######## block 1 ########
<file path="config.mk">
export PLATFORM = sky130hd
export DESIGN_NAME = agc_tpg
export DESIGN_NICKNAME = d
export VERILOG_FILES = /design/src/rtl/agc_tpg_pkg.sv /design/src/rtl/agc_tpg_phase.sv /design/src/rtl/agc_tpg.sv
export SDC_FILE = /design/constraint.sdc
export NUM_CORES = 1
export LEC_CHECK = 0
export CAP_MARGIN = 20
export CORE_MARGIN = 2
export CORE_UTILIZATION = 49
export DETAILED_ROUTE_END_ITERATION = 10
export GPL_TIMING_DRIVEN = 0
export PLACE_DENSITY = 0.79
export SYNTH_ARGS = -nofsm -noshare
export SYNTH_HDL_FRONTEND = slang
export SYNTH_SLANG_ARGS = --single-unit
</file>
<file path="constraint.sdc">
create_clock -name clk -period 2.5 [get_ports clk]
set_clock_uncertainty 0.2 [all_clocks]
set_input_delay 0.5 -clock clk [delete_from_list [all_inputs] [get_ports clk]]
set_output_delay 0.5 -clock clk [all_outputs]
set_load 0.01 [all_outputs]
</file>
<file path="src/rtl/agc_tpg_pkg.sv">
// -----------------------------------------------------------------------------
// agc_tpg_pkg
// Shared definitions for the AGC time-pulse generator: the controller state
// encoding, the number of time pulses per memory cycle time and the one-hot
// patterns for each pulse T01..T12.
// -----------------------------------------------------------------------------
package agc_tpg_pkg;

    typedef enum logic [1:0] {
        STBY = 2'd0,
        RUN  = 2'd1,
        HALT = 2'd2
    } tpg_state_e;

    localparam int TP_COUNT = 12;

    localparam logic [TP_COUNT-1:0] T01 = 12'h001;
    localparam logic [TP_COUNT-1:0] T02 = 12'h002;
    localparam logic [TP_COUNT-1:0] T03 = 12'h004;
    localparam logic [TP_COUNT-1:0] T04 = 12'h008;
    localparam logic [TP_COUNT-1:0] T05 = 12'h010;
    localparam logic [TP_COUNT-1:0] T06 = 12'h020;
    localparam logic [TP_COUNT-1:0] T07 = 12'h040;
    localparam logic [TP_COUNT-1:0] T08 = 12'h080;
    localparam logic [TP_COUNT-1:0] T09 = 12'h100;
    localparam logic [TP_COUNT-1:0] T10 = 12'h200;
    localparam logic [TP_COUNT-1:0] T11 = 12'h400;
    localparam logic [TP_COUNT-1:0] T12 = 12'h800;

    // Advance the one-hot ring by one pulse; T12 wraps back to T01.
    function automatic logic [TP_COUNT-1:0] rotate_tp(input logic [TP_COUNT-1:0] tp);
        return {tp[TP_COUNT-2:0], tp[TP_COUNT-1]};
    endfunction

endpackage

</file>
<file path="src/rtl/agc_tpg_phase.sv">
// -----------------------------------------------------------------------------
// agc_tpg_phase
// Phase counter for the time-pulse generator. Counts clk cycles within the
// current time pulse and flags the last phase so the ring can rotate.
//
// Ports:
//   clk    in   master clock
//   rst    in   asynchronous reset, active-low
//   enable in   count this cycle (generator running)
//   clear  in   force the phase back to 0 on the next edge
//   ph     out  current phase index, 0..PHASES-1
//   wrap   out  high in the last phase of a pulse while enabled
// -----------------------------------------------------------------------------
module agc_tpg_phase #(
    parameter int PHASES = 2
) (
    input  logic       clk,
    input  logic       rst,
    input  logic       enable,
    input  logic       clear,
    output logic [2:0] ph,
    output logic       wrap
);

    localparam logic [2:0] PH_LAST = 3'(PHASES - 1);

    // wrap is a decode of the registered phase only, so it carries no input path.
    assign wrap = enable && (ph == PH_LAST);

    always_ff @(posedge clk or negedge rst) begin
        if (!rst) begin
            ph <= '0;
        end else if (clear) begin
            ph <= '0;
        end else if (enable) begin
            ph <= wrap ? 3'd0 : ph + 3'd1;
        end
    end

endmodule

</file>
<file path="src/rtl/agc_tpg.sv">
// -----------------------------------------------------------------------------
// agc_tpg
// Time-pulse generator for the gate-level AGC model. Produces the one-hot time
// pulses T01..T12 of each memory cycle time (MCT) together with the phase
// index, handles power-on standby, GOJAM restart and monitor stop at MCT
// boundaries.
//
// Optional feature macro: AGC_TPG_MSTEP_EN adds the mstep input, which runs
// exactly one MCT from HALT on each rising edge.
//
// Ports:
//   clk      in   master clock
//   rst      in   asynchronous reset, active-low
//   go       in   leave standby and start running
//   gojam    in   restart request: jump to T12, then a fresh T01
//   stop     in   monitor stop, honoured at the end of an MCT
//   mstep    in   single-MCT step (AGC_TPG_MSTEP_EN only)
//   t        out  one-hot time pulse, bit 0 = T01, bit 11 = T12
//   ph       out  phase index within the current pulse
//   mct_end  out  strobe in the last phase of T12
//   running  out  high while in RUN
//   mct_cnt  out  completed-MCT counter, wraps modulo 2^16
// -----------------------------------------------------------------------------
module agc_tpg
    import agc_tpg_pkg::*;
#(
    parameter int                    PHASES = 2,
    parameter logic [TP_COUNT-1:0]   IV_T   = 12'h000
) (
    input  logic                clk,
    input  logic                rst,
    input  logic                go,
    input  logic                gojam,
    input  logic                stop,
`ifdef AGC_TPG_MSTEP_EN
    input  logic                mstep,
`endif
    output logic [TP_COUNT-1:0] t,
    output logic [2:0]          ph,
    output logic                mct_end,
    output logic                running,
    output logic [15:0]         mct_cnt
);

    tpg_state_e          state;
    tpg_state_e          state_next;
    logic [TP_COUNT-1:0] t_next;
    logic                ph_wrap;
    logic                ph_clear;
    logic                cnt_inc;
    logic                step_active;
    logic                step_next;
    logic                mstep_edge;

    assign running = (state == RUN);
    assign mct_end = ph_wrap && (t == T12);

    agc_tpg_phase #(
        .PHASES (PHASES)
    ) u_phase (
        .clk    (clk),
        .rst    (rst),
        .enable (running),
        .clear  (ph_clear),
        .ph     (ph),
        .wrap   (ph_wrap)
    );

`ifdef AGC_TPG_MSTEP_EN
    // Edge detect on mstep so a held level cannot start a second MCT.
    logic mstep_q;

    always_ff @(posedge clk or negedge rst) begin
        if (!rst) begin
            mstep_q <= 1'b0;
        end else begin
            mstep_q <= mstep;
        end
    end

    assign mstep_edge = mstep && !mstep_q;
`else
    assign mstep_edge = 1'b0;
`endif

    // Next-state logic. stop is only looked at in the mct_end cycle so that
    // T12 always completes; a GOJAM jump clears the phase so T12 runs its
    // full length. A step MCT always ends back in HALT.
    always_comb begin
        state_next = state;
        t_next     = t;
        ph_clear   = 1'b0;
        cnt_inc    = 1'b0;
        step_next  = step_active;
        unique case (state)
            STBY: begin
                ph_clear = 1'b1;
                if (go) begin
                    state_next = RUN;
                    t_next     = T01;
                end
            end
            RUN: begin
                if (mct_end) begin
                    cnt_inc = 1'b1;
                    if (stop || step_active) begin
                        state_next = HALT;
                        t_next     = '0;
                        step_next  = 1'b0;
                    end else begin
                        t_next = T01;
                    end
                end else if (gojam && (t != T12)) begin
                    t_next   = T12;
                    ph_clear = 1'b1;
                end else if (ph_wrap) begin
                    t_next = rotate_tp(t);
                end
            end
            HALT: begin
                ph_clear = 1'b1;
                if (mstep_edge) begin
                    state_next = RUN;
                    t_next     = T01;
                    step_next  = 1'b1;
                end else if (!stop) begin
                    state_next = RUN;
                    t_next     = T01;
                end
            end
            default: begin
                state_next = STBY;
                t_next     = '0;
                ph_clear   = 1'b1;
                step_next  = 1'b0;
            end
        endcase
    end

    // Controller state, time-pulse ring and step flag.
    always_ff @(posedge clk or negedge rst) begin
        if (!rst) begin
            state       <= STBY;
            t           <= IV_T;
            step_active <= 1'b0;
        end else begin
            state       <= state_next;
            t           <= t_next;
            step_active <= step_next;
        end
    end

    // Completed-MCT counter, advanced on the edge that leaves T12.
    always_ff @(posedge clk or negedge rst) begin
        if (!rst) begin
            mct_cnt <= '0;
        end else if (cnt_inc) begin
            mct_cnt <= mct_cnt + 16'd1;
        end
    end

endmodule

</file>
Figure 1. Logic cells by family (block 1).
Scale bar: 20 um.
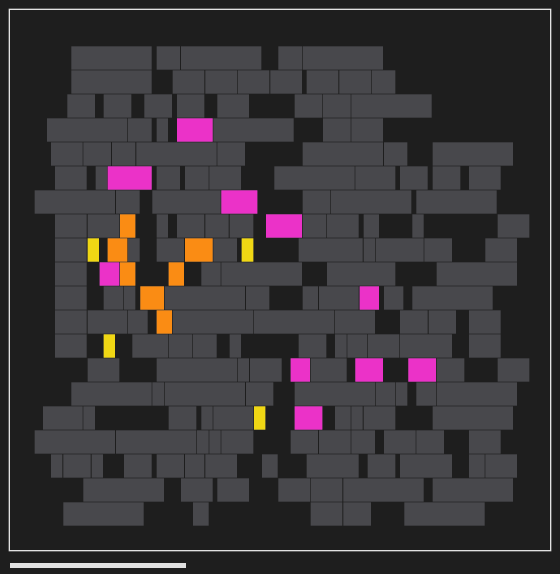
[and/or cells] magenta | cells: 10
[aoi and oai cells] orange | cells: 7 | where: middle left
[inv cells] yellow | cells: 4
Comb/total area: 0.347
Finished Layout Cells: 231

==> flow_summary_export.csv <==
group,metric,value,unit
run_status,status,"finished, final reports clean",
critical_path,worstReg2RegStart,"t[4]$_DFFE_PN0P_",
layout,logic_gates,91,
die,rows,20,
logic_synthesis,yosysUniqueCellTypes,35,
power_and_ir_drop,combPwrFrac,0.413,
layout,clock_area_frac,0.0224,
die,dieHeight,61.2,um
critical_path,critical_path.endpoint,"mct_end",
critical_path,worstSetupStartpointType,"register",
logic_synthesis,mux_area_frac,0.00625,
sta,fmax,402,MHz
die,die_w,61.2,um
placed_design,gp_congestion,0.813,
cts,numCtsBuffers,5,
sta,layout_setup_ws,0.0139,ns
logic_synthesis,compound_area_frac,0.0968,
placed_design,hpwl,2420,um
drt,finalWirelength,3500,um
global_route,grt_pass1_wl,5640,um
logic_synthesis,ys_sh_adder,0.0234,
logic_synthesis,area_leaders,"dfrtp_1 (52%), xor2_1 (7.7%), a22o_1 (5.5%)",
logic_synthesis,postSynthSeqShare,0.515,
logic_synthesis,synth_stat.cells,132,
logic_synthesis,ys_warn_count,0,
Figure 2. Placed cells, one color a class (block 1).
Scale bar: 20 um.
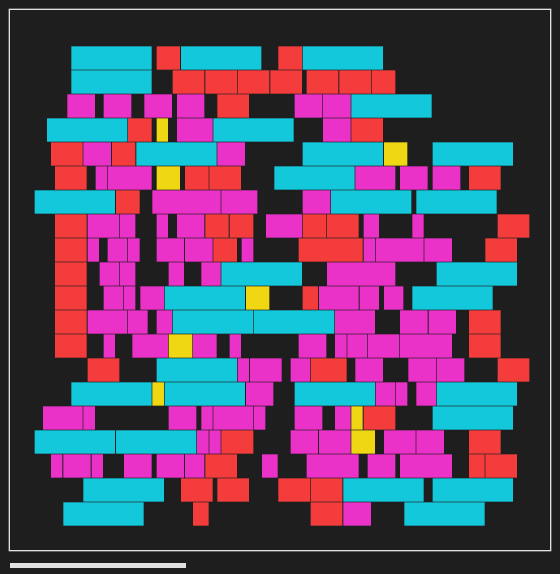
[remaining logic cells] magenta | cells: 95 | share of their area: 36%
[registers] cyan | cells: 33 | share of their area: 39%
[clock drivers and dummy loads] yellow | cells: 8 | share of their area: 2.3%
[remaining buffers and delay cells] red | cells: 51 | share of their area: 23%

[worst max-delay path: cells and delay by family (launching register included)]
kind / cells / cell delay, ns
and+or+nand+nor: 2 / 0.87
DFF: 1 / 0.40
buffers and inverters: 1 / 0.18
[layer usage]
layer / global-route usage / vias up / part of all wire
met5: 0 / - / 0
met4: 0.0807 / 0 / 0.0089
met3: 0.0756 / 4 / 0.045
met2: 0.340 / 32 / 0.52
met1: 0.264 / 632 / 0.43
li1: - / 589 / -
[registers in the layout, indices dropped and copies added, names as in the netlist]
signal / flops
mct_cnt: 16
t: 12
u_phase.ph: 3
state: 2

######## block 2 ########
$ cat src/rtl/spmmio_initiator.sv
// Wishbone classic initiator for the spmmio space: valid/ready commands in, one response per beat out.
// Optional stuck-beat abort is built when SPMMIO_INIT_TIMEOUT_EN is defined.
module spmmio_initiator #(
    parameter int unsigned TIMEOUT_CYCLES = 256,
    parameter int unsigned CNT_W          = 9
) (
    input  logic        clk,
    input  logic        reset,
    input  logic        cmd_valid,
    output logic        cmd_ready,
    input  logic [0:21] cmd_adr,
    input  logic        cmd_we,
    input  logic [0:3]  cmd_sel,
    input  logic [0:31] cmd_dat,
    input  logic [0:7]  cmd_len,
    output logic        rsp_valid,
    input  logic        rsp_ready,
    output logic [0:31] rsp_dat,
    output logic        rsp_err,
    output logic        rsp_last,
    output logic        busy,
    output logic [0:23] adr_o,
    output logic        cyc_o,
    output logic        stb_o,
    output logic [0:3]  sel_o,
    output logic        we_o,
    output logic [0:31] dat_o,
    input  logic        ack_i,
    input  logic [0:31] dat_i
);

    typedef enum logic [1:0] {
        S_IDLE = 2'd0,
        S_BUS  = 2'd1,
        S_RESP = 2'd2
    } state_t;

    state_t      state_q, state_d;
    logic        cmd_ready_q, cmd_ready_d;
    logic        busy_q, busy_d;
    logic [0:21] adr_q, adr_d;
    logic        we_q, we_d;
    logic [0:3]  sel_q, sel_d;
    logic [0:31] dat_q, dat_d;
    logic [0:7]  rem_q, rem_d;
    logic        cyc_q, cyc_d;
    logic        stb_q, stb_d;
    logic        rsp_valid_q, rsp_valid_d;
    logic [0:31] rsp_dat_q, rsp_dat_d;
    logic        rsp_err_q, rsp_err_d;
    logic        rsp_last_q, rsp_last_d;
    logic        accept_s;
    logic        timeout_s;

    if ((2 ** CNT_W) < TIMEOUT_CYCLES) begin : g_cnt_w_too_small
    end

    assign accept_s = (state_q == S_IDLE) && cmd_valid && cmd_ready_q;

`ifdef SPMMIO_INIT_TIMEOUT_EN
    logic [CNT_W-1:0] cnt_q, cnt_d;

    assign timeout_s = (state_q == S_BUS) && !ack_i && (cnt_q == CNT_W'(TIMEOUT_CYCLES - 1));

    // Wait-cycle counter: zero outside BUS, so every beat starts counting from zero
    always_comb begin
        if ((state_q == S_BUS) && !ack_i) begin
            cnt_d = cnt_q + CNT_W'(1);
        end else begin
            cnt_d = CNT_W'(0);
        end
    end

    // Wait-cycle counter register
    always_ff @(posedge clk or negedge reset) begin
        if (!reset) begin
            cnt_q <= CNT_W'(0);
        end else begin
            cnt_q <= cnt_d;
        end
    end
`else
    assign timeout_s = 1'b0;
`endif

    // State and datapath registers
    always_ff @(posedge clk or negedge reset) begin
        if (!reset) begin
            state_q     <= S_IDLE;
            cmd_ready_q <= 1'b0;
            busy_q      <= 1'b0;
            adr_q       <= 22'd0;
            we_q        <= 1'b0;
            sel_q       <= 4'd0;
            dat_q       <= 32'd0;
            rem_q       <= 8'd0;
            cyc_q       <= 1'b0;
            stb_q       <= 1'b0;
            rsp_valid_q <= 1'b0;
            rsp_dat_q   <= 32'd0;
            rsp_err_q   <= 1'b0;
            rsp_last_q  <= 1'b0;
        end else begin
            state_q     <= state_d;
            cmd_ready_q <= cmd_ready_d;
            busy_q      <= busy_d;
            adr_q       <= adr_d;
            we_q        <= we_d;
            sel_q       <= sel_d;
            dat_q       <= dat_d;
            rem_q       <= rem_d;
            cyc_q       <= cyc_d;
            stb_q       <= stb_d;
            rsp_valid_q <= rsp_valid_d;
            rsp_dat_q   <= rsp_dat_d;
            rsp_err_q   <= rsp_err_d;
            rsp_last_q  <= rsp_last_d;
        end
    end

    // Next-state logic
    always_comb begin
        state_d = state_q;
        case (state_q)
            S_IDLE: begin
                if (accept_s) state_d = S_BUS;
                else          state_d = S_IDLE;
            end
            S_BUS: begin
                if (ack_i || timeout_s) state_d = S_RESP;
                else                    state_d = S_BUS;
            end
            S_RESP: begin
                if (rsp_ready) begin
                    if (rem_q != 8'd0) state_d = S_BUS;
                    else               state_d = S_IDLE;
                end else begin
                    state_d = S_RESP;
                end
            end
            default: state_d = S_IDLE;
        endcase
    end

    // Output and datapath next values; the abort path zeroes the remaining count so RESP falls back to IDLE
    always_comb begin
        adr_d       = adr_q;
        we_d        = we_q;
        sel_d       = sel_q;
        dat_d       = dat_q;
        rem_d       = rem_q;
        cyc_d       = cyc_q;
        stb_d       = stb_q;
        rsp_valid_d = rsp_valid_q;
        rsp_dat_d   = rsp_dat_q;
        rsp_err_d   = rsp_err_q;
        rsp_last_d  = rsp_last_q;
        case (state_q)
            S_IDLE: begin
                if (accept_s) begin
                    adr_d = cmd_adr;
                    we_d  = cmd_we;
                    sel_d = cmd_sel;
                    dat_d = cmd_dat;
                    rem_d = cmd_len;
                    cyc_d = 1'b1;
                    stb_d = 1'b1;
                end else begin
                    cyc_d = 1'b0;
                    stb_d = 1'b0;
                end
            end
            S_BUS: begin
                if (ack_i) begin
                    stb_d       = 1'b0;
                    rsp_valid_d = 1'b1;
                    rsp_dat_d   = we_q ? 32'd0 : dat_i;
                    rsp_err_d   = 1'b0;
                    rsp_last_d  = (rem_q == 8'd0);
                end else if (timeout_s) begin
                    stb_d       = 1'b0;
                    rsp_valid_d = 1'b1;
                    rsp_dat_d   = 32'd0;
                    rsp_err_d   = 1'b1;
                    rsp_last_d  = 1'b1;
                    rem_d       = 8'd0;
                end else begin
                    stb_d = 1'b1;
                end
            end
            S_RESP: begin
                if (rsp_ready) begin
                    rsp_valid_d = 1'b0;
                    rsp_dat_d   = 32'd0;
                    rsp_err_d   = 1'b0;
                    rsp_last_d  = 1'b0;
                    if (rem_q != 8'd0) begin
                        rem_d = rem_q - 8'd1;
                        adr_d = adr_q + 22'd1;
                        stb_d = 1'b1;
                    end else begin
                        cyc_d = 1'b0;
                    end
                end else begin
                    rsp_valid_d = 1'b1;
                end
            end
            default: begin
                cyc_d       = 1'b0;
                stb_d       = 1'b0;
                rsp_valid_d = 1'b0;
            end
        endcase
        cmd_ready_d = (state_d == S_IDLE);
        busy_d      = (state_d != S_IDLE);
    end

    assign cmd_ready = cmd_ready_q;
    assign busy      = busy_q;
    assign adr_o     = {adr_q, 2'b00};
    assign we_o      = we_q;
    assign sel_o     = sel_q;
    assign dat_o     = dat_q;
    assign cyc_o     = cyc_q;
    assign stb_o     = stb_q;
    assign rsp_valid = rsp_valid_q;
    assign rsp_dat   = rsp_dat_q;
    assign rsp_err   = rsp_err_q;
    assign rsp_last  = rsp_last_q;

endmodule

$ cat config.mk
export PLATFORM = sky130hd
export DESIGN_NAME = spmmio_initiator
export DESIGN_NICKNAME = d
export VERILOG_FILES = /design/src/rtl/spmmio_initiator.sv
export SDC_FILE = /design/constraint.sdc
export NUM_CORES = 1
export LEC_CHECK = 0
export ABC_AREA = 0
export CAP_MARGIN = 20
export CORE_MARGIN = 2
export CORE_UTILIZATION = 39
export CTS_BUF_LIST = sky130_fd_sc_hd__clkbuf_16
export CTS_CLUSTER_DIAMETER = 40
export DETAILED_ROUTE_END_ITERATION = 8
export PLACE_DENSITY = 0.86
export SYNTH_ARGS = -nofsm -noshare
export SYNTH_HDL_FRONTEND = slang
export SYNTH_SLANG_ARGS = --single-unit
$ cat constraint.sdc
create_clock -name clk -period 1.97 [get_ports clk]
set_clock_uncertainty 0.05 [all_clocks]
set_input_delay 0.394 -clock clk [delete_from_list [all_inputs] [get_ports clk]]
set_output_delay 0.394 -clock clk [all_outputs]
set_load 0.05 [all_outputs]
==> flow_summary_export.csv <==
group,metric,value,unit
run_status,status,"finished, final reports clean",
drt,vias,4954,
layout,nNonClkInverters,11,
power_and_ir_drop,power.group.top,"combinational logic",
drt,wl_met1,6150,um
logic_synthesis,xor_area_frac,0,
placed_design,hpwl,10900,um
drt,drt-pass1-iter-count,4,
drt,drt_iter0_markers,230,
layout,antenna_cells,0,
logic_synthesis,synth_area,5070,um2
layout,sh_seq_area,0.342,
cts,root_buffer,"clkbuf_16",
placed_design,place_inst,956,
logic_synthesis,ys_sh_adder,0.0148,
## stage by stage
stage | TNS, ns | instance area (um2)
after floorplan | 0 | 5090
after global placement | -2.06 | 7380
after detailed placement | -3.00 | 7380
after CTS | 0 | 7690
after global routing | -0.0196 | 7850
final | 0 | 7850
## critical path, cell delays in order, from the launching register on
cell     delay (ns)
dfrtp_1        0.42
buf_4          0.15
ha_4           0.17
and2b_2        0.22
o21ai_4        0.22
a31o_4         0.16
buf_4          0.15
o21ai_1        0.07
a21o_1         0.17
Figure 3. Clock wiring as the flow saved it (block 2).
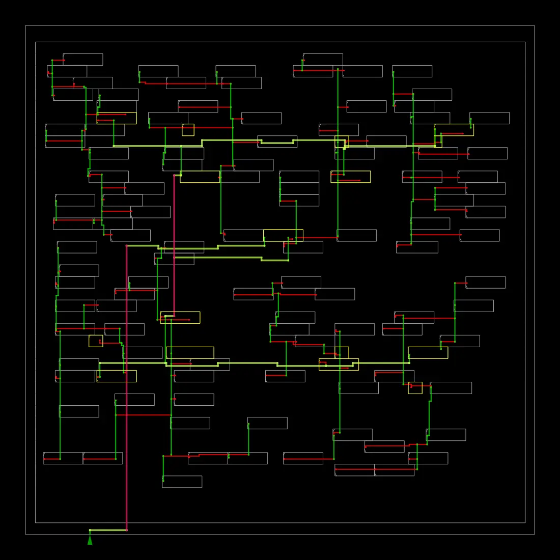
P_clk: 1.83 mW
# clock sinks: 107

Figure 4. Logic cells by family (block 2).
Scale bar: 20 um.
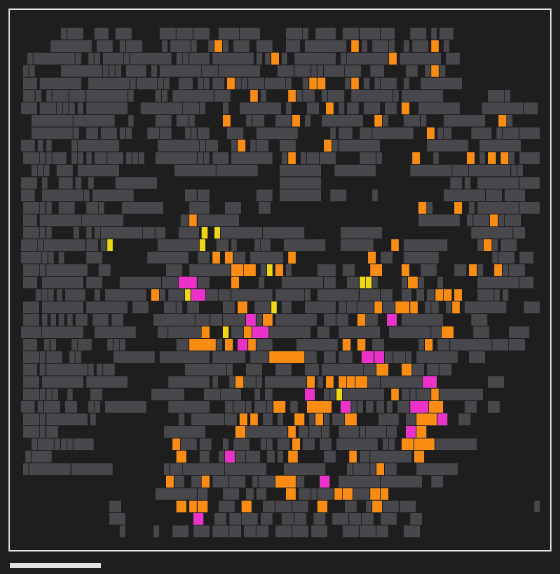
[inv cells] yellow | cells: 11
[and/or cells] magenta | cells: 17
[aoi and oai cells] orange | cells: 111

Figure 5. Power grid (block 2).
Pins as bars on the die edge. Tap cells in gray.
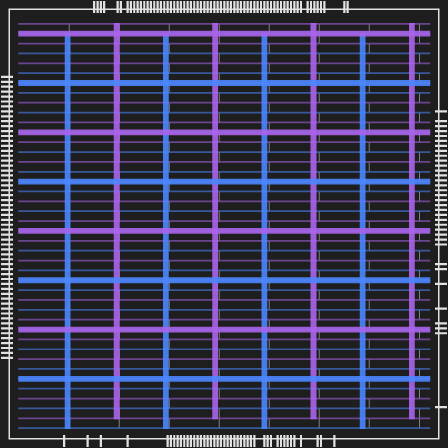
[VSS] blue
[VDD] purple
met4 straps: 8
rows: 41
Chip Width: 118 um
Die Ht: 118 um
Core Region: 12700 um2
VDD IR max: 1130 uV


######## block 3 ########
`src/rtl/noc_ring_pkg.sv`:
```
// Shared types and helpers for the ring path allocator.
//   src_state_e : per-source request state (IDLE / WAIT / ACTIVE)
//   mod_dist    : hop count walking clockwise from one ring position to another
//   prefer_cw   : route preference; ties go clockwise
package noc_ring_pkg;

    localparam int DEF_N_NODES = 4;
    localparam int DEF_LEN_W   = 8;

    typedef enum logic [1:0] {
        ST_IDLE   = 2'd0,
        ST_WAIT   = 2'd1,
        ST_ACTIVE = 2'd2
    } src_state_e;

    function automatic int unsigned mod_dist(input int unsigned from_i,
                                             input int unsigned to_i,
                                             input int unsigned n);
        return (to_i >= from_i) ? (to_i - from_i) : (to_i + n - from_i);
    endfunction

    function automatic logic prefer_cw(input int unsigned hops_cw,
                                       input int unsigned hops_ccw);
        return hops_cw <= hops_ccw;
    endfunction

endpackage

```
`src/rtl/ring_path_mask.sv`:
```
// Combinational link mask for one route around the ring.
//   src, dst : ring positions of the route end points
//   cw       : 1 = clockwise links src..dst-1, 0 = counter-clockwise links dst..src-1
//   mask     : bit i set when link i is on the route (empty when src == dst)
module ring_path_mask
    import noc_ring_pkg::*;
#(
    parameter  int N_NODES = DEF_N_NODES,
    localparam int ID_W    = $clog2(N_NODES)
) (
    input  logic [ID_W-1:0]    src,
    input  logic [ID_W-1:0]    dst,
    input  logic               cw,
    output logic [N_NODES-1:0] mask
);
    localparam int DIST_W = ID_W + 1;

    logic [ID_W-1:0]   anchor;
    logic [DIST_W-1:0] span;
    logic [DIST_W-1:0] offs;

    // Link i lies on the route when its offset from the route start is below
    // the route length, both measured in the route's own direction of walk.
    always_comb begin
        anchor = cw ? src : dst;
        span   = cw ? DIST_W'(mod_dist(32'(src), 32'(dst), N_NODES))
                    : DIST_W'(mod_dist(32'(dst), 32'(src), N_NODES));
        offs   = '0;
        mask   = '0;
        for (int i = 0; i < N_NODES; i++) begin
            offs    = DIST_W'(mod_dist(32'(anchor), i, N_NODES));
            mask[i] = (offs < span);
        end
    end

endmodule

```
`src/rtl/ring_path_allocator.sv`:
```
// Central path allocator for a ring of N_NODES routers. Each source posts a
// (dest, len) request; the allocator reserves the shortest free route plus the
// destination ejection port for the burst and frees them when it ends.
//   clock, reset            : single clock, synchronous active-high reset
//   req_valid/dest/len      : per-source request, packed per source
//   req_ready, busy         : source is IDLE / ACTIVE
//   grant, done             : one-cycle pulses at burst start / return to IDLE
//   grant_cw                : direction of the current or last grant
//   link_cw_busy/ccw_busy   : reserved directional links (bit i = link i<->i+1)
//   eject_busy              : reserved ejection ports
//
// state     | meaning
// ----------+------------------------------------------------------------
// ST_IDLE   | ready for a request; bad destination pulses done, no grant
// ST_WAIT   | contends for a route every cycle
// ST_ACTIVE | holds its route; counter runs max(len,1)-1 down to 0
module ring_path_allocator
    import noc_ring_pkg::*;
#(
    parameter  int N_NODES = DEF_N_NODES,
    parameter  int LEN_W   = DEF_LEN_W,
    localparam int ID_W    = $clog2(N_NODES)
) (
    input  logic                     clock,
    input  logic                     reset,
    input  logic [N_NODES-1:0]       req_valid,
    input  logic [N_NODES*ID_W-1:0]  req_dest,
    input  logic [N_NODES*LEN_W-1:0] req_len,
    output logic [N_NODES-1:0]       req_ready,
    output logic [N_NODES-1:0]       grant,
    output logic [N_NODES-1:0]       grant_cw,
    output logic [N_NODES-1:0]       busy,
    output logic [N_NODES-1:0]       done,
    output logic [N_NODES-1:0]       link_cw_busy,
    output logic [N_NODES-1:0]       link_ccw_busy,
    output logic [N_NODES-1:0]       eject_busy
);
    localparam int DIST_W = ID_W + 1;

    src_state_e         state_q [N_NODES];
    src_state_e         state_d [N_NODES];
    logic [ID_W-1:0]    dest_q  [N_NODES];
    logic [ID_W-1:0]    dest_d  [N_NODES];
    logic [LEN_W-1:0]   cnt_q   [N_NODES];
    logic [LEN_W-1:0]   cnt_d   [N_NODES];
    logic [N_NODES-1:0] cw_q, cw_d, grant_q, grant_d, done_q, done_d;
    logic [N_NODES-1:0] link_cw_q, link_cw_d, link_ccw_q, link_ccw_d;
    logic [N_NODES-1:0] eject_q, eject_d;
    logic [ID_W-1:0]    rr_q, rr_d;

    logic [N_NODES-1:0] path_cw  [N_NODES];
    logic [N_NODES-1:0] path_ccw [N_NODES];
    logic [DIST_W-1:0]  hops_cw  [N_NODES];
    logic [DIST_W-1:0]  hops_ccw [N_NODES];
    logic [N_NODES-1:0] ok_cw, ok_ccw, pref_cw, pick_cw, elig;
    logic               win_valid;
    logic [ID_W-1:0]    win_idx;
    int                 arb_c;

    // Masks follow the latched destination, so the same pair serves both the
    // eligibility check in WAIT and the release at the end of ACTIVE.
    for (genvar s = 0; s < N_NODES; s++) begin : g_src
        ring_path_mask #(.N_NODES(N_NODES)) u_mask_cw (
            .src (ID_W'(s)),
            .dst (dest_q[s]),
            .cw  (1'b1),
            .mask(path_cw[s])
        );
        ring_path_mask #(.N_NODES(N_NODES)) u_mask_ccw (
            .src (ID_W'(s)),
            .dst (dest_q[s]),
            .cw  (1'b0),
            .mask(path_ccw[s])
        );
    end

    always_comb begin
        ok_cw   = '0;
        ok_ccw  = '0;
        pref_cw = '0;
        pick_cw = '0;
        elig    = '0;
        for (int s = 0; s < N_NODES; s++) begin
            hops_cw[s]  = DIST_W'(mod_dist(s, 32'(dest_q[s]), N_NODES));
            hops_ccw[s] = DIST_W'(mod_dist(32'(dest_q[s]), s, N_NODES));
            pref_cw[s]  = prefer_cw(32'(hops_cw[s]), 32'(hops_ccw[s]));
            ok_cw[s]    = ~|(path_cw[s] & link_cw_q) & ~eject_q[dest_q[s]];
            ok_ccw[s]   = ~|(path_ccw[s] & link_ccw_q) & ~eject_q[dest_q[s]];
            // Preferred route if free, otherwise the alternate.
            pick_cw[s]  = pref_cw[s] ? ok_cw[s] : ~ok_ccw[s];
            elig[s]     = (state_q[s] == ST_WAIT) && (ok_cw[s] || ok_ccw[s]);
        end
    end

    always_comb begin
        win_valid = 1'b0;
        win_idx   = '0;
        arb_c     = 0;
        for (int i = 0; i < N_NODES; i++) begin
            arb_c = int'(rr_q) + i;
            if (arb_c >= N_NODES) arb_c = arb_c - N_NODES;
            if (!win_valid && elig[arb_c]) begin
                win_valid = 1'b1;
                win_idx   = ID_W'(arb_c);
            end
        end
    end

    always_comb begin
        state_d    = state_q;
        dest_d     = dest_q;
        cnt_d      = cnt_q;
        cw_d       = cw_q;
        grant_d    = '0;
        done_d     = '0;
        link_cw_d  = link_cw_q;
        link_ccw_d = link_ccw_q;
        eject_d    = eject_q;
        rr_d       = rr_q;
        if (win_valid) rr_d = (32'(win_idx) == N_NODES - 1) ? '0 : win_idx + 1'b1;

        // A grant only claims resources free in the registered masks and a
        // release only clears its own, so set and clear never touch one bit.
        for (int s = 0; s < N_NODES; s++) begin
            unique case (state_q[s])
                ST_IDLE: begin
                    if (req_valid[s]) begin
                        if ({1'b0, req_dest[s*ID_W +: ID_W]} >= DIST_W'(N_NODES)) begin
                            done_d[s] = 1'b1;
                        end else begin
                            state_d[s] = ST_WAIT;
                            dest_d[s]  = req_dest[s*ID_W +: ID_W];
                            cnt_d[s]   = req_len[s*LEN_W +: LEN_W];
                        end
                    end
                end
                ST_WAIT: begin
                    if (win_valid && (win_idx == ID_W'(s))) begin
                        state_d[s] = ST_ACTIVE;
                        grant_d[s] = 1'b1;
                        cw_d[s]    = pick_cw[s];
                        cnt_d[s]   = (cnt_q[s] == '0) ? '0 : cnt_q[s] - 1'b1;
                        if (pick_cw[s]) link_cw_d  = link_cw_d  | path_cw[s];
                        else            link_ccw_d = link_ccw_d | path_ccw[s];
                        eject_d[dest_q[s]] = 1'b1;
                    end
                end
                ST_ACTIVE: begin
                    if (cnt_q[s] == '0) begin
                        state_d[s] = ST_IDLE;
                        done_d[s]  = 1'b1;
                        if (cw_q[s]) link_cw_d  = link_cw_d  & ~path_cw[s];
                        else         link_ccw_d = link_ccw_d & ~path_ccw[s];
                        eject_d[dest_q[s]] = 1'b0;
                    end else begin
                        cnt_d[s] = cnt_q[s] - 1'b1;
                    end
                end
                default: state_d[s] = ST_IDLE;
            endcase
        end
    end

    always_ff @(posedge clock) begin
        if (reset) begin
            for (int s = 0; s < N_NODES; s++) begin
                state_q[s] <= ST_IDLE;
                dest_q[s]  <= '0;
                cnt_q[s]   <= '0;
            end
            cw_q       <= '0;
            grant_q    <= '0;
            done_q     <= '0;
            link_cw_q  <= '0;
            link_ccw_q <= '0;
            eject_q    <= '0;
            rr_q       <= '0;
        end else begin
            state_q    <= state_d;
            dest_q     <= dest_d;
            cnt_q      <= cnt_d;
            cw_q       <= cw_d;
            grant_q    <= grant_d;
            done_q     <= done_d;
            link_cw_q  <= link_cw_d;
            link_ccw_q <= link_ccw_d;
            eject_q    <= eject_d;
            rr_q       <= rr_d;
        end
    end

    always_comb begin
        req_ready = '0;
        busy      = '0;
        for (int s = 0; s < N_NODES; s++) begin
            req_ready[s] = (state_q[s] == ST_IDLE);
            busy[s]      = (state_q[s] == ST_ACTIVE);
        end
    end

    assign grant         = grant_q;
    assign grant_cw      = cw_q;
    assign done          = done_q;
    assign link_cw_busy  = link_cw_q;
    assign link_ccw_busy = link_ccw_q;
    assign eject_busy    = eject_q;

endmodule

```
`config.mk`:
```
export PLATFORM = sky130hd
export DESIGN_NAME = ring_path_allocator
export DESIGN_NICKNAME = d
export VERILOG_FILES = /design/src/rtl/noc_ring_pkg.sv /design/src/rtl/ring_path_mask.sv /design/src/rtl/ring_path_allocator.sv
export SDC_FILE = /design/constraint.sdc
export NUM_CORES = 1
export LEC_CHECK = 0
export CORE_AREA = 2 2 125 127
export CTS_BUF_LIST = sky130_fd_sc_hd__clkbuf_2 sky130_fd_sc_hd__clkbuf_4 sky130_fd_sc_hd__clkbuf_8
export CTS_CLUSTER_SIZE = 8
export DETAILED_ROUTE_END_ITERATION = 8
export DIE_AREA = 0 0 127 129
export PLACE_DENSITY_LB_ADDON = 0.2
export SLEW_MARGIN = 0
export SYNTH_ARGS = -nofsm -noshare
export SYNTH_HDL_FRONTEND = slang
export SYNTH_HIERARCHICAL = 1
export SYNTH_SLANG_ARGS = --single-unit
```
`constraint.sdc`:
```
create_clock -name clock -period 14.51 [get_ports clock]
set_input_delay 2.1765 -clock clock [delete_from_list [all_inputs] [get_ports clock]]
set_output_delay 2.1765 -clock clock [all_outputs]
set_load 0.005 [all_outputs]
```
==> flow_summary_export.csv <==
group,metric,value,unit
critical_path,worstReg2RegStart,"dest_q[2]$_SDFFE_PP0P_",
power_and_ir_drop,p_switching,0.847,mW
sta,slew_violations,0,
drt,vias,8739,
run_status,status,"finished, final reports clean",
layout,sh_seq_area,0.147,
power_and_ir_drop,total_power,1.63,mW
layout,n_all_buffers,81,
logic_synthesis,yosysUniqueCellTypes,72,
cts,cts.sinks,74,
logic_synthesis,synthCells,1138,
power_and_ir_drop,ir_drop,112,uV
cts,root_buffer,"clkbuf_8",
logic_synthesis,synth_stat.cells,1138,
drt,drt_iter0_markers,614,
layout,final_cell_area,10100,um2
layout,top_regs,"cnt_q: 32 flops, dest_q: 8 flops, state_q: 8 flops",
worst_hold_path,hold_class,"reg2reg",
power_and_ir_drop,switching_share,0.519,
drt,routedWlPerCell,15.8,um
sta,fmax,171,MHz
die,fp_util,0.588,
sta,period_needed,5.84,ns
cts,cts_tree,"yes",
power_and_ir_drop,power.group.top,"combinational logic",
layout,nets,1426,
==> logic make-up (layout without fill, tap and decap cells) <==
group / after synthesis / after routing / share of synthesized area
DFF: 74 / 74 / 0.168
xor gates and xnor gates: 4 / 4 / 0.00398
and+or+nand+nor: 376 / 376 / 0.216
muxes: 31 / 31 / 0.0523
AOI/OAI and AO/OA: 350 / 350 / 0.293
buffers and inverters: 189 / 237 / 0.0927
other: 2 / 88 / 0.000853
adders and majority gates: 112 / 112 / 0.173
==> routing by layer <==
metal,vias up,wire (um)
met2,336,11000
met1,4064,9860
met4,0,724
li1,4277,-
met5,-,0
met3,62,1430
Figure 6. Power grid (block 3).
Pins as bars on the die edge. Tap cells in gray.
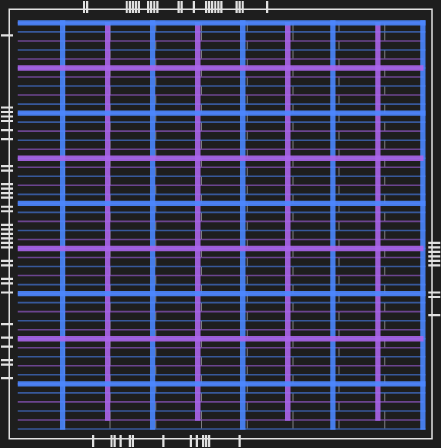
[VDD] purple
[VSS] blue
met1 rails: 46
tap cells: 188
rows: 45
signal pins: 78
met5 straps: 9


######## block 4 ########
--- src/rtl/instr_encoder.sv ---
// rtl/instr_encoder.sv - encodes ALU micro-ops into RV32I words and streams them into instruction memory
// Optional: INSTR_ENC_X0_FILTER_EN drops legal non-NOP micro-ops that target x0.
module instr_encoder #(
   parameter int ADDR_W = 10,
   parameter int DEPTH  = 4
) (
   input  logic              clk,
   input  logic              rst_n,
   input  logic              start,
   input  logic [ADDR_W-1:0] base_addr,
   input  logic              in_valid,
   output logic              in_ready,
   input  logic [5:0]        in_op,
   input  logic              in_use_imm,
   input  logic [4:0]        in_rd,
   input  logic [4:0]        in_rs1,
   input  logic [4:0]        in_rs2,
   input  logic [11:0]       in_imm,
   input  logic              in_last,
   output logic              imem_we,
   input  logic              imem_ready,
   output logic [ADDR_W-1:0] imem_addr,
   output logic [31:0]       imem_wdata,
   output logic              busy,
   output logic              done,
   output logic              err_illegal,
   output logic [15:0]       wr_count
);
   localparam int PTR_W = $clog2(DEPTH);
   localparam logic [31:0] NOP_WORD = 32'h0000_0013;

   typedef enum logic [1:0] {IDLE, RUN, DRAIN, DONE} state_t;
   state_t state, state_nx;

   logic [31:0]      fifo_mem [DEPTH];
   logic [PTR_W-1:0] wr_ptr, rd_ptr;
   logic [PTR_W:0]   count;
   logic             full, empty, accept, push, pop, legal, keep, is_nop;
   logic [31:0]      enc_word;

   assign full   = (count == (PTR_W+1)'(DEPTH));
   assign empty  = (count == '0);
   assign accept = in_valid && in_ready;
   assign push   = accept && keep;
   assign pop    = imem_we && imem_ready;
   assign is_nop = (in_op == 6'b111111);

   always_comb begin
      legal    = 1'b1;
      enc_word = NOP_WORD;
      case (in_op)
         6'b000000: enc_word = in_use_imm ? {in_imm, in_rs1, 3'b000, in_rd, 7'b0010011}
                                          : {7'b0000000, in_rs2, in_rs1, 3'b000, in_rd, 7'b0110011};
         6'b000001: begin
            if (in_use_imm) legal = 1'b0;
            else enc_word = {7'b0100000, in_rs2, in_rs1, 3'b000, in_rd, 7'b0110011};
         end
         6'b000010: enc_word = in_use_imm ? {in_imm, in_rs1, 3'b111, in_rd, 7'b0010011}
                                          : {7'b0000000, in_rs2, in_rs1, 3'b111, in_rd, 7'b0110011};
         6'b111111: enc_word = NOP_WORD;
         default:   legal = 1'b0;
      endcase
   end

`ifdef INSTR_ENC_X0_FILTER_EN
   assign keep = !(legal && !is_nop && (in_rd == 5'd0));
`else
   assign keep = 1'b1;
`endif

   always_ff @(posedge clk or negedge rst_n) begin
      if (!rst_n) state <= IDLE;
      else        state <= state_nx;
   end

   always_comb begin
      state_nx = state;
      case (state)
         IDLE:    if (start) state_nx = RUN;
         RUN:     if (accept && in_last) state_nx = DRAIN;
         DRAIN:   if (empty) state_nx = DONE;
         default: state_nx = IDLE;
      endcase
   end

   always_comb begin
      in_ready = (state == RUN) && !full;
      busy     = (state != IDLE);
      done     = (state == DONE);
   end

   // Storage has no reset; the pointers alone define what is valid.
   always_ff @(posedge clk) begin
      if (push) fifo_mem[wr_ptr] <= enc_word;
   end

   always_ff @(posedge clk or negedge rst_n) begin
      if (!rst_n) begin
         wr_ptr      <= '0;
         rd_ptr      <= '0;
         count       <= '0;
         imem_addr   <= '0;
         wr_count    <= '0;
         err_illegal <= 1'b0;
      end else begin
         if (push) wr_ptr <= wr_ptr + PTR_W'(1);
         if (pop)  rd_ptr <= rd_ptr + PTR_W'(1);
         if (push && !pop)      count <= count + (PTR_W+1)'(1);
         else if (pop && !push) count <= count - (PTR_W+1)'(1);

         if (state == IDLE && start) begin
            imem_addr   <= base_addr & ~ADDR_W'(3);
            wr_count    <= '0;
            err_illegal <= 1'b0;
         end else begin
            if (pop) begin
               imem_addr <= imem_addr + ADDR_W'(4);
               if (wr_count != 16'hFFFF) wr_count <= wr_count + 16'd1;
            end
            if (accept && !legal) err_illegal <= 1'b1;
         end
      end
   end

   assign imem_we    = !empty;
   assign imem_wdata = empty ? 32'h0 : fifo_mem[rd_ptr];
endmodule

--- config.mk ---
export PLATFORM = sky130hd
export DESIGN_NAME = instr_encoder
export DESIGN_NICKNAME = d
export VERILOG_FILES = /design/src/rtl/instr_encoder.sv
export SDC_FILE = /design/constraint.sdc
export NUM_CORES = 1
export LEC_CHECK = 0
export CAP_MARGIN = 10
export CORE_MARGIN = 2
export CORE_UTILIZATION = 39
export CTS_CLUSTER_SIZE = 14
export DETAILED_ROUTE_END_ITERATION = 8
export GPL_TIMING_DRIVEN = 1
export HOLD_SLACK_MARGIN = 0.1
export SYNTH_ARGS = -nofsm -noshare
export SYNTH_HDL_FRONTEND = slang
export SYNTH_SLANG_ARGS = --single-unit
--- constraint.sdc ---
create_clock -name clk -period 4.55 [get_ports clk]
set_clock_uncertainty 0.1 [all_clocks]
set_input_delay 0.6825 -clock clk [delete_from_list [all_inputs] [get_ports clk]]
set_output_delay 0.6825 -clock clk [all_outputs]
set_load 0.05 [all_outputs]
Figure 7. Logic cells by family (block 4).
Scale bar: 50 um.
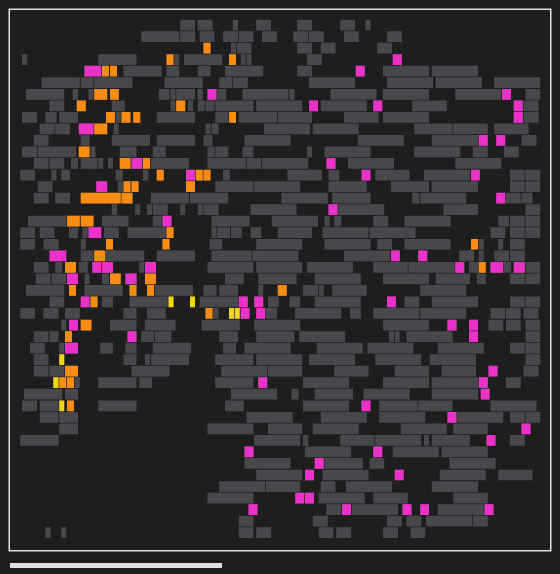
[inv cells] yellow | cells: 7
[aoi and oai cells] orange | cells: 48
[and/or cells] magenta | cells: 65 | where: all over the die
Finished Layout Cells: 717
Comb/total area: 0.264
most frequent logic cell in the layout: clkdlybuf4s50_1

Figure 8. Clock network drawn from the DEF (block 4).
Scale bar: 50 um.
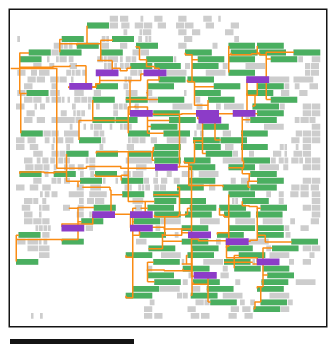
[flip-flops] green | count: 130
[clock-net drivers] purple | count: 17
[clock wires] orange | length: 1490 um
routed clock nets: 18
Latency at later pin: 0.40 ns
P_clk: 1.23 mW

-- through the flow --
stage	util	power [mW]
after floorplan	-	3.33
after global placement	0.475	4.03
after detailed placement	0.475	4.06
after CTS	0.511	5.30
after global routing	0.511	5.50
final	0.511	5.24
-- registers in the layout (all words and copies together) (netlist names) --
name         cells
err_illegal      1
rd_ptr           2
wr_count        16
fifo_mem        96
imem_addr        8
state            2
count            3
wr_ptr           2
-- cell type report --
type	count	area share
Clock buffer	17	0.0553
Clock inverter	14	0.0150
Inverter	7	0.00342
Multi-Input combinational cell	247	0.264
Sequential cell	130	0.486
Tap cell	188	0.0306
Timing Repair Buffer	114	0.146
==> flow_summary_export.csv <==
group,metric,value,unit
logic_synthesis,ys_sh_adder,0.0266,
layout,final_cell_area,7690,um2
global_route,grtUsageMet1,0.211,
drt,final_antenna_net_count,0,
power_and_ir_drop,power.group.top,"combinational logic",
worst_hold_path,min_from,"rd_ptr[1]$_DFFE_PN0P_",
sta,fin_crit_sh,0.796,
critical_path,worst_path_max_delay_cell,"dfrtp_2",
critical_path,cp.depth,3,
critical_path,startpoint,"rd_ptr[0]$_DFFE_PN0P_",
die,fp_util,0.394,
logic_synthesis,yosys_area,5930,um2
drt,drt-pass1-iter-count,4,
cts,clk_path_buf_depth,2,
cts,numCtsBuffers,17,
layout,nets,579,
global_route,grt.total_usage,0.162,
run_status,status,"finished, final reports clean",
critical_path,critical_path.endpoint,"imem_wdata[17]",
worst_hold_path,min_to,"rd_ptr[1]$_DFFE_PN0P_",
critical_path,cp.required,3.77,ns
sta,slew_violations,0,
sta,final-hold-violation-count,0,
power_and_ir_drop,p_switching,2.13,mW

######## block 5 ########
<file path="config.mk">
export PLATFORM = sky130hd
export DESIGN_NAME = universal_shift_reg
export DESIGN_NICKNAME = d
export VERILOG_FILES = /design/src/rtl/shift_pkg.sv /design/src/rtl/shift_word_counter.sv /design/src/rtl/universal_shift_reg.sv
export SDC_FILE = /design/constraint.sdc
export NUM_CORES = 1
export LEC_CHECK = 0
export ABC_AREA = 1
export CORE_UTILIZATION = 45
export DETAILED_ROUTE_END_ITERATION = 16
export HOLD_SLACK_MARGIN = 0.12
export PLACE_DENSITY_LB_ADDON = 0.2
export SETUP_SLACK_MARGIN = 0.4
export SYNTH_ARGS = -nofsm -noshare
export SYNTH_HDL_FRONTEND = slang
export SYNTH_HIERARCHICAL = 1
export SYNTH_SLANG_ARGS = --single-unit
</file>
<file path="constraint.sdc">
create_clock -name clk -period 1.3 [get_ports clk]
set_clock_uncertainty 0.1 [all_clocks]
set_input_delay 0.26 -clock clk [delete_from_list [all_inputs] [get_ports clk]]
set_output_delay 0.26 -clock clk [all_outputs]
set_load 0.02 [all_outputs]
</file>
<file path="src/rtl/shift_pkg.sv">
// Shared mode encodings and the shift-class predicate for the universal shift register.
`default_nettype none

package shift_pkg;

  localparam logic [2:0] MODE_HOLD = 3'b000;
  localparam logic [2:0] MODE_SHL  = 3'b001;
  localparam logic [2:0] MODE_SHR  = 3'b010;
  localparam logic [2:0] MODE_ROL  = 3'b011;
  localparam logic [2:0] MODE_ROR  = 3'b100;
  localparam logic [2:0] MODE_LOAD = 3'b101;
  localparam logic [2:0] MODE_ASR  = 3'b110;
  localparam logic [2:0] MODE_CLR  = 3'b111;

  function automatic logic is_shift(input logic [2:0] mode);
    logic shift_class;
    case (mode)
      MODE_SHL, MODE_SHR, MODE_ROL, MODE_ROR, MODE_ASR: shift_class = 1'b1;
      default:                                          shift_class = 1'b0;
    endcase
    return shift_class;
  endfunction

endpackage

`default_nettype wire

</file>
<file path="src/rtl/shift_word_counter.sv">
// Counts shift operations and pulses word_done on the edge that completes WIDTH of them.
// Revision: 1.0
`default_nettype none

module shift_word_counter #(
  parameter int WIDTH = 6,
  parameter int CNT_W = 3
) (
  input  logic             clk,
  input  logic             clear,
  input  logic             step,
  input  logic             restart,
  input  logic             sclr,
  output logic [CNT_W-1:0] cnt,
  output logic             word_done
);

  localparam logic [CNT_W-1:0] LAST = CNT_W'(WIDTH - 1);

  always_ff @(posedge clk or posedge clear) begin
    if (clear) begin
      cnt       <= '0;
      word_done <= 1'b0;
    end else begin
      // word_done is a single-cycle pulse: low unless this edge wraps the count
      word_done <= 1'b0;
      if (sclr || restart) begin
        cnt <= '0;
      end else if (step) begin
        if (cnt == LAST) begin
          cnt       <= '0;
          word_done <= 1'b1;
        end else begin
          cnt <= cnt + CNT_W'(1);
        end
      end
    end
  end

endmodule

`default_nettype wire

</file>
<file path="src/rtl/universal_shift_reg.sv">
// Parametrised universal shift register: shifts, rotates, load, sync clear/preset, word counter.
// Revision: 1.0
`default_nettype none

module universal_shift_reg
  import shift_pkg::*;
#(
  parameter int               WIDTH     = 6,
  parameter int               CNT_W     = 3,
  parameter logic [WIDTH-1:0] RESET_VAL = '0
) (
  input  logic             clk,
  input  logic             clear,
  input  logic             en,
  input  logic             preset,
  input  logic [2:0]       mode,
  input  logic             sin_l,
  input  logic             sin_r,
  input  logic [WIDTH-1:0] d,
  output logic [WIDTH-1:0] q,
  output logic [WIDTH-1:0] qnot,
  output logic             sout_l,
  output logic             sout_r,
  output logic [CNT_W-1:0] cnt,
  output logic             word_done
);

  logic [WIDTH-1:0] q_next;
  logic             step;
  logic             restart;

  always_comb begin
    q_next = q;
    case (mode)
      MODE_HOLD: q_next = q;
      MODE_SHL:  q_next = {q[WIDTH-2:0], sin_l};
      MODE_SHR:  q_next = {sin_r, q[WIDTH-1:1]};
      MODE_ROL:  q_next = {q[WIDTH-2:0], q[WIDTH-1]};
      MODE_ROR:  q_next = {q[0], q[WIDTH-1:1]};
      MODE_LOAD: q_next = d;
      MODE_ASR:  q_next = {q[WIDTH-1], q[WIDTH-1:1]};
      MODE_CLR:  q_next = '0;
      default:   q_next = q;
    endcase
  end

  // qnot is registered alongside q rather than derived, so both change on the same edge
  always_ff @(posedge clk or posedge clear) begin
    if (clear) begin
      q    <= RESET_VAL;
      qnot <= ~RESET_VAL;
    end else if (preset) begin
      q    <= '1;
      qnot <= '0;
    end else if (en) begin
      q    <= q_next;
      qnot <= ~q_next;
    end
  end

  assign sout_l  = q[WIDTH-1];
  assign sout_r  = q[0];

  assign step    = en & is_shift(mode);
  assign restart = en & ((mode == MODE_LOAD) | (mode == MODE_CLR));

  shift_word_counter #(
    .WIDTH (WIDTH),
    .CNT_W (CNT_W)
  ) u_counter (
    .clk       (clk),
    .clear     (clear),
    .step      (step),
    .restart   (restart),
    .sclr      (preset),
    .cnt       (cnt),
    .word_done (word_done)
  );

endmodule

`default_nettype wire

</file>
Figure 9. Clock network drawn from the DEF (block 5).
Scale bar: 20 um.
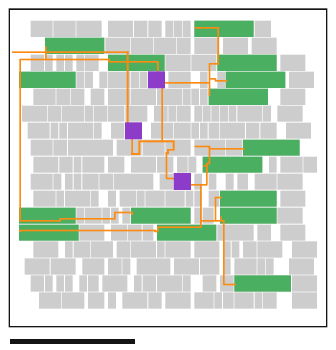
[flip-flops] green | count: 16
[clock wires] orange | length: 240 um
[clock-net drivers] purple | count: 3
routed clock nets: 4

==> flow_summary_export.csv <==
group,metric,value,unit
critical_path,cp.depth,1,
sta,period_needed,1.36,ns
die,coreArea,2210,um2
critical_path,critPathBufInv,1,
power_and_ir_drop,total_power,1.68,mW
critical_path,crit_path_end_kind,"output pin",
layout,logic_area,719,um2
drt,met2_length,2150,um
sta,setup_viol,6,
layout,final_cell_mix,"nand2_1 (43), buf_6 (34), nand2_2 (16)",
sta,fin_crit_sh,1.05,
critical_path,max_stage_delay,0.58,ns
global_route,grt-ovfl-total,0,
logic_synthesis,compound_area_frac,0.0341,
global_route,grtUsageMet1,0.367,
cts,clk_path_buf_depth,2,
critical_path,worstSetupStartpointType,"register",
layout,flop_area,412,um2
layout,final_cell_area,1920,um2
run_status,status,"finished with violations",
layout,final_layout_size_suffix_gt1_frac,0.579,
sta,rsz0062_at_grt,"true",
sta,fmax,735,MHz
sta,layout_setup_ws,-0.0602,ns
drt,finalWirelength,4010,um
run_status,failed_checks,"negative setup slack",
## where the power goes
| part | leakage [nW] | internal (mW) | switching, mW |
|---|---|---|---|
| registers | 0.181 | 0.563 | 0.0450 |
| clock network | 0.0210 | 0.171 | 0.178 |
| logic | 0.772 | 0.343 | 0.380 |
## sequential cells by signal, indices dropped and copies added (netlist names)
name,flops
q,6
qnot,6
u_counter/cnt,3
u_counter/word_done,1
## what timing repair did
action                                 in CTS  in global routing
resized                                   181                 26
buffers inserted                            8                  2
endpoints found under the hold margin       4                  4
pin swaps                                  28                 18
setup endpoints to repair                  34                 34
gates cloned                                0                  0

######## block 6 ########
Figure 10. Power grid (block 6).
Pins as bars on the die edge. Tap cells in gray.
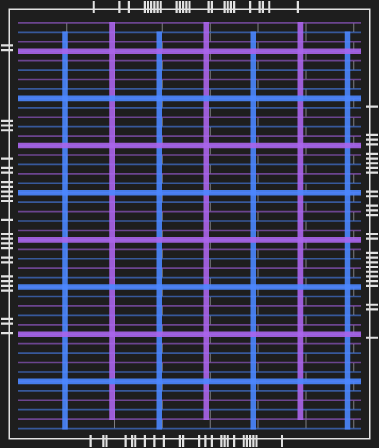
==> src/rtl/fe_req_responder_if.sv <==
// Avalon-MM slave bundle for fe_req_responder: word address, 1-cycle strobes,
// fixed read latency of one clock, no waitrequest.
interface fe_req_responder_if;
  logic [1:0]  s_address;
  logic        s_read;
  logic        s_write;
  logic [31:0] s_writedata;
  logic [31:0] s_readdata;

  modport master (
    output s_address, s_read, s_write, s_writedata,
    input  s_readdata
  );

  modport slave (
    input  s_address, s_read, s_write, s_writedata,
    output s_readdata
  );
endinterface

==> src/rtl/fe_req_responder.sv <==
// Front-end request responder: sticky rising-edge pending bits, mask, level IRQ,
// and a pop register. Optional 2-flop input synchroniser under FE_REQ_SYNC_EN.

// One request line: edge detector, sticky pending bit and its mask bit.
module fe_req_cell (
  input  logic clk,
  input  logic reset,
  input  logic req_s,
  input  logic mask_we,
  input  logic mask_wd,
  input  logic clr,
  output logic pend,
  output logic mask
);
  logic req_q;

  // A rise wins over a same-edge clear so no request is ever lost.
  always_ff @(posedge clk) begin
    if (reset) begin
      req_q <= 1'b0;
      pend  <= 1'b0;
      mask  <= 1'b0;
    end else begin
      req_q <= req_s;
      pend  <= (req_s & ~req_q) | (pend & ~clr);
      if (mask_we) mask <= mask_wd;
    end
  end
endmodule

module fe_req_responder #(
  parameter int NREQ = 32
) (
  input  logic                clk,
  input  logic                reset,
  input  logic [31:0]         fe_req,
  fe_req_responder_if.slave   av,
  output logic                irq
);
  localparam int          STAGES = 1;
  localparam logic [31:0] IMPL   = 32'((64'd1 << NREQ) - 64'd1);

  typedef struct packed {
    logic        rd;
    logic        wr;
    logic [1:0]  addr;
    logic [31:0] wdata;
  } bus_req_t;

  bus_req_t    breq;
  logic [31:0] req_s;
  logic [31:0] pend;
  logic [31:0] mask;
  logic [31:0] en;
  logic [31:0] clr;
  logic [31:0] raw;
  logic [31:0] rd_mux;
  logic [31:0] rdata_q;
  logic [4:0]  nxt_idx;
  logic        nxt_vld;
  logic        wr_pend;
  logic        wr_mask;
  logic        pop;
  logic [STAGES:0] vld_pipe;

  assign breq = '{rd: av.s_read, wr: av.s_write, addr: av.s_address,
                  wdata: av.s_writedata};

`ifdef FE_REQ_SYNC_EN
  logic [1:0][31:0] sync_q;

  always_ff @(posedge clk) begin
    if (reset) sync_q <= '0;
    else       sync_q <= {sync_q[0], fe_req};
  end

  assign req_s = sync_q[1];
`else
  assign req_s = fe_req;
`endif

  assign wr_pend = breq.wr & (breq.addr == 2'd0);
  assign wr_mask = breq.wr & (breq.addr == 2'd1);
  assign en      = pend & mask;
  assign raw     = req_s & IMPL;

  // Lowest-numbered enabled request wins the pop.
  always_comb begin
    nxt_vld = 1'b0;
    nxt_idx = '0;
    for (int i = 31; i >= 0; i--) begin
      if (en[i]) begin
        nxt_vld = 1'b1;
        nxt_idx = 5'(i);
      end
    end
  end

  assign pop = breq.rd & (breq.addr == 2'd3) & nxt_vld;
  assign clr = ({32{wr_pend}} & breq.wdata) | (pop ? (32'd1 << nxt_idx) : 32'd0);

  for (genvar n = 0; n < 32; n++) begin : g_lane
    if (n < NREQ) begin : g_on
      fe_req_cell u_cell (
        .clk     (clk),
        .reset   (reset),
        .req_s   (req_s[n]),
        .mask_we (wr_mask),
        .mask_wd (breq.wdata[n]),
        .clr     (clr[n]),
        .pend    (pend[n]),
        .mask    (mask[n])
      );
    end else begin : g_off
      assign pend[n] = 1'b0;
      assign mask[n] = 1'b0;
    end
  end

  always_comb begin
    rd_mux = '0;
    case (breq.addr)
      2'd0: rd_mux = pend;
      2'd1: rd_mux = mask;
      2'd2: rd_mux = raw;
      2'd3: rd_mux = {nxt_vld, 26'b0, nxt_idx};
      default: rd_mux = '0;
    endcase
  end

  // Read data is taken from pre-update state, so a same-cycle write is not seen.
  assign vld_pipe[0] = breq.rd;

  always_ff @(posedge clk) begin
    if (reset) begin
      vld_pipe[STAGES:1] <= '0;
      rdata_q            <= '0;
      irq                <= 1'b0;
    end else begin
      vld_pipe[STAGES:1] <= vld_pipe[STAGES-1:0];
      if (breq.rd) rdata_q <= rd_mux;
      irq <= |en;
    end
  end

  assign av.s_readdata = vld_pipe[STAGES] ? rdata_q : 32'd0;
endmodule
==> src/flat_wrapper.sv <==
// flat-port wrapper written by rule: the top's interface ports become plain ports
module fe_req_responder_flat 
#(
  parameter int NREQ = 32
)
  (clk, reset, fe_req, irq, av_s_address, av_s_read, av_s_write, av_s_writedata, av_s_readdata);
  fe_req_responder_if av_i ();
  input  logic clk;
  input  logic reset;
  input  logic [31:0] fe_req;
  output logic irq;
  input wire logic [$bits(av_i.s_address)-1:0] av_s_address;
  input wire logic [$bits(av_i.s_read)-1:0] av_s_read;
  input wire logic [$bits(av_i.s_write)-1:0] av_s_write;
  input wire logic [$bits(av_i.s_writedata)-1:0] av_s_writedata;
  output wire logic [$bits(av_i.s_readdata)-1:0] av_s_readdata;
  assign av_i.s_address = av_s_address;
  assign av_i.s_read = av_s_read;
  assign av_i.s_write = av_s_write;
  assign av_i.s_writedata = av_s_writedata;
  assign av_s_readdata = av_i.s_readdata;
  fe_req_responder #(.NREQ(NREQ)) u_core (.clk(clk), .reset(reset), .fe_req(fe_req), .av(av_i), .irq(irq));
endmodule
==> config.mk <==
export PLATFORM = sky130hd
export DESIGN_NAME = fe_req_responder_flat
export DESIGN_NICKNAME = d
export VERILOG_FILES = /design/src/rtl/fe_req_responder_if.sv /design/src/rtl/fe_req_responder.sv /design/src/flat_wrapper.sv
export SDC_FILE = /design/constraint.sdc
export NUM_CORES = 1
export LEC_CHECK = 0
export CAP_MARGIN = 40
export CORE_ASPECT_RATIO = 1.2
export CORE_MARGIN = 2
export CORE_UTILIZATION = 54
export CTS_CLUSTER_DIAMETER = 60
export DETAILED_ROUTE_END_ITERATION = 8
export PLACE_DENSITY = 0.78
export SYNTH_ARGS = -nofsm -noshare
export SYNTH_HDL_FRONTEND = slang
export SYNTH_HIERARCHICAL = 1
export SYNTH_SLANG_ARGS = --single-unit
==> constraint.sdc <==
create_clock -name clk -period 3.4 [get_ports clk]
set_input_delay 0.51 -clock clk [delete_from_list [all_inputs] [get_ports clk]]
set_output_delay 0.51 -clock clk [all_outputs]
set_load 0.02 [all_outputs]
==> flow_summary_export.csv <==
group,metric,value,unit
power_and_ir_drop,total_power,4.02,mW
critical_path,critPathArrivalTime,2.17,ns
sta,period_needed,2.68,ns
critical_path,worstReg2RegStart,"u_core/g_lane[24].g_on.u_cell/mask$_SDFFE_PP0P_",
layout,nets,881,
flow_run,cap_viol_max_count,0,
sta,tns,0,ns
die,die-area,12800,um2
drt,wl_met1,7500,um
critical_path,rrSetupSlack,0.89,ns
drt,final_antenna_net_count,0,
run_status,status,"finished, final reports clean",
cts,clkTransAtPathRegs,0.05,ns
die,io_pins,103,
layout,buffer_area_frac,0.139,
logic_synthesis,yosysUniqueCellTypes,59,
sta,fmax,373,MHz
layout,seq_cells,130,
layout,largest_class,"combinational gates",
critical_path,r2r-end,"u_core/g_lane[5].g_on.u_cell/pend$_SDFF_PP0_",
layout,clock_area_frac,0.0704,
power_and_ir_drop,p_switching,1.02,mW
power_and_ir_drop,p_int,3.00,mW
layout,logic_gates,542,
cts,cts_resized,0,
critical_path,cp.depth,3,
logic_synthesis,ys_sh_adder,0,
critical_path,critPathKind,"reg2out",
critical_path,r2r.worst_path.cells,8,
cts,clk_latency,0.42,ns
## Picture notes: Figure 10
[VDD] purple
[VSS] blue
met4 straps: 7
met5 straps: 8
met1 rails: 44
signal pins: 103
VDD IR max: 328 uV
Core Region: 11600 um2
Chip Width: 104 um

==> sequential cells by signal (all words and copies together) (netlist names) <==
register                         flops
u_core/irq                           1
u_core/rdata_q                      32
u_core/g_lane.g_on.u_cell/pend      32
u_core/g_lane.g_on.u_cell/mask      32
u_core/vld_pipe                      1
u_core/g_lane.g_on.u_cell/req_q     32
==> cell families (layout without fill, tap and decap cells) <==
family / count (synthesis) / in the layout
muxes: 64 / 64
and+or+nand+nor: 294 / 294
AOI/OAI and AO/OA: 184 / 184
DFF: 130 / 130
buffers and inverters: 31 / 152

######## block 7 ########
===== config.mk =====
export PLATFORM = sky130hd
export DESIGN_NAME = updown_counter_bank
export DESIGN_NICKNAME = d
export VERILOG_FILES = /design/src/rtl/updown_counter_bank.sv
export SDC_FILE = /design/constraint.sdc
export NUM_CORES = 1
export LEC_CHECK = 0
export ABC_AREA = 0
export CAP_MARGIN = 5
export CORE_ASPECT_RATIO = 1.75
export CORE_MARGIN = 1
export CORE_UTILIZATION = 30
export CTS_BUF_LIST = sky130_fd_sc_hd__clkbuf_2
export CTS_CLUSTER_SIZE = 14
export DETAILED_ROUTE_END_ITERATION = 6
export MAX_ROUTING_LAYER = met4
export PLACE_DENSITY_LB_ADDON = 0.15
export SETUP_SLACK_MARGIN = 0.5
export SLEW_MARGIN = 40
export SYNTH_ARGS = -nofsm -noshare
export SYNTH_HDL_FRONTEND = slang
export SYNTH_SLANG_ARGS = --single-unit

===== constraint.sdc =====
create_clock -name clk -period 2.7 [get_ports clk]
set_input_delay 0.54 -clock clk [delete_from_list [all_inputs] [get_ports clk]]
set_output_delay 0.54 -clock clk [all_outputs]
set_load 0.005 [all_outputs]

===== src/rtl/updown_counter_bank.sv =====
// Bank of up/down counters with per-channel load, cascade chaining,
// registered terminal-count flags and a snapshot; COUNTER_BANK_SATURATE_EN selects saturation.
module updown_counter_bank #(
    parameter int WIDTH    = 8,
    parameter int CHANNELS = 2
) (
    input  logic                      clk,
    input  logic                      reset,
    input  logic [CHANNELS-1:0]       en,
    input  logic [CHANNELS-1:0]       direction,
    input  logic                      cascade,
    input  logic [CHANNELS-1:0]       load,
    input  logic [CHANNELS*WIDTH-1:0] load_value,
    input  logic                      capture,
    output logic [CHANNELS*WIDTH-1:0] count,
    output logic [CHANNELS-1:0]       tc,
    output logic [CHANNELS*WIDTH-1:0] snapshot
);

    localparam logic [WIDTH-1:0] ONES = {WIDTH{1'b1}};
    localparam logic [WIDTH-1:0] ZERO = '0;
    localparam logic [WIDTH-1:0] ONE  = WIDTH'(1);

    logic [CHANNELS-1:0][WIDTH-1:0] cnt_q;
    logic [CHANNELS-1:0][WIDTH-1:0] cnt_d;
    logic [CHANNELS-1:0][WIDTH-1:0] nxt;
    logic [CHANNELS-1:0]            tc_q;
    logic [CHANNELS-1:0]            tc_d;
    logic [CHANNELS-1:0]            up;
    logic [CHANNELS-1:0]            at_lim;
    logic [CHANNELS-1:0]            step;
    logic [CHANNELS*WIDTH-1:0]      snap_q;

    // In cascade mode every slice follows channel 0's sense and limit.
    always_comb begin
        up     = '0;
        at_lim = '0;
        nxt    = cnt_q;
        for (int i = 0; i < CHANNELS; i++) begin
            up[i]     = cascade ? direction[0] : direction[i];
            at_lim[i] = up[i] ? (cnt_q[i] == ONES) : (cnt_q[i] == ZERO);
            nxt[i]    = up[i] ? cnt_q[i] + ONE : cnt_q[i] - ONE;
        end
    end

    always_comb begin
        logic chain;
`ifdef COUNTER_BANK_SATURATE_EN
        logic pinned;
        pinned = &at_lim;
`endif
        chain = 1'b1;
        step  = '0;
        for (int i = 0; i < CHANNELS; i++) begin
            step[i] = cascade ? (en[0] & chain) : en[i];
            chain   = chain & at_lim[i];
`ifdef COUNTER_BANK_SATURATE_EN
            step[i] = step[i] & ~(cascade ? pinned : at_lim[i]);
`endif
        end
    end

    // Load beats step; carries were already derived from pre-edge values.
    always_comb begin
        cnt_d = cnt_q;
        tc_d  = '0;
        for (int i = 0; i < CHANNELS; i++) begin
            if (load[i]) begin
                cnt_d[i] = load_value[i*WIDTH +: WIDTH];
            end else if (step[i]) begin
                cnt_d[i] = nxt[i];
`ifdef COUNTER_BANK_SATURATE_EN
                tc_d[i]  = (nxt[i] == (up[i] ? ONES : ZERO));
`else
                tc_d[i]  = at_lim[i];
`endif
            end
        end
    end

    always_ff @(posedge clk) begin
        if (reset) begin
            cnt_q  <= '0;
            tc_q   <= '0;
            snap_q <= '0;
        end else begin
            cnt_q <= cnt_d;
            tc_q  <= tc_d;
            if (capture) begin
                snap_q <= cnt_q;
            end
        end
    end

    assign count    = cnt_q;
    assign tc       = tc_q;
    assign snapshot = snap_q;

endmodule


Figure 11. Clock wiring as the flow saved it (block 7).
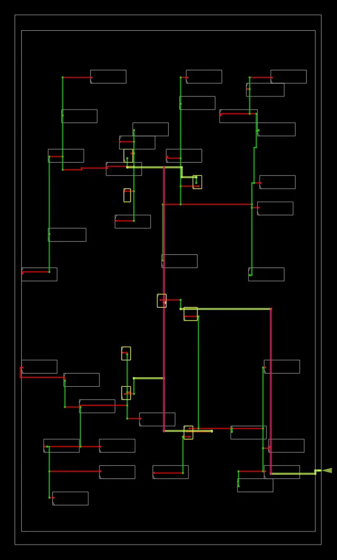
# clock sinks: 34
sequential cells: 34
Latency at later pin: 0.42 ns
Setup Skew: 0.0269 ns
CTS buffer count: 5

==> flow_summary_export.csv <==
group,metric,value,unit
sta,tightest_slew,0.471,ns
power_and_ir_drop,power_leakage,1.24,nW
sta,layout_setup_ws,0.492,ns
power_and_ir_drop,power_clock,0.255,mW
logic_synthesis,ys_warn_count,0,
global_route,met3_usage,0.0280,
critical_path,r2r.worst_path.cells,7,
cts,cts_resized,11,
power_and_ir_drop,p_int,0.853,mW
power_and_ir_drop,switching_share,0.338,
sta,fmax,453,MHz
placed_design,port_buffers,59,
critical_path,startpoint,"cascade",
global_route,grtUsageMet1,0.178,
logic_synthesis,most_common_cell,"dfxtp_1",
layout,lay_top_count,"clkdlybuf4s50_1",
logic_synthesis,edf_count,0,
run_status,status,"finished, final reports clean",
[logic make-up (layout without fill, tap and decap cells)]
group / Yosys count / count (layout) / synth area share
adder cells (fa/ha/maj): 15 / 15 / 0.103
multiplexers: 19 / 19 / 0.0970
AND-OR/OR-AND: 58 / 58 / 0.193
AND/OR/NAND/NOR: 74 / 74 / 0.180
flip-flops: 34 / 34 / 0.345
buffers and inverters: 18 / 104 / 0.0342
XOR/XNOR: 11 / 11 / 0.0488
[flip-flops by register name, indices dropped and copies added, names as in the netlist]
register	flops
snapshot	16
count	16
tc	2

######## block 8 ########
Figure 12. Clock wiring as the flow saved it (block 8).
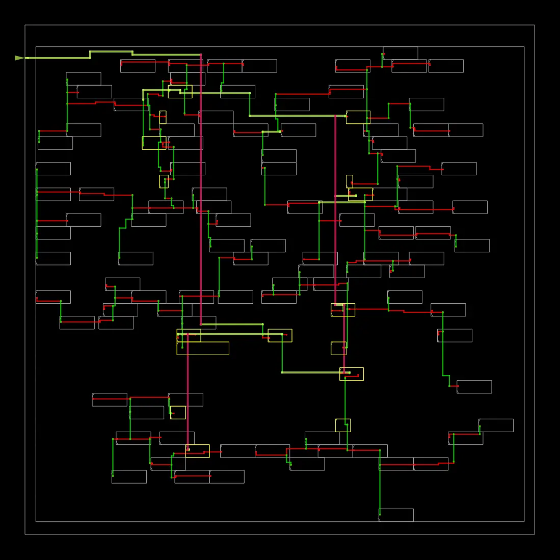
Figure 13. Placed cells, one color a class (block 8).
Scale bar: 20 um.
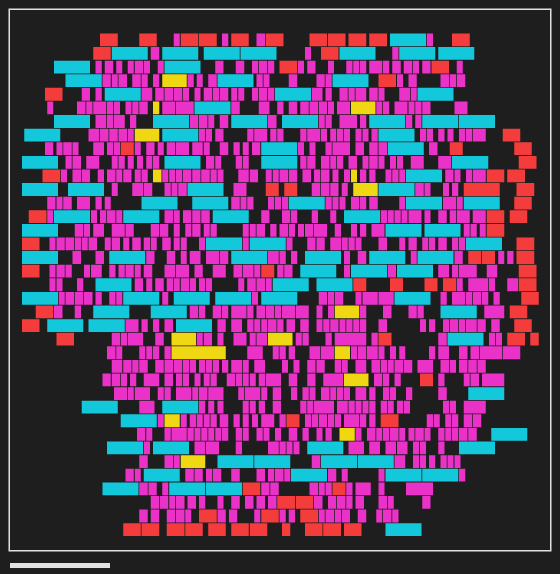
Figure 14. Logic cells by family (block 8).
Scale bar: 20 um.
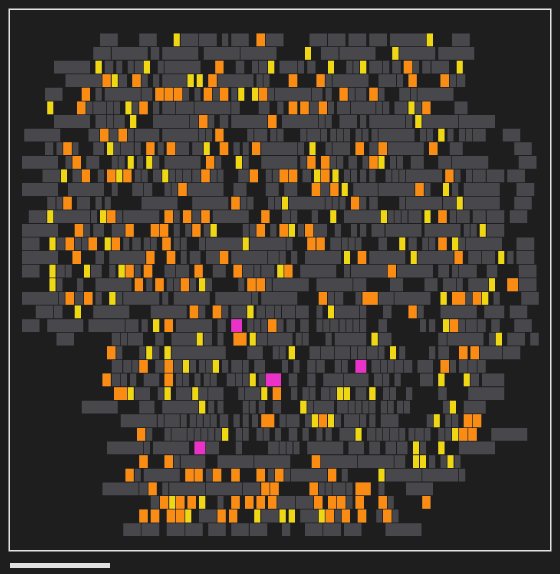
--- src/rtl/spi_rx_pkg.sv ---
// rtl/spi_rx_pkg.sv - shared types and constants for the SPI receive deserialiser
package spi_rx_pkg;

    localparam int WORD_W = 32;
    localparam int CNT_W  = 16;

    typedef enum logic [1:0] {
        IDLE           = 2'd0,
        RECEIVE        = 2'd1,
        WAIT_FIFO      = 2'd2,
        WAIT_FIFO_LAST = 2'd3
    } rx_state_e;

    typedef enum logic [1:0] {
        MODE_STD  = 2'd0,
        MODE_QUAD = 2'd1,
        MODE_DUAL = 2'd2
    } rx_mode_e;

    // Shifts one edge worth of sdi bits into the LSBs of the packing register.
    function automatic logic [WORD_W-1:0] shift_in(input logic [WORD_W-1:0] shreg,
                                                   input rx_mode_e mode,
                                                   input logic [3:0] sdi);
        logic [WORD_W-1:0] res;
        case (mode)
            MODE_QUAD: res = {shreg[WORD_W-5:0], sdi[3], sdi[2], sdi[1], sdi[0]};
            MODE_DUAL: res = {shreg[WORD_W-3:0], sdi[1], sdi[0]};
            default:   res = {shreg[WORD_W-2:0], sdi[1]};
        endcase
        return res;
    endfunction

endpackage

--- src/rtl/spi_rx_if.sv ---
// rtl/spi_rx_if.sv - received-word handshake towards the RX FIFO
interface spi_rx_if;
    import spi_rx_pkg::*;

    logic [WORD_W-1:0] data;
    logic              data_valid;
    logic              data_ready;

    modport master (output data, output data_valid, input data_ready);
    modport slave  (input data, input data_valid, output data_ready);
endinterface

--- src/rtl/spi_rx.sv ---
// rtl/spi_rx.sv - SPI master receive deserialiser (optional dual mode: SPI_RX_DUAL_EN)
module spi_rx
    import spi_rx_pkg::*;
(
    input  logic             clk,
    input  logic             rst,
    input  logic             en,
    input  logic             rx_edge,
    output logic             rx_done,
    input  logic             sdi0,
    input  logic             sdi1,
    input  logic             sdi2,
    input  logic             sdi3,
    input  logic             en_quad_in,
`ifdef SPI_RX_DUAL_EN
    input  logic             en_dual_in,
`endif
    input  logic [CNT_W-1:0] counter_in,
    input  logic             counter_in_upd,
    spi_rx_if.master         rx,
    output logic             clk_en_o
);

    rx_state_e         state, state_d;
    rx_mode_e          mode;
    logic [CNT_W-1:0]  counter, counter_d;
    logic [CNT_W-1:0]  trgt, trgt_m1;
    logic [WORD_W-1:0] shreg, shreg_d, shifted, push_word;
    logic              done, word_end, slot_free, push;

    // Quad wins over dual when both are requested.
    always_comb begin
        mode = MODE_STD;
`ifdef SPI_RX_DUAL_EN
        if (en_dual_in)
            mode = MODE_DUAL;
`endif
        if (en_quad_in)
            mode = MODE_QUAD;
    end

    assign trgt_m1   = trgt - 16'd1;
    assign done      = rx_edge && (state == RECEIVE) && (counter == trgt_m1);
    assign rx_done   = done;
    assign slot_free = !rx.data_valid || rx.data_ready;
    assign shifted   = shift_in(shreg, mode, {sdi3, sdi2, sdi1, sdi0});

    // A word is complete once the last bit position of the 32-bit word is filled.
    always_comb begin
        case (mode)
            MODE_QUAD: word_end = (counter[2:0] == 3'd7);
            MODE_DUAL: word_end = (counter[3:0] == 4'hF);
            default:   word_end = (counter[4:0] == 5'd31);
        endcase
    end

    // Transfer length in edges; zero wraps through the 16-bit counter to 65536 edges.
    always_ff @(posedge clk) begin
        if (rst)
            trgt <= 16'd8;
        else if (counter_in_upd) begin
            case (mode)
                MODE_QUAD: trgt <= {2'b00, counter_in[15:2]};
                MODE_DUAL: trgt <= {1'b0, counter_in[15:1]};
                default:   trgt <= counter_in;
            endcase
        end
    end

    // Sequencer: counts edges, packs bits, and stalls the SPI clock when the FIFO slot is full.
    always_comb begin
        state_d   = state;
        counter_d = counter;
        shreg_d   = shreg;
        clk_en_o  = 1'b0;
        push      = 1'b0;
        push_word = shreg;
        case (state)
            IDLE: begin
                if (en) begin
                    state_d   = RECEIVE;
                    counter_d = '0;
                    shreg_d   = '0;
                end
            end
            RECEIVE: begin
                clk_en_o = 1'b1;
                if (rx_edge) begin
                    counter_d = counter + 16'd1;
                    shreg_d   = shifted;
                    if (done) begin
                        counter_d = '0;
                        if (slot_free) begin
                            push      = 1'b1;
                            push_word = shifted;
                            shreg_d   = '0;
                            state_d   = IDLE;
                        end else begin
                            clk_en_o = 1'b0;
                            state_d  = WAIT_FIFO_LAST;
                        end
                    end else if (word_end) begin
                        if (slot_free) begin
                            push      = 1'b1;
                            push_word = shifted;
                            // Cleared so a short final word comes out right-aligned.
                            shreg_d   = '0;
                        end else begin
                            clk_en_o = 1'b0;
                            state_d  = WAIT_FIFO;
                        end
                    end
                end
            end
            WAIT_FIFO: begin
                if (slot_free) begin
                    push    = 1'b1;
                    shreg_d = '0;
                    state_d = RECEIVE;
                end
            end
            WAIT_FIFO_LAST: begin
                if (slot_free) begin
                    push    = 1'b1;
                    shreg_d = '0;
                    state_d = IDLE;
                end
            end
            default: state_d = IDLE;
        endcase
    end

    // State, edge counter and packing register.
    always_ff @(posedge clk) begin
        if (rst) begin
            state   <= IDLE;
            counter <= '0;
            shreg   <= '0;
        end else begin
            state   <= state_d;
            counter <= counter_d;
            shreg   <= shreg_d;
        end
    end

    // Output word register; a push in the same cycle as a pop keeps valid high.
    always_ff @(posedge clk) begin
        if (rst) begin
            rx.data       <= '0;
            rx.data_valid <= 1'b0;
        end else if (push) begin
            rx.data       <= push_word;
            rx.data_valid <= 1'b1;
        end else if (rx.data_valid && rx.data_ready) begin
            rx.data_valid <= 1'b0;
        end
    end

endmodule

--- src/flat_wrapper.sv ---
// flat-port wrapper written by rule: the top's interface ports become plain ports
module spi_rx_flat import spi_rx_pkg::*;
  (clk, rst, en, rx_edge, rx_done, sdi0, sdi1, sdi2, sdi3, en_quad_in, counter_in, counter_in_upd, clk_en_o, rx_data, rx_data_valid, rx_data_ready);
  spi_rx_if rx_i ();
  input  logic clk;
  input  logic rst;
  input  logic en;
  input  logic rx_edge;
  output logic rx_done;
  input  logic sdi0;
  input  logic sdi1;
  input  logic sdi2;
  input  logic sdi3;
  input  logic en_quad_in;
  input  logic [CNT_W-1:0] counter_in;
  input  logic counter_in_upd;
  output logic clk_en_o;
  output wire logic [$bits(rx_i.data)-1:0] rx_data;
  output wire logic [$bits(rx_i.data_valid)-1:0] rx_data_valid;
  input wire logic [$bits(rx_i.data_ready)-1:0] rx_data_ready;
  assign rx_data = rx_i.data;
  assign rx_data_valid = rx_i.data_valid;
  assign rx_i.data_ready = rx_data_ready;
  spi_rx u_core (.clk(clk), .rst(rst), .en(en), .rx_edge(rx_edge), .rx_done(rx_done), .sdi0(sdi0), .sdi1(sdi1), .sdi2(sdi2), .sdi3(sdi3), .en_quad_in(en_quad_in), .counter_in(counter_in), .counter_in_upd(counter_in_upd), .rx(rx_i), .clk_en_o(clk_en_o));
endmodule
--- config.mk ---
export PLATFORM = sky130hd
export DESIGN_NAME = spi_rx_flat
export DESIGN_NICKNAME = d
export VERILOG_FILES = /design/src/rtl/spi_rx_pkg.sv /design/src/rtl/spi_rx_if.sv /design/src/rtl/spi_rx.sv /design/src/flat_wrapper.sv
export SDC_FILE = /design/constraint.sdc
export NUM_CORES = 1
export LEC_CHECK = 0
export ABC_AREA = 1
export CAP_MARGIN = 20
export CORE_MARGIN = 2
export CORE_UTILIZATION = 55
export CTS_CLUSTER_DIAMETER = 40
export DETAILED_ROUTE_END_ITERATION = 10
export PLACE_DENSITY = 0.89
export SLEW_MARGIN = 10
export SYNTH_ARGS = -nofsm -noshare
export SYNTH_HDL_FRONTEND = slang
export SYNTH_SLANG_ARGS = --single-unit
--- constraint.sdc ---
create_clock -name clk -period 3.4 [get_ports clk]
set_input_delay 0.51 -clock clk [delete_from_list [all_inputs] [get_ports clk]]
set_output_delay 0.51 -clock clk [all_outputs]
set_load 0.01 [all_outputs]
==> flow_summary_export.csv <==
group,metric,value,unit
run_status,status,"finished, final reports clean",
drt,wl_met1,7110,um
logic_synthesis,syn-num-nets,973,
logic_synthesis,compound_area_frac,0.145,
sta,setup_viol,0,
die,die-area,11700,um2
drt,drt_iter0_markers,512,
critical_path,startpoint,"u_core.trgt[0]$_SDFFE_PP0P_",
critical_path,max_stage_delay,0.48,ns
logic_synthesis,ys_warn_count,0,
drt,vias,6166,
logic_synthesis,yosys_area,5950,um2
critical_path,cp.required,2.89,ns
layout,antenna_cells,0,
critical_path,rrSetupSlack,0.59,ns
logic_synthesis,postSynthSeqShare,0.333,
drt,finalWirelength,15100,um
placed_design,dpl-instance-area,6570,um2
layout,clock_area_frac,0.0285,
cts,ctsHoldBuffers,0,
global_route,grt-ovfl-total,0,
sta,final-hold-violation-count,0,
flow_run,cap_viol_max_count,0,
die,io_pins,62,
global_route,use_met2,0.412,
sta,maxSlewHeadroom,0.532,
Notes on Figure 12 above:
clk_buf instances: 11
P_clk: 0.768 mW
sequential cells: 99
# clock sinks: 99

Notes on Figure 13 above:
[registers] cyan | cells: 99 | share of their area: 30%
[remaining buffers and delay cells] red | cells: 77 | share of their area: 11%
[clock drivers and dummy loads] yellow | cells: 16 | share of their area: 2.9%
[remaining logic cells] magenta | cells: 789 | share of their area: 56%
Core Region: 10400 um2
Final Cell Area: 6770 um2
Seq/total area: 0.293

Notes on Figure 14 above:
[aoi and oai cells] orange | cells: 167
[and/or cells] magenta | cells: 4
[inv cells] yellow | cells: 110 | where: all over the die
Finished Layout Cells: 1117
Comb/total area: 0.484
most frequent logic cell in the layout: nand2_1

worst min-delay path: stages (launching register included):
cell,delay (ns)
dfxtp_1,0.33
nand2_1,0.06
a21oi_1,0.06
flip-flops by register name, summed over array words and instances (netlist names):
register	flops
u_core.rx.data	32
u_core.shreg	32
u_core.state	2
u_core.counter	16
u_core.rx.data_valid	1
u_core.trgt	16
power breakdown:
| part | internal, mW | leakage [nW] | switching, mW |
|---|---|---|---|
| registers | 1.19 | 0.801 | 0.0422 |
| logic | 0.168 | 1.94 | 0.341 |
| clock network | 0.345 | 0.0979 | 0.422 |

######## block 9 ########
Figure 15. Clock wiring as the flow saved it (block 9).
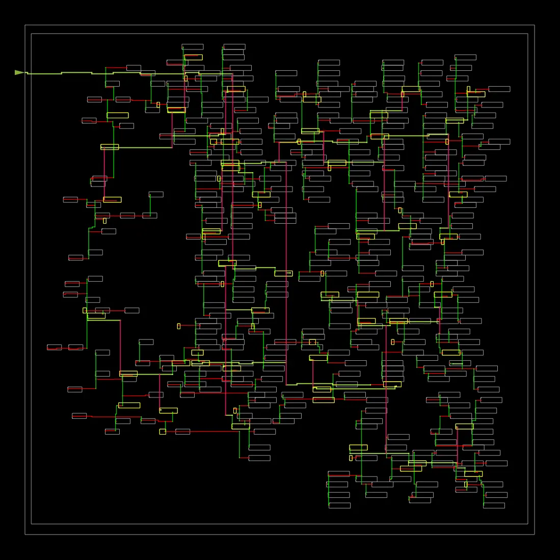
<file path="src/rtl/stage_fetch_queued.sv">
// Fetch stage: PC generator, in-order imem request/response handshake, and instruction queue toward decode.
// Response reaches decode one cycle later. Optional FETCH_PERF_EN adds stall, redirect and drop counters.

// Generic circular FIFO with synchronous flush. The caller never pushes when full or pops when empty.
module fetch_fifo #(
  parameter int WIDTH = 32,
  parameter int DEPTH = 4
) (
  input  logic                       clk,
  input  logic                       reset,
  input  logic                       flush,
  input  logic                       push,
  input  logic [WIDTH-1:0]           push_dat,
  input  logic                       pop,
  output logic [WIDTH-1:0]           head_dat,
  output logic [$clog2(DEPTH+1)-1:0] count
);

  localparam int AW = (DEPTH > 1) ? $clog2(DEPTH) : 1;
  localparam int CW = $clog2(DEPTH + 1);

  logic [WIDTH-1:0] mem [DEPTH];
  logic [AW-1:0]    rd_ptr;
  logic [AW-1:0]    wr_ptr;

  function automatic logic [AW-1:0] ptr_inc(input logic [AW-1:0] p);
    return (p == AW'(DEPTH - 1)) ? '0 : p + AW'(1);
  endfunction

  always_ff @(posedge clk) begin
    if (reset || flush) begin
      rd_ptr <= '0;
      wr_ptr <= '0;
      count  <= '0;
    end else begin
      if (push) wr_ptr <= ptr_inc(wr_ptr);
      if (pop)  rd_ptr <= ptr_inc(rd_ptr);
      case ({push, pop})
        2'b10:   count <= count + CW'(1);
        2'b01:   count <= count - CW'(1);
        default: ;
      endcase
    end
  end

  always_ff @(posedge clk) begin
    if (push) mem[wr_ptr] <= push_dat;
  end

  assign head_dat = mem[rd_ptr];

endmodule

module stage_fetch_queued #(
  parameter int              XLEN     = 32,
  parameter logic [XLEN-1:0] RESET_PC = '0,
  parameter int              PC_INC   = 1,
  parameter int              QDEPTH   = 4,
  parameter int              MAX_OUT  = 2
) (
  input  logic            clk,
  input  logic            reset,
  input  logic            branch_taken,
  input  logic [XLEN-1:0] new_pc,
  output logic            imem_req_valid,
  input  logic            imem_req_ready,
  output logic [XLEN-1:0] imem_req_addr,
  input  logic            imem_resp_valid,
  input  logic [XLEN-1:0] imem_resp_data,
  output logic            inst_valid,
  input  logic            inst_ready,
  output logic [XLEN-1:0] inst_out,
  output logic [XLEN-1:0] out_pc
`ifdef FETCH_PERF_EN
  ,
  output logic [31:0]     perf_stall_cnt,
  output logic [31:0]     perf_redirect_cnt,
  output logic [31:0]     perf_drop_cnt
`endif
);

  localparam int QCW = $clog2(QDEPTH + 1);
  localparam int OCW = $clog2(MAX_OUT + 1);

  logic [XLEN-1:0]   fetch_pc;
  logic [OCW-1:0]    inflight;
  logic [OCW-1:0]    drop_cnt;
  logic [QCW-1:0]    q_count;
  logic [XLEN-1:0]   tag_pc;
  logic [XLEN-1:0]   head_pc;
  logic [XLEN-1:0]   head_inst;
  logic              credit_ok;
  logic              accept;
  logic              resp;
  logic              drop_resp;
  logic              q_push;
  logic              q_pop;

  // Queue slots are reserved at issue time, so every in-flight response (even a stale one) holds a slot.
  assign credit_ok = ((32'(q_count) + 32'(inflight)) < 32'(QDEPTH)) && (inflight < OCW'(MAX_OUT));

  assign imem_req_valid = !reset && !branch_taken && credit_ok;
  assign imem_req_addr  = fetch_pc;
  assign accept         = imem_req_valid && imem_req_ready;

  assign resp      = imem_resp_valid && !reset && (inflight != '0);
  // A response landing in the redirect cycle itself belongs to the old path as well.
  assign drop_resp = resp && ((drop_cnt != '0) || branch_taken);
  assign q_push    = resp && !drop_resp;

  assign inst_valid = !reset && (q_count != '0);
  assign q_pop      = inst_valid && inst_ready;
  assign inst_out   = inst_valid ? head_inst : '0;
  assign out_pc     = inst_valid ? head_pc   : RESET_PC;

  // Tag FIFO occupancy is exactly the number of outstanding requests.
  fetch_fifo #(
    .WIDTH (XLEN),
    .DEPTH (MAX_OUT)
  ) u_tag_fifo (
    .clk      (clk),
    .reset    (reset),
    .flush    (1'b0),
    .push     (accept),
    .push_dat (fetch_pc),
    .pop      (resp),
    .head_dat (tag_pc),
    .count    (inflight)
  );

  fetch_fifo #(
    .WIDTH (2 * XLEN),
    .DEPTH (QDEPTH)
  ) u_inst_queue (
    .clk      (clk),
    .reset    (reset),
    .flush    (branch_taken),
    .push     (q_push),
    .push_dat ({tag_pc, imem_resp_data}),
    .pop      (q_pop),
    .head_dat ({head_pc, head_inst}),
    .count    (q_count)
  );

  always_ff @(posedge clk) begin
    if (reset) begin
      fetch_pc <= RESET_PC;
    end else if (branch_taken) begin
      fetch_pc <= new_pc;
    end else if (accept) begin
      fetch_pc <= fetch_pc + XLEN'(PC_INC);
    end
  end

  // On redirect every response still pending after this cycle is stale; nothing is issued that cycle.
  always_ff @(posedge clk) begin
    if (reset) begin
      drop_cnt <= '0;
    end else if (branch_taken) begin
      drop_cnt <= inflight - OCW'(resp);
    end else if (resp && (drop_cnt != '0)) begin
      drop_cnt <= drop_cnt - OCW'(1);
    end
  end

`ifdef FETCH_PERF_EN
  function automatic logic [31:0] sat_inc(input logic [31:0] v, input logic en);
    return (en && (v != '1)) ? v + 32'd1 : v;
  endfunction

  always_ff @(posedge clk) begin
    if (reset) begin
      perf_stall_cnt    <= '0;
      perf_redirect_cnt <= '0;
      perf_drop_cnt     <= '0;
    end else begin
      perf_stall_cnt    <= sat_inc(perf_stall_cnt, !inst_valid);
      perf_redirect_cnt <= sat_inc(perf_redirect_cnt, branch_taken);
      perf_drop_cnt     <= sat_inc(perf_drop_cnt, drop_resp);
    end
  end
`endif

endmodule

</file>
<file path="config.mk">
export PLATFORM = sky130hd
export DESIGN_NAME = stage_fetch_queued
export DESIGN_NICKNAME = d
export VERILOG_FILES = /design/src/rtl/stage_fetch_queued.sv
export SDC_FILE = /design/constraint.sdc
export NUM_CORES = 1
export LEC_CHECK = 0
export ABC_AREA = 1
export CELL_PAD_IN_SITES_DETAIL_PLACEMENT = 1
export CELL_PAD_IN_SITES_GLOBAL_PLACEMENT = 2
export CORE_MARGIN = 3
export CORE_UTILIZATION = 23
export CTS_CLUSTER_SIZE = 40
export DETAILED_ROUTE_END_ITERATION = 10
export GPL_ROUTABILITY_DRIVEN = 0
export PLACE_DENSITY = 0.53
export SLEW_MARGIN = 20
export SYNTH_ARGS = -nofsm -noshare
export SYNTH_HDL_FRONTEND = slang
export SYNTH_SLANG_ARGS = --single-unit
</file>
<file path="constraint.sdc">
create_clock -name clk -period 5 [get_ports clk]
set_input_delay 1.5 -clock clk [delete_from_list [all_inputs] [get_ports clk]]
set_output_delay 1.5 -clock clk [all_outputs]
set_load 0.05 [all_outputs]
</file>
==> flow_summary_export.csv <==
group,metric,value,unit
run_status,status,"finished, final reports clean",
layout,logic_area,4140,um2
critical_path,crit_chain,"clkdlybuf4s50_1 > a31oi_2 > inv_2 > buf_12 > a21oi_1 > buf_12",
critical_path,cp.depth,6,
layout,flop_area,10600,um2
logic_synthesis,ys_ff,368,
global_route,grt-ovfl-total,0,
critical_path,worstSetupStartpointType,"input pin",
layout,largest_reg_flops,256,
critical_path,cpMostUsedCell,"buf_12",
drt,drt_iter0_markers,463,
sta,rsz0062_at_grt,"false",
flow_run,tool_warnings,30,
layout,seq_cells,368,
global_route,grt.total_usage,0.132,
layout,sh_seq_area,0.527,
sta,tns,0,ns
About Figure 15:
CTS buffer count: 44
P_clk: 3.09 mW

## power breakdown
part	switching [mW]	internal, mW	total [mW]	leakage (nW)
clock	1.22	1.87	3.09	0.670
sequential	0.0585	3.38	3.44	3.30
combinational	0.199	0.135	0.334	2.88
total	1.47	5.39	6.86	6.86
## metal layers
metal  up-vias  wire, um  global-route usage
met2       187     21700               0.220
met4         0       982              0.0344
met5         -         0                   0
met1      5116     21600               0.176
li1       4991         -                   -
met3        58      1740              0.0235

######## block 10 ########
===== src/rtl/shufflenet_pkg.sv =====
// Shared types, fixed-point constants and helpers for the ShuffleNet layer datapath.
package shufflenet_pkg;

  typedef enum logic [1:0] {
    ModeDwconv  = 2'b00,
    ModeMaxpool = 2'b01,
    ModeAdd     = 2'b10,
    ModePass    = 2'b11
  } mode_e;

  typedef enum logic [1:0] {
    StIdle,
    StAcc,
    StPost,
    StOut
  } state_e;

  localparam int unsigned FRAC_W_DEF = 8;
  localparam int          ONE        = 1 << FRAC_W_DEF;
  localparam int          SIX        = 6 * ONE;

  // Output channel that input channel c lands on after a g-group shuffle.
  function automatic int unsigned shuffle_idx(input int unsigned c, input int unsigned n_ch,
                                              input int unsigned groups);
    int unsigned k;
    k = n_ch / groups;
    return (c % k) * groups + c / k;
  endfunction

  function automatic logic signed [63:0] six_of(input int unsigned frac_w);
    return 64'sd6 <<< frac_w;
  endfunction

  // Clamp a wide signed value to the range of a w-bit signed number.
  function automatic logic signed [63:0] sat(input logic signed [63:0] v, input int unsigned w);
    logic signed [63:0] hi;
    logic signed [63:0] lo;
    hi = (64'sd1 <<< (w - 1)) - 64'sd1;
    lo = -hi - 64'sd1;
    if (v > hi) return hi;
    if (v < lo) return lo;
    return v;
  endfunction

endpackage


===== src/rtl/shufflenet_layer_pipe_if.sv =====
// Tap input stream and result output stream of the layer datapath.
interface shufflenet_layer_pipe_if #(
  parameter int unsigned N_CH   = 4,
  parameter int unsigned DATA_W = 16
);
  logic                     tap_valid;
  logic                     tap_ready;
  logic [N_CH*DATA_W-1:0]   tap_data;
  logic [N_CH*DATA_W-1:0]   tap_weight;
  logic [N_CH*DATA_W-1:0]   bias;
  logic [N_CH*DATA_W-1:0]   res_data;
  logic                     out_valid;
  logic                     out_ready;
  logic [N_CH*DATA_W-1:0]   out_data;

  modport master (
    output tap_valid, tap_data, tap_weight, bias, res_data, out_ready,
    input  tap_ready, out_valid, out_data
  );

  modport slave (
    input  tap_valid, tap_data, tap_weight, bias, res_data, out_ready,
    output tap_ready, out_valid, out_data
  );
endinterface


===== src/rtl/fixed_sat_relu6.sv =====
// Combinational saturate to DATA_W, optional ReLU6 clamp, and saturation indicator.
module fixed_sat_relu6
  import shufflenet_pkg::*;
#(
  parameter int unsigned IN_W   = 42,
  parameter int unsigned DATA_W = 16,
  parameter int unsigned FRAC_W = 8
) (
  input  logic signed [IN_W-1:0]   val,
  input  logic                     relu6,
  output logic signed [DATA_W-1:0] res,
  output logic                     sat_hit
);

  localparam logic signed [63:0] SixQ = six_of(FRAC_W);

  logic signed [63:0] wide;
  logic signed [63:0] clamped;
  logic signed [63:0] capped;

  always_comb begin
    wide    = 64'(val);
    clamped = sat(wide, DATA_W);
    sat_hit = (clamped != wide);
    capped  = clamped;
    if (relu6) begin
      if (clamped < 64'sd0) begin
        capped = 64'sd0;
      end else if (clamped > SixQ) begin
        capped = SixQ;
      end
    end
    res = capped[DATA_W-1:0];
  end

endmodule


===== src/rtl/shufflenet_layer_pipe.sv =====
// N-channel ShuffleNet layer datapath: depthwise MAC / max-pool / add / pass per window,
// then round, bias, saturate, ReLU6 and channel shuffle into a held output register.
module shufflenet_layer_pipe
  import shufflenet_pkg::*;
#(
  parameter int unsigned N_CH   = 4,
  parameter int unsigned DATA_W = 16,
  parameter int unsigned FRAC_W = 8,
  parameter int unsigned ACC_W  = 40,
  parameter int unsigned GROUPS = 2
) (
  input  logic                    clk,
  input  logic                    rst_n,
  input  logic                    abort,
  input  logic [1:0]              cfg_mode,
  input  logic                    cfg_relu6,
  input  logic                    cfg_shuffle,
  input  logic                    clr_sat,
  output logic                    busy,
  output logic                    sat_flag,
  shufflenet_layer_pipe_if.slave  strm
);

  localparam int unsigned PROD_W = 2 * DATA_W;
  localparam int unsigned PW     = ACC_W + 2;
  localparam logic signed [PW-1:0] Half = {{(PW - 1){1'b0}}, 1'b1} << (FRAC_W - 1);

  state_e                     state_q, state_d;
  mode_e                      mode_q, mode_d;
  logic                       relu6_q, relu6_d;
  logic                       shuffle_q, shuffle_d;
  logic [3:0]                 tap_cnt_q, tap_cnt_d;
  logic signed [ACC_W-1:0]    acc_q [N_CH];
  logic signed [ACC_W-1:0]    acc_d [N_CH];
  logic signed [ACC_W-1:0]    acc_upd [N_CH];
  logic signed [DATA_W-1:0]   bias_q [N_CH];
  logic signed [DATA_W-1:0]   bias_d [N_CH];
  logic signed [DATA_W-1:0]   bias_in [N_CH];
  logic signed [DATA_W-1:0]   res [N_CH];
  logic signed [DATA_W-1:0]   shuf_arr [N_CH];
  logic [N_CH-1:0]            sat_hit;
  logic [N_CH*DATA_W-1:0]     post_data;
  logic [N_CH*DATA_W-1:0]     out_data_q, out_data_d;
  logic                       sat_q, sat_d;

  logic  tap_fire;
  logic  first;
  logic  last_tap;
  mode_e cur_mode;

  assign strm.tap_ready = (state_q == StIdle) || (state_q == StAcc);
  assign strm.out_valid = (state_q == StOut);
  assign strm.out_data  = out_data_q;
  assign busy           = (state_q != StIdle);
  assign sat_flag       = sat_q;

  assign tap_fire = strm.tap_valid && strm.tap_ready;
  assign first    = (state_q == StIdle);
  // Config is taken live on the first tap, from the latched copy afterwards.
  assign cur_mode = first ? mode_e'(cfg_mode) : mode_q;
  assign last_tap = first ? ((cur_mode == ModeAdd) || (cur_mode == ModePass))
                          : (tap_cnt_q == 4'd8);

  for (genvar c = 0; c < N_CH; c++) begin : g_ch
    localparam int unsigned Dst = shuffle_idx(c, N_CH, GROUPS);

    logic signed [DATA_W-1:0] td, tw, rd;
    logic signed [PROD_W-1:0] prod;
    logic signed [ACC_W-1:0]  tap_ext, prod_ext, add_ext;
    logic signed [PW-1:0]     rounded, pre;

    assign td         = strm.tap_data[c*DATA_W +: DATA_W];
    assign tw         = strm.tap_weight[c*DATA_W +: DATA_W];
    assign rd         = strm.res_data[c*DATA_W +: DATA_W];
    assign bias_in[c] = strm.bias[c*DATA_W +: DATA_W];
    assign prod       = PROD_W'(td) * PROD_W'(tw);
    assign tap_ext    = ACC_W'(td);
    assign prod_ext   = ACC_W'(prod);
    assign add_ext    = ACC_W'(td) + ACC_W'(rd);

    assign acc_upd[c] =
        (cur_mode == ModeDwconv)  ? ((first ? {ACC_W{1'b0}} : acc_q[c]) + prod_ext) :
        (cur_mode == ModeMaxpool) ? ((first || (tap_ext > acc_q[c])) ? tap_ext : acc_q[c]) :
        (cur_mode == ModeAdd)     ? add_ext : tap_ext;

    // Round half up before the bias so the bias is added at output precision.
    assign rounded = (PW'(acc_q[c]) + Half) >>> FRAC_W;
    assign pre     = (mode_q == ModeDwconv) ? (rounded + PW'(bias_q[c])) : PW'(acc_q[c]);

    fixed_sat_relu6 #(
      .IN_W   (PW),
      .DATA_W (DATA_W),
      .FRAC_W (FRAC_W)
    ) u_sat (
      .val     (pre),
      .relu6   (relu6_q),
      .res     (res[c]),
      .sat_hit (sat_hit[c])
    );

    assign shuf_arr[Dst] = res[c];
    assign post_data[c*DATA_W +: DATA_W] = shuffle_q ? shuf_arr[c] : res[c];
  end

  always_comb begin
    state_d    = state_q;
    mode_d     = mode_q;
    relu6_d    = relu6_q;
    shuffle_d  = shuffle_q;
    tap_cnt_d  = tap_cnt_q;
    acc_d      = acc_q;
    bias_d     = bias_q;
    out_data_d = out_data_q;
    sat_d      = sat_q & ~clr_sat;

    case (state_q)
      StIdle, StAcc: begin
        if (tap_fire) begin
          if (first) begin
            mode_d    = mode_e'(cfg_mode);
            relu6_d   = cfg_relu6;
            shuffle_d = cfg_shuffle;
          end
          acc_d     = acc_upd;
          tap_cnt_d = first ? 4'd1 : tap_cnt_q + 4'd1;
          if (last_tap) begin
            bias_d  = bias_in;
            state_d = StPost;
          end else begin
            state_d = StAcc;
          end
        end
      end
      StPost: begin
        out_data_d = post_data;
        if (|sat_hit) sat_d = 1'b1;
        state_d = StOut;
      end
      StOut: begin
        if (strm.out_ready) state_d = StIdle;
      end
      default: state_d = StIdle;
    endcase

    // Abort drops the window like a reset but keeps the sticky saturation flag.
    if (abort) begin
      state_d    = StIdle;
      mode_d     = ModeDwconv;
      relu6_d    = 1'b0;
      shuffle_d  = 1'b0;
      tap_cnt_d  = 4'd0;
      acc_d      = '{default: '0};
      bias_d     = '{default: '0};
      out_data_d = '0;
      sat_d      = sat_q;
    end
  end

  always_ff @(posedge clk) begin
    if (!rst_n) begin
      state_q    <= StIdle;
      mode_q     <= ModeDwconv;
      relu6_q    <= 1'b0;
      shuffle_q  <= 1'b0;
      tap_cnt_q  <= 4'd0;
      acc_q      <= '{default: '0};
      bias_q     <= '{default: '0};
      out_data_q <= '0;
      sat_q      <= 1'b0;
    end else begin
      state_q    <= state_d;
      mode_q     <= mode_d;
      relu6_q    <= relu6_d;
      shuffle_q  <= shuffle_d;
      tap_cnt_q  <= tap_cnt_d;
      acc_q      <= acc_d;
      bias_q     <= bias_d;
      out_data_q <= out_data_d;
      sat_q      <= sat_d;
    end
  end

endmodule


===== src/flat_wrapper.sv =====
// flat-port wrapper written by rule: the top's interface ports become plain ports
module shufflenet_layer_pipe_flat import shufflenet_pkg::*;
#(
  parameter int unsigned N_CH   = 4,
  parameter int unsigned DATA_W = 16,
  parameter int unsigned FRAC_W = 8,
  parameter int unsigned ACC_W  = 40,
  parameter int unsigned GROUPS = 2
)
  (clk, rst_n, abort, cfg_mode, cfg_relu6, cfg_shuffle, clr_sat, busy, sat_flag, strm_tap_valid, strm_tap_data, strm_tap_weight, strm_bias, strm_res_data, strm_out_ready, strm_tap_ready, strm_out_valid, strm_out_data);
  shufflenet_layer_pipe_if #(.N_CH(N_CH), .DATA_W(DATA_W)) strm_i ();
  input  logic clk;
  input  logic rst_n;
  input  logic abort;
  input  logic [1:0] cfg_mode;
  input  logic cfg_relu6;
  input  logic cfg_shuffle;
  input  logic clr_sat;
  output logic busy;
  output logic sat_flag;
  input wire logic [$bits(strm_i.tap_valid)-1:0] strm_tap_valid;
  input wire logic [$bits(strm_i.tap_data)-1:0] strm_tap_data;
  input wire logic [$bits(strm_i.tap_weight)-1:0] strm_tap_weight;
  input wire logic [$bits(strm_i.bias)-1:0] strm_bias;
  input wire logic [$bits(strm_i.res_data)-1:0] strm_res_data;
  input wire logic [$bits(strm_i.out_ready)-1:0] strm_out_ready;
  output wire logic [$bits(strm_i.tap_ready)-1:0] strm_tap_ready;
  output wire logic [$bits(strm_i.out_valid)-1:0] strm_out_valid;
  output wire logic [$bits(strm_i.out_data)-1:0] strm_out_data;
  assign strm_i.tap_valid = strm_tap_valid;
  assign strm_i.tap_data = strm_tap_data;
  assign strm_i.tap_weight = strm_tap_weight;
  assign strm_i.bias = strm_bias;
  assign strm_i.res_data = strm_res_data;
  assign strm_i.out_ready = strm_out_ready;
  assign strm_tap_ready = strm_i.tap_ready;
  assign strm_out_valid = strm_i.out_valid;
  assign strm_out_data = strm_i.out_data;
  shufflenet_layer_pipe #(.N_CH(N_CH), .DATA_W(DATA_W), .FRAC_W(FRAC_W), .ACC_W(ACC_W), .GROUPS(GROUPS)) u_core (.clk(clk), .rst_n(rst_n), .abort(abort), .cfg_mode(cfg_mode), .cfg_relu6(cfg_relu6), .cfg_shuffle(cfg_shuffle), .clr_sat(clr_sat), .busy(busy), .sat_flag(sat_flag), .strm(strm_i));
endmodule

===== config.mk =====
export PLATFORM = sky130hd
export DESIGN_NAME = shufflenet_layer_pipe_flat
export DESIGN_NICKNAME = d
export VERILOG_FILES = /design/src/rtl/shufflenet_pkg.sv /design/src/rtl/shufflenet_layer_pipe_if.sv /design/src/rtl/fixed_sat_relu6.sv /design/src/rtl/shufflenet_layer_pipe.sv /design/src/flat_wrapper.sv
export SDC_FILE = /design/constraint.sdc
export NUM_CORES = 2
export LEC_CHECK = 0
export CORE_MARGIN = 2
export CORE_UTILIZATION = 40
export DETAILED_ROUTE_END_ITERATION = 7
export PLACE_DENSITY = 0.67
export SETUP_SLACK_MARGIN = 0.2
export SYNTH_ARGS = -nofsm -noshare
export SYNTH_HDL_FRONTEND = slang
export SYNTH_SLANG_ARGS = --single-unit

===== constraint.sdc =====
create_clock -name clk -period 12.2 [get_ports clk]
set_clock_uncertainty 0.05 [all_clocks]
set_input_delay 2.44 -clock clk [delete_from_list [all_inputs] [get_ports clk]]
set_output_delay 2.44 -clock clk [all_outputs]
set_load 0.01 [all_outputs]

Figure 16. Clock wiring as the flow saved it (block 10).
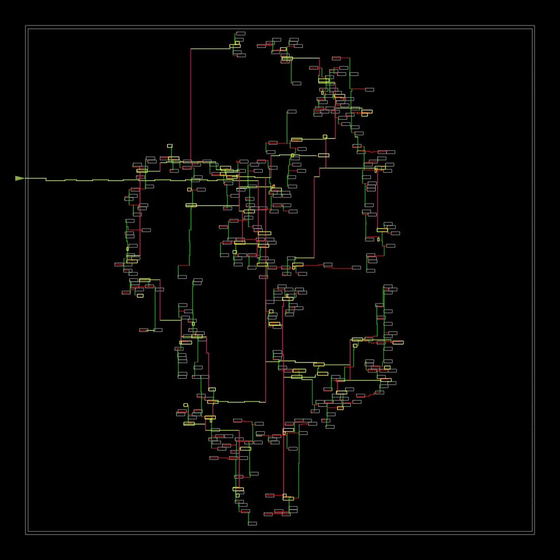
Latency at later pin: 0.63 ns
CTS buffer count: 39
# clock sinks: 299

==> flow_summary_export.csv <==
group,metric,value,unit
run_status,status,"finished, final reports clean",
die,coreArea,192000,um2
die,fp_util,0.402,
drt,drc,0,
worst_hold_path,worstHoldPathCells,2,
critical_path,r2r.worst_path.cells,30,
global_route,grt_pass1_wl,399000,um
logic_synthesis,area_leaders,"fa_1 (27%), ha_1 (14%), dfxtp_1 (7.7%)",
placed_design,port_buffers,333,
sta,slew_violations,0,
cts,cts_tree,"yes",
critical_path,worst_path_max_delay_cell,"clkdlybuf4s50_1",
logic_synthesis,yosysUniqueCellTypes,95,
die,io_pins,334,
sta,layout_setup_ws,0.781,ns
[cell type report]
| cell class | instances | share of cell area |
|---|---|---|
| Timing Repair Buffer | 527 | 0.0561 |
| Tap cell | 2526 | 0.0371 |
| Clock buffer | 54 | 0.0131 |
| Clock inverter | 17 | 0.00216 |
| Multi-Input combinational cell | 7619 | 0.759 |
| Sequential cell | 299 | 0.0702 |
| Inverter | 1413 | 0.0622 |
| Antenna cell | 11 | 0.000323 |

######## block 11 ########
File: src/rtl/riscv_pkg.sv
// riscv_pkg: definitions shared by the fetch stage and its instruction buffer.
//   XLEN          - datapath / address width
//   NOP_INSTR     - addi x0,x0,0; shown on instr_out whenever the buffer is empty
//   fetch_state_t - fetch-stage FSM states (HALT exists only when the
//                   FETCH_MISALIGN_TRAP_EN macro is defined)
//   fetch_entry_t - one buffered instruction together with its PC
//   align_word()  - clears the two low address bits
package riscv_pkg;

   localparam int          XLEN      = 32;
   localparam logic [31:0] NOP_INSTR = 32'h0000_0013;

   typedef enum logic [1:0] {
      RESET_S = 2'd0,
      RUN     = 2'd1,
      FLUSH   = 2'd2
`ifdef FETCH_MISALIGN_TRAP_EN
      ,
      HALT    = 2'd3
`endif
   } fetch_state_t;

   typedef struct packed {
      logic [XLEN-1:0] pc;
      logic [XLEN-1:0] instr;
   } fetch_entry_t;

   function automatic logic [XLEN-1:0] align_word(input logic [XLEN-1:0] addr);
      return addr & ~(XLEN'(3));
   endfunction

endpackage

File: src/rtl/fetch_buffer.sv
// fetch_buffer: first-word-fall-through FIFO of {pc, instr} entries.
// Ports:
//   clk, reset        - clock, asynchronous active-low reset
//   push, push_entry  - write an entry (ignored when full and not popping)
//   pop               - remove the head entry (ignored when empty)
//   flush             - empty the FIFO; wins over push and pop
//   count             - number of valid entries (0..DEPTH)
//   head              - oldest entry; contents undefined when count is 0
// DEPTH must be a power of two so the pointers wrap naturally.
module fetch_buffer
   import riscv_pkg::*;
#(
   parameter int DEPTH = 2
) (
   input  logic                     clk,
   input  logic                     reset,
   input  logic                     push,
   input  fetch_entry_t             push_entry,
   input  logic                     pop,
   input  logic                     flush,
   output logic [$clog2(DEPTH):0]   count,
   output fetch_entry_t             head
);

   localparam int AW = $clog2(DEPTH);
   localparam int CW = AW + 1;
   localparam logic [CW-1:0] FULL = CW'(DEPTH);

   fetch_entry_t   mem [DEPTH];
   logic [AW-1:0]  wr_ptr_reg;
   logic [AW-1:0]  rd_ptr_reg;
   logic [CW-1:0]  count_reg;
   logic           do_push;
   logic           do_pop;

   assign do_pop  = pop && !flush && (count_reg != '0);
   // A full buffer can still take a push in the same cycle it pops.
   assign do_push = push && !flush && ((count_reg != FULL) || do_pop);

   always_ff @(posedge clk or negedge reset) begin
      if (!reset) begin
         wr_ptr_reg <= '0;
         rd_ptr_reg <= '0;
         count_reg  <= '0;
      end else if (flush) begin
         wr_ptr_reg <= '0;
         rd_ptr_reg <= '0;
         count_reg  <= '0;
      end else begin
         if (do_push) wr_ptr_reg <= wr_ptr_reg + 1'b1;
         if (do_pop)  rd_ptr_reg <= rd_ptr_reg + 1'b1;
         case ({do_push, do_pop})
            2'b10:   count_reg <= count_reg + 1'b1;
            2'b01:   count_reg <= count_reg - 1'b1;
            default: count_reg <= count_reg;
         endcase
      end
   end

   // Storage carries no reset; validity is tracked by count_reg alone.
   always_ff @(posedge clk) begin
      if (do_push) mem[wr_ptr_reg] <= push_entry;
   end

   assign head  = mem[rd_ptr_reg];
   assign count = count_reg;

endmodule

File: src/rtl/instr_fetch.sv
// instr_fetch: instruction fetch stage feeding the decoder.
// Owns the PC, issues sequential reads to a 1-cycle synchronous instruction
// memory, buffers {pc, instr} pairs and hands them out over valid/ready.
// A taken branch (bt) redirects the PC and flushes everything in flight.
// Ports:
//   clk, reset          - clock, asynchronous active-low reset
//   stall               - blocks new memory requests only
//   bt, branch_target   - redirect request and its target
//   imem_req, imem_addr - memory read request / address (always the PC)
//   imem_rdata          - read data, one cycle after the request
//   instr_out, pc_out   - head of buffer (NOP / RESET_PC when empty)
//   instr_valid         - buffer non-empty
//   instr_ready         - decoder accepts the head this cycle
//   fetch_trap          - sticky misaligned-target trap
// Build option: FETCH_MISALIGN_TRAP_EN. When defined, a misaligned branch
// target traps into HALT instead of redirecting; when undefined the target's
// low two bits are cleared and fetch_trap is constant 0.
module instr_fetch
   import riscv_pkg::*;
#(
   parameter logic [31:0] RESET_PC  = 32'h0000_0000,
   parameter int          BUF_DEPTH = 2
) (
   input  logic              clk,
   input  logic              reset,
   input  logic              stall,
   input  logic              bt,
   input  logic [XLEN-1:0]   branch_target,
   output logic              imem_req,
   output logic [XLEN-1:0]   imem_addr,
   input  logic [XLEN-1:0]   imem_rdata,
   output logic [XLEN-1:0]   instr_out,
   output logic [XLEN-1:0]   pc_out,
   output logic              instr_valid,
   input  logic              instr_ready,
   output logic              fetch_trap
);

   localparam int CW = $clog2(BUF_DEPTH) + 1;

   fetch_state_t     state_reg, state_next;
   logic [XLEN-1:0]  pc_reg, pc_next;
   logic [XLEN-1:0]  issue_pc_reg;
   logic             inflight_reg;
   logic             issue;
   logic             flush;
   logic             push;
   logic             pop;
   logic             room;
   logic [CW:0]      occupancy;
   logic [CW-1:0]    count;
   fetch_entry_t     head;
   fetch_entry_t     push_entry;
   logic [XLEN-1:0]  target;

`ifdef FETCH_MISALIGN_TRAP_EN
   logic             trap_reg, trap_next;
   logic             misaligned;
   assign misaligned = (branch_target[1:0] != 2'b00);
   assign target     = branch_target;
`else
   assign target     = align_word(branch_target);
`endif

   assign instr_valid = (count != '0);
   assign pop         = instr_valid && instr_ready;

   // Slots already owned: buffered entries plus the response still coming,
   // less the entry leaving this cycle. Issue only if a slot stays free.
   assign occupancy = {1'b0, count} + (CW+1)'(inflight_reg) - (CW+1)'(pop);
   assign room      = (occupancy < (CW+1)'(BUF_DEPTH));

   always_comb begin
      state_next = state_reg;
      pc_next    = pc_reg;
      issue      = 1'b0;
      flush      = 1'b0;
`ifdef FETCH_MISALIGN_TRAP_EN
      trap_next  = trap_reg;
`endif
      case (state_reg)
         RESET_S: state_next = RUN;
         RUN, FLUSH: begin
            if (bt) begin
               flush = 1'b1;
`ifdef FETCH_MISALIGN_TRAP_EN
               if (misaligned) begin
                  trap_next  = 1'b1;
                  state_next = HALT;
               end else begin
                  pc_next    = target;
                  state_next = FLUSH;
               end
`else
               pc_next    = target;
               state_next = FLUSH;
`endif
            end else begin
               state_next = RUN;
               issue      = !stall && room;
               if (issue) pc_next = pc_reg + 32'd4;
            end
         end
`ifdef FETCH_MISALIGN_TRAP_EN
         HALT: state_next = HALT;
`endif
         default: state_next = RESET_S;
      endcase
   end

   // Responses are kept only in RUN: the FLUSH cycle's arrival belongs to the
   // abandoned path, and HALT writes nothing.
   assign push             = inflight_reg && (state_reg == RUN);
   assign push_entry.pc    = issue_pc_reg;
   assign push_entry.instr = imem_rdata;

   always_ff @(posedge clk or negedge reset) begin
      if (!reset) begin
         state_reg    <= RESET_S;
         pc_reg       <= RESET_PC;
         issue_pc_reg <= RESET_PC;
         inflight_reg <= 1'b0;
      end else begin
         state_reg    <= state_next;
         pc_reg       <= pc_next;
         inflight_reg <= issue;
         if (issue) issue_pc_reg <= pc_reg;
      end
   end

`ifdef FETCH_MISALIGN_TRAP_EN
   always_ff @(posedge clk or negedge reset) begin
      if (!reset) trap_reg <= 1'b0;
      else        trap_reg <= trap_next;
   end
   assign fetch_trap = trap_reg;
`else
   assign fetch_trap = 1'b0;
`endif

   fetch_buffer #(
      .DEPTH (BUF_DEPTH)
   ) u_buffer (
      .clk        (clk),
      .reset      (reset),
      .push       (push),
      .push_entry (push_entry),
      .pop        (pop),
      .flush      (flush),
      .count      (count),
      .head       (head)
   );

   assign imem_req  = issue;
   assign imem_addr = pc_reg;
   assign instr_out = instr_valid ? head.instr : NOP_INSTR;
   assign pc_out    = instr_valid ? head.pc    : RESET_PC;

endmodule

File: config.mk
export PLATFORM = sky130hd
export DESIGN_NAME = instr_fetch
export DESIGN_NICKNAME = d
export VERILOG_FILES = /design/src/rtl/riscv_pkg.sv /design/src/rtl/fetch_buffer.sv /design/src/rtl/instr_fetch.sv
export SDC_FILE = /design/constraint.sdc
export NUM_CORES = 1
export LEC_CHECK = 0
export ABC_AREA = 1
export CAP_MARGIN = 20
export CORE_UTILIZATION = 35
export DETAILED_ROUTE_END_ITERATION = 6
export PLACE_DENSITY = 0.58
export SLEW_MARGIN = 20
export SYNTH_ARGS = -nofsm -noshare
export SYNTH_HDL_FRONTEND = slang
export SYNTH_SLANG_ARGS = --single-unit
export TNS_END_PERCENT = 1
File: constraint.sdc
create_clock -name clk -period 6.9 [get_ports clk]
set_input_delay 1.38 -clock clk [delete_from_list [all_inputs] [get_ports clk]]
set_output_delay 1.38 -clock clk [all_outputs]
set_load 0.005 [all_outputs]
Figure 17. Clock network drawn from the DEF (block 11).
Scale bar: 50 um.
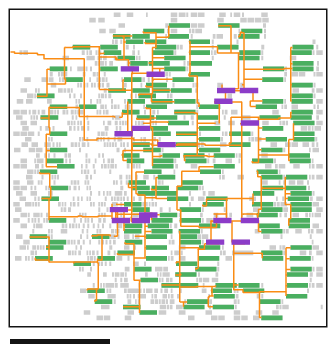
[clock-net drivers] purple | count: 17
[flip-flops] green | count: 191
[clock wires] orange | length: 2220 um
routed clock nets: 18

==> flow_summary_export.csv <==
group,metric,value,unit
run_status,status,"finished, final reports clean",
layout,nets,1128,
die,fp_util,0.356,
logic_synthesis,synth_area_per_cell,9.51,um2
critical_path,crit_family,"buffers and inverters",
cts,cts_resized,0,
global_route,grt_pass1_vias,6023,
layout,final_cell_mix,"nand2_1 (334), clkdlybuf4s50_1 (159), edfxtp_1 (124)",
drt,routedWlPerCell,15.1,um
sta,slew_violations,0,
global_route,use_met2,0.255,
critical_path,worst_path_max_delay_cell,"clkdlybuf4s50_1",
global_route,grt-ovfl-total,0,
logic_synthesis,yosys_area,8600,um2
layout,clkbuf_count,21,
die,dieHeight,159,um
==> stage by stage <==
stage               setup slack, ns  hold slack, ns  total power, mW  cell area (um2)  cells
floorplan                      1.92           0.442             2.71             8620    908
global placement               1.56           0.450             3.56            10400   1358
detailed placement             1.57           0.456             3.58            10400   1358
CTS                            1.55           0.472             4.53            11000   1390
global route                   1.47           0.484             4.82            11000   1390
finish                         1.58           0.466             4.48            11000   1390
==> report_power, final <==
| part | switching (mW) | internal, mW |
|---|---|---|
| Sequential | 0.251 | 1.49 |
| Clock | 0.425 | 0.513 |
| Combinational | 0.985 | 0.820 |
| Total | 1.66 | 2.82 |

######## block 12 ########
==> src/rtl/alu_arbiter.sv <==
// alu_arbiter: round-robin front end that lets two requesters share one ALU.
// Each operation walks IDLE -> EXEC -> RESP, with operands and results held in registers.
module alu_arbiter #(
   parameter int DATA_W = 32,
   parameter int OP_W   = 5
) (
   input  logic              clk,
   input  logic              rst,
   input  logic              req0_valid,
   output logic              req0_ready,
   input  logic [OP_W-1:0]   req0_op,
   input  logic [DATA_W-1:0] req0_src1,
   input  logic [DATA_W-1:0] req0_src2,
   input  logic              req1_valid,
   output logic              req1_ready,
   input  logic [OP_W-1:0]   req1_op,
   input  logic [DATA_W-1:0] req1_src1,
   input  logic [DATA_W-1:0] req1_src2,
   output logic              rsp0_valid,
   input  logic              rsp0_ready,
   output logic [DATA_W-1:0] rsp0_result,
   output logic              rsp0_zero,
   output logic              rsp1_valid,
   input  logic              rsp1_ready,
   output logic [DATA_W-1:0] rsp1_result,
   output logic              rsp1_zero,
   output logic [DATA_W-1:0] alu_src1,
   output logic [DATA_W-1:0] alu_src2,
   output logic [OP_W-1:0]   alu_operation,
   input  logic [DATA_W-1:0] alu_result,
   input  logic              alu_zero,
   output logic              busy
);
   typedef enum logic [1:0] {IDLE, EXEC, RESP} state_t;
   state_t state, state_nxt;
   logic last_grant, owner, grant, accept, rsp_done, zero_q;
   logic [OP_W-1:0] op_q;
   logic [DATA_W-1:0] src1_q, src2_q, result_q;
   always_comb begin
      grant = (req0_valid && req1_valid) ? ~last_grant : req1_valid;
      req0_ready = (state == IDLE) && !rst && req0_valid && !grant;
      req1_ready = (state == IDLE) && !rst && req1_valid && grant;
      accept = req0_ready || req1_ready;
      rsp0_valid = (state == RESP) && !owner;
      rsp1_valid = (state == RESP) && owner;
      rsp_done = (rsp0_valid && rsp0_ready) || (rsp1_valid && rsp1_ready);
      state_nxt = (state == IDLE && accept) ? EXEC :
                  (state == EXEC) ? RESP :
                  (state == RESP && !rsp_done) ? RESP : IDLE;
   end
   always_ff @(posedge clk) begin
      if (rst) state <= IDLE;
      else state <= state_nxt;
   end
   // last_grant resets to 1 so that requester 0 wins the first tie
   always_ff @(posedge clk) begin
      if (rst) begin
         last_grant <= 1'b1;
         owner      <= 1'b0;
         op_q       <= '0;
         src1_q     <= '0;
         src2_q     <= '0;
         result_q   <= '0;
         zero_q     <= 1'b0;
      end else begin
         if (accept) begin
            owner  <= grant;
            op_q   <= grant ? req1_op : req0_op;
            src1_q <= grant ? req1_src1 : req0_src1;
            src2_q <= grant ? req1_src2 : req0_src2;
         end
         if (state == EXEC) begin
            result_q <= alu_result;
            zero_q   <= alu_zero;
         end
         if (rsp_done) last_grant <= owner;
      end
   end
   assign alu_src1      = src1_q;
   assign alu_src2      = src2_q;
   assign alu_operation = op_q;
   assign rsp0_result   = result_q;
   assign rsp1_result   = result_q;
   assign rsp0_zero     = zero_q;
   assign rsp1_zero     = zero_q;
   assign busy          = (state != IDLE);
endmodule

==> config.mk <==
export PLATFORM = sky130hd
export DESIGN_NAME = alu_arbiter
export DESIGN_NICKNAME = d
export VERILOG_FILES = /design/src/rtl/alu_arbiter.sv
export SDC_FILE = /design/constraint.sdc
export NUM_CORES = 1
export LEC_CHECK = 0
export ABC_AREA = 0
export CORE_AREA = 2 2 122 124
export CTS_BUF_LIST = sky130_fd_sc_hd__clkbuf_8
export DETAILED_ROUTE_END_ITERATION = 10
export DIE_AREA = 0 0 124 126
export GPL_TIMING_DRIVEN = 0
export PLACE_DENSITY_LB_ADDON = 0.2
export SYNTH_ARGS = -nofsm -noshare
export SYNTH_HDL_FRONTEND = slang
export SYNTH_SLANG_ARGS = --single-unit
export TNS_END_PERCENT = 50
==> constraint.sdc <==
create_clock -name clk -period 2.3 [get_ports clk]
set_clock_uncertainty 0.1 [all_clocks]
set_input_delay 0.46 -clock clk [delete_from_list [all_inputs] [get_ports clk]]
set_output_delay 0.46 -clock clk [all_outputs]
set_load 0.005 [all_outputs]
Figure 18. Power grid (block 12).
Pins as bars on the die edge. Tap cells in gray.
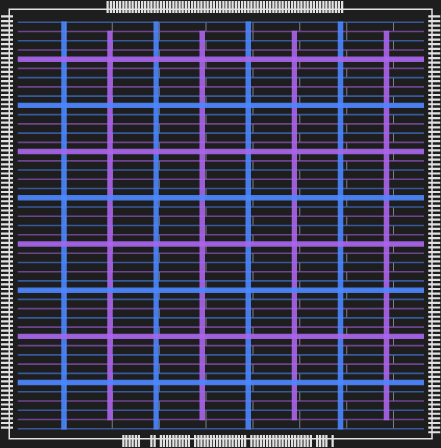
[VDD] purple
[VSS] blue
met4 straps: 8
rows: 44
tap cells: 184
signal pins: 317
met5 straps: 8
Core Region: 14300 um2
Chip Width: 124 um
Die Ht: 126 um
VDD IR max: 263 uV

Figure 19. Clock wiring as the flow saved it (block 12).
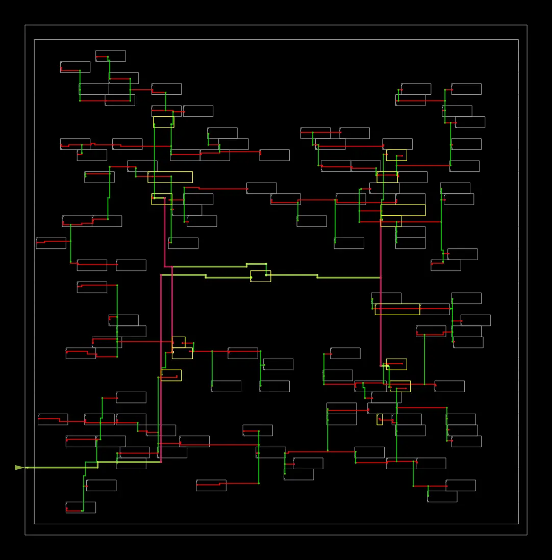
clk_buf instances: 10
P_clk: 1.37 mW
Latency at later pin: 0.35 ns
# clock sinks: 106

==> flow_summary_export.csv <==
group,metric,value,unit
global_route,grt-ovfl-total,0,
worst_hold_path,hold_class,"reg2reg",
sta,period_needed,2.22,ns
logic_synthesis,area_leaders,"dfxtp_1 (42%), mux2i_1 (28%), nand2b_1 (8.8%)",
layout,final_cells,1020,
power_and_ir_drop,seq_power_share,0.429,
logic_synthesis,synth-main-ff-cell,"dfxtp_1",
cts,cts_resized,7,
sta,whs,0.376,ns
logic_synthesis,synth.cellmix.simpleShare,0.153,
drt,drc,0,
power_and_ir_drop,powerDensity,582,nW/um2
drt,drt-pass1-iter-count,4,
layout,final_cell_mix,"clkdlybuf4s50_1 (313), mux2i_1 (139), dfxtp_1 (105)",
drt,routedWlPerCell,15.5,um
critical_path,critPathKind,"in2out",
layout,nNonClkInverters,0,
run_status,status,"finished, final reports clean",
[worst paths after layout]
path / start / to
worst max-delay path: req0_valid / req0_ready
worst min-delay path: alu_operation[4]$_SDFFE_PP0N_ / alu_operation[4]$_SDFFE_PP0N_
worst max register to register: last_grant$_SDFFE_PP1P_ / alu_src2[23]$_SDFFE_PP0N_
worst min register to register: alu_operation[4]$_SDFFE_PP0N_ / alu_operation[4]$_SDFFE_PP0N_
[routing by layer]
metal,share of wire,vias to the layer above,track usage
met5,0,-,0
met4,0.019,0,0.0687
met3,0.10,20,0.0734
met2,0.51,197,0.364
met1,0.36,2106,0.204
li1,-,2301,-


==> layout pictures side by side <==
Clock network drawn from the DEF.
panel A
Scale bar: 100 um.
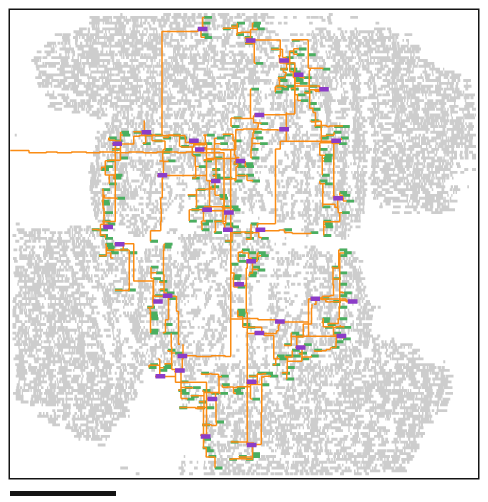
panel B
Scale bar: 20 um.
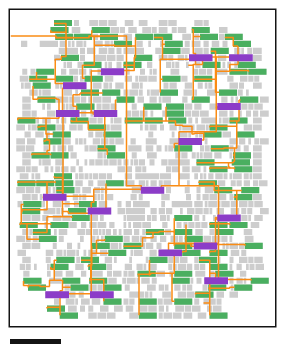
panel C
Scale bar: 20 um.
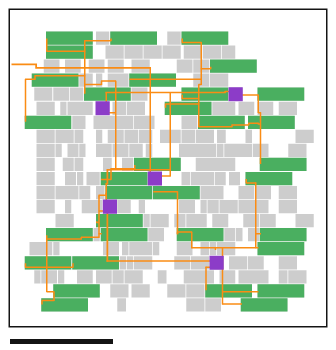
panel D
Scale bar: 20 um.
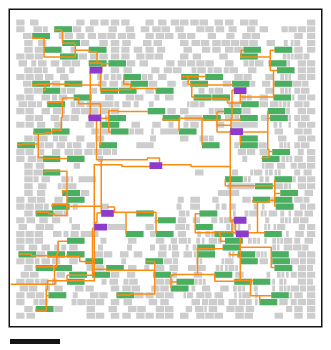
panel E
Scale bar: 100 um.
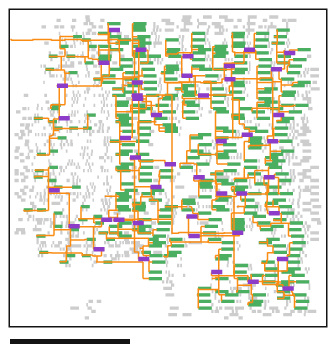
panel F
Scale bar: 50 um.
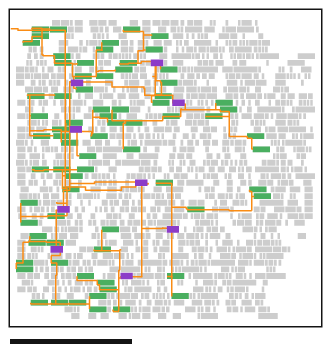
block 1 -> panel C
block 12 -> panel D
block 6 -> panel B
block 3 -> panel F
block 9 -> panel E
block 10 -> panel A
- most sequential cells: panel E


==> layout pictures side by side <==
Placed cells, one color a class.
Plate I
Scale bar: 50 um.
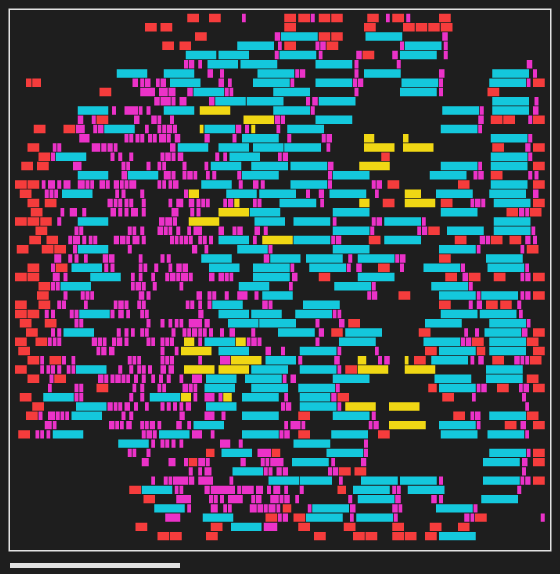
Plate II
Scale bar: 50 um.
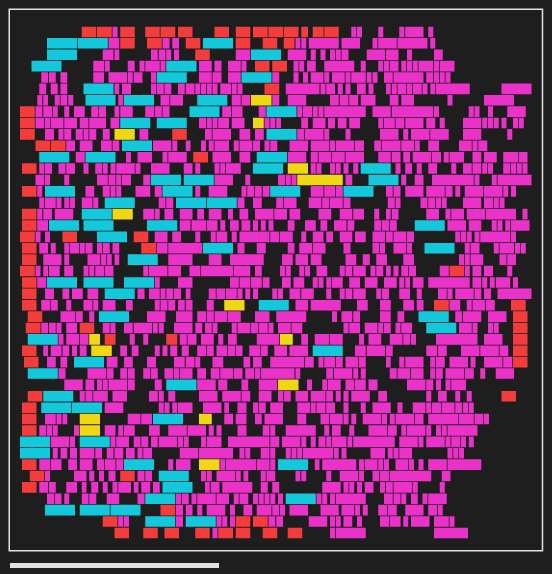
Plate III
Scale bar: 20 um.
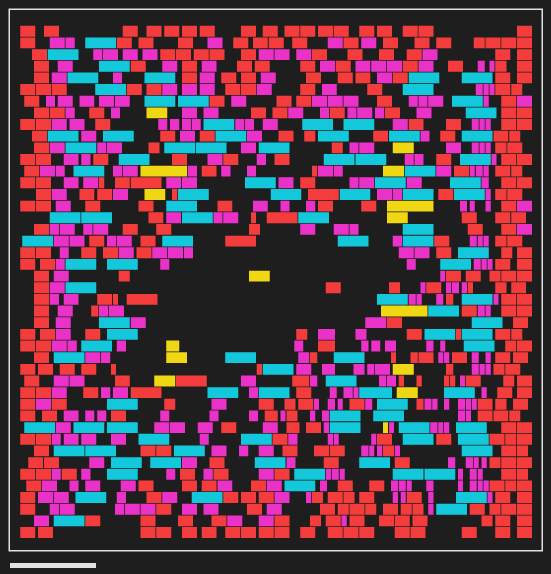
Plate IV
Scale bar: 20 um.
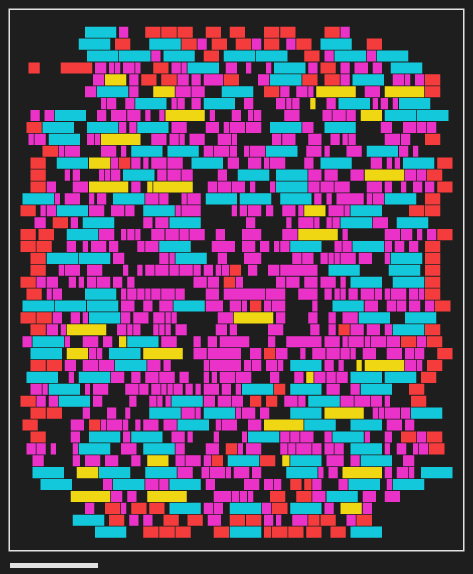
Plate V
Scale bar: 50 um.
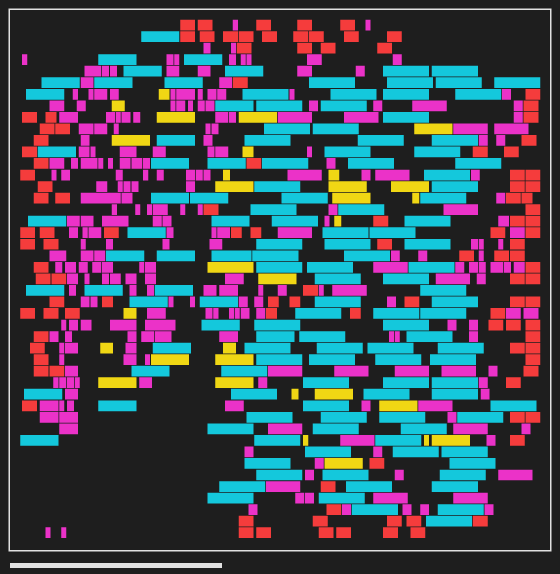
Plate VI
Scale bar: 20 um.
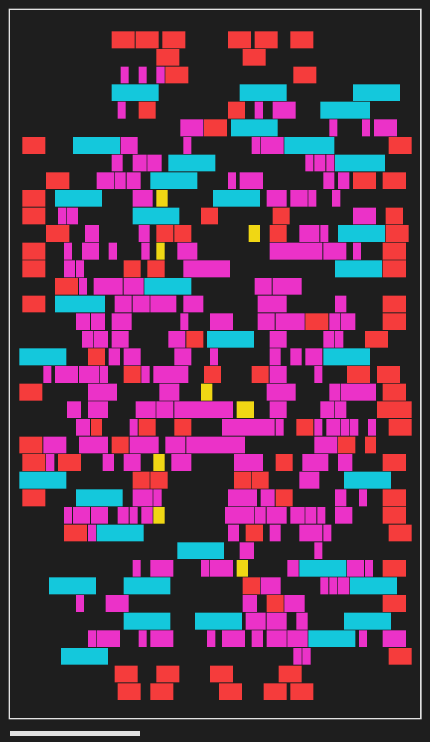
Of these, most sequential cells: Plate I
Plate V comes from block 4.
Plate IV comes from block 6.
Plate VI comes from block 7.
Plate II comes from block 3.
Plate I comes from block 11.
Plate III comes from block 12.

Power and IR drop assume default switching activity.
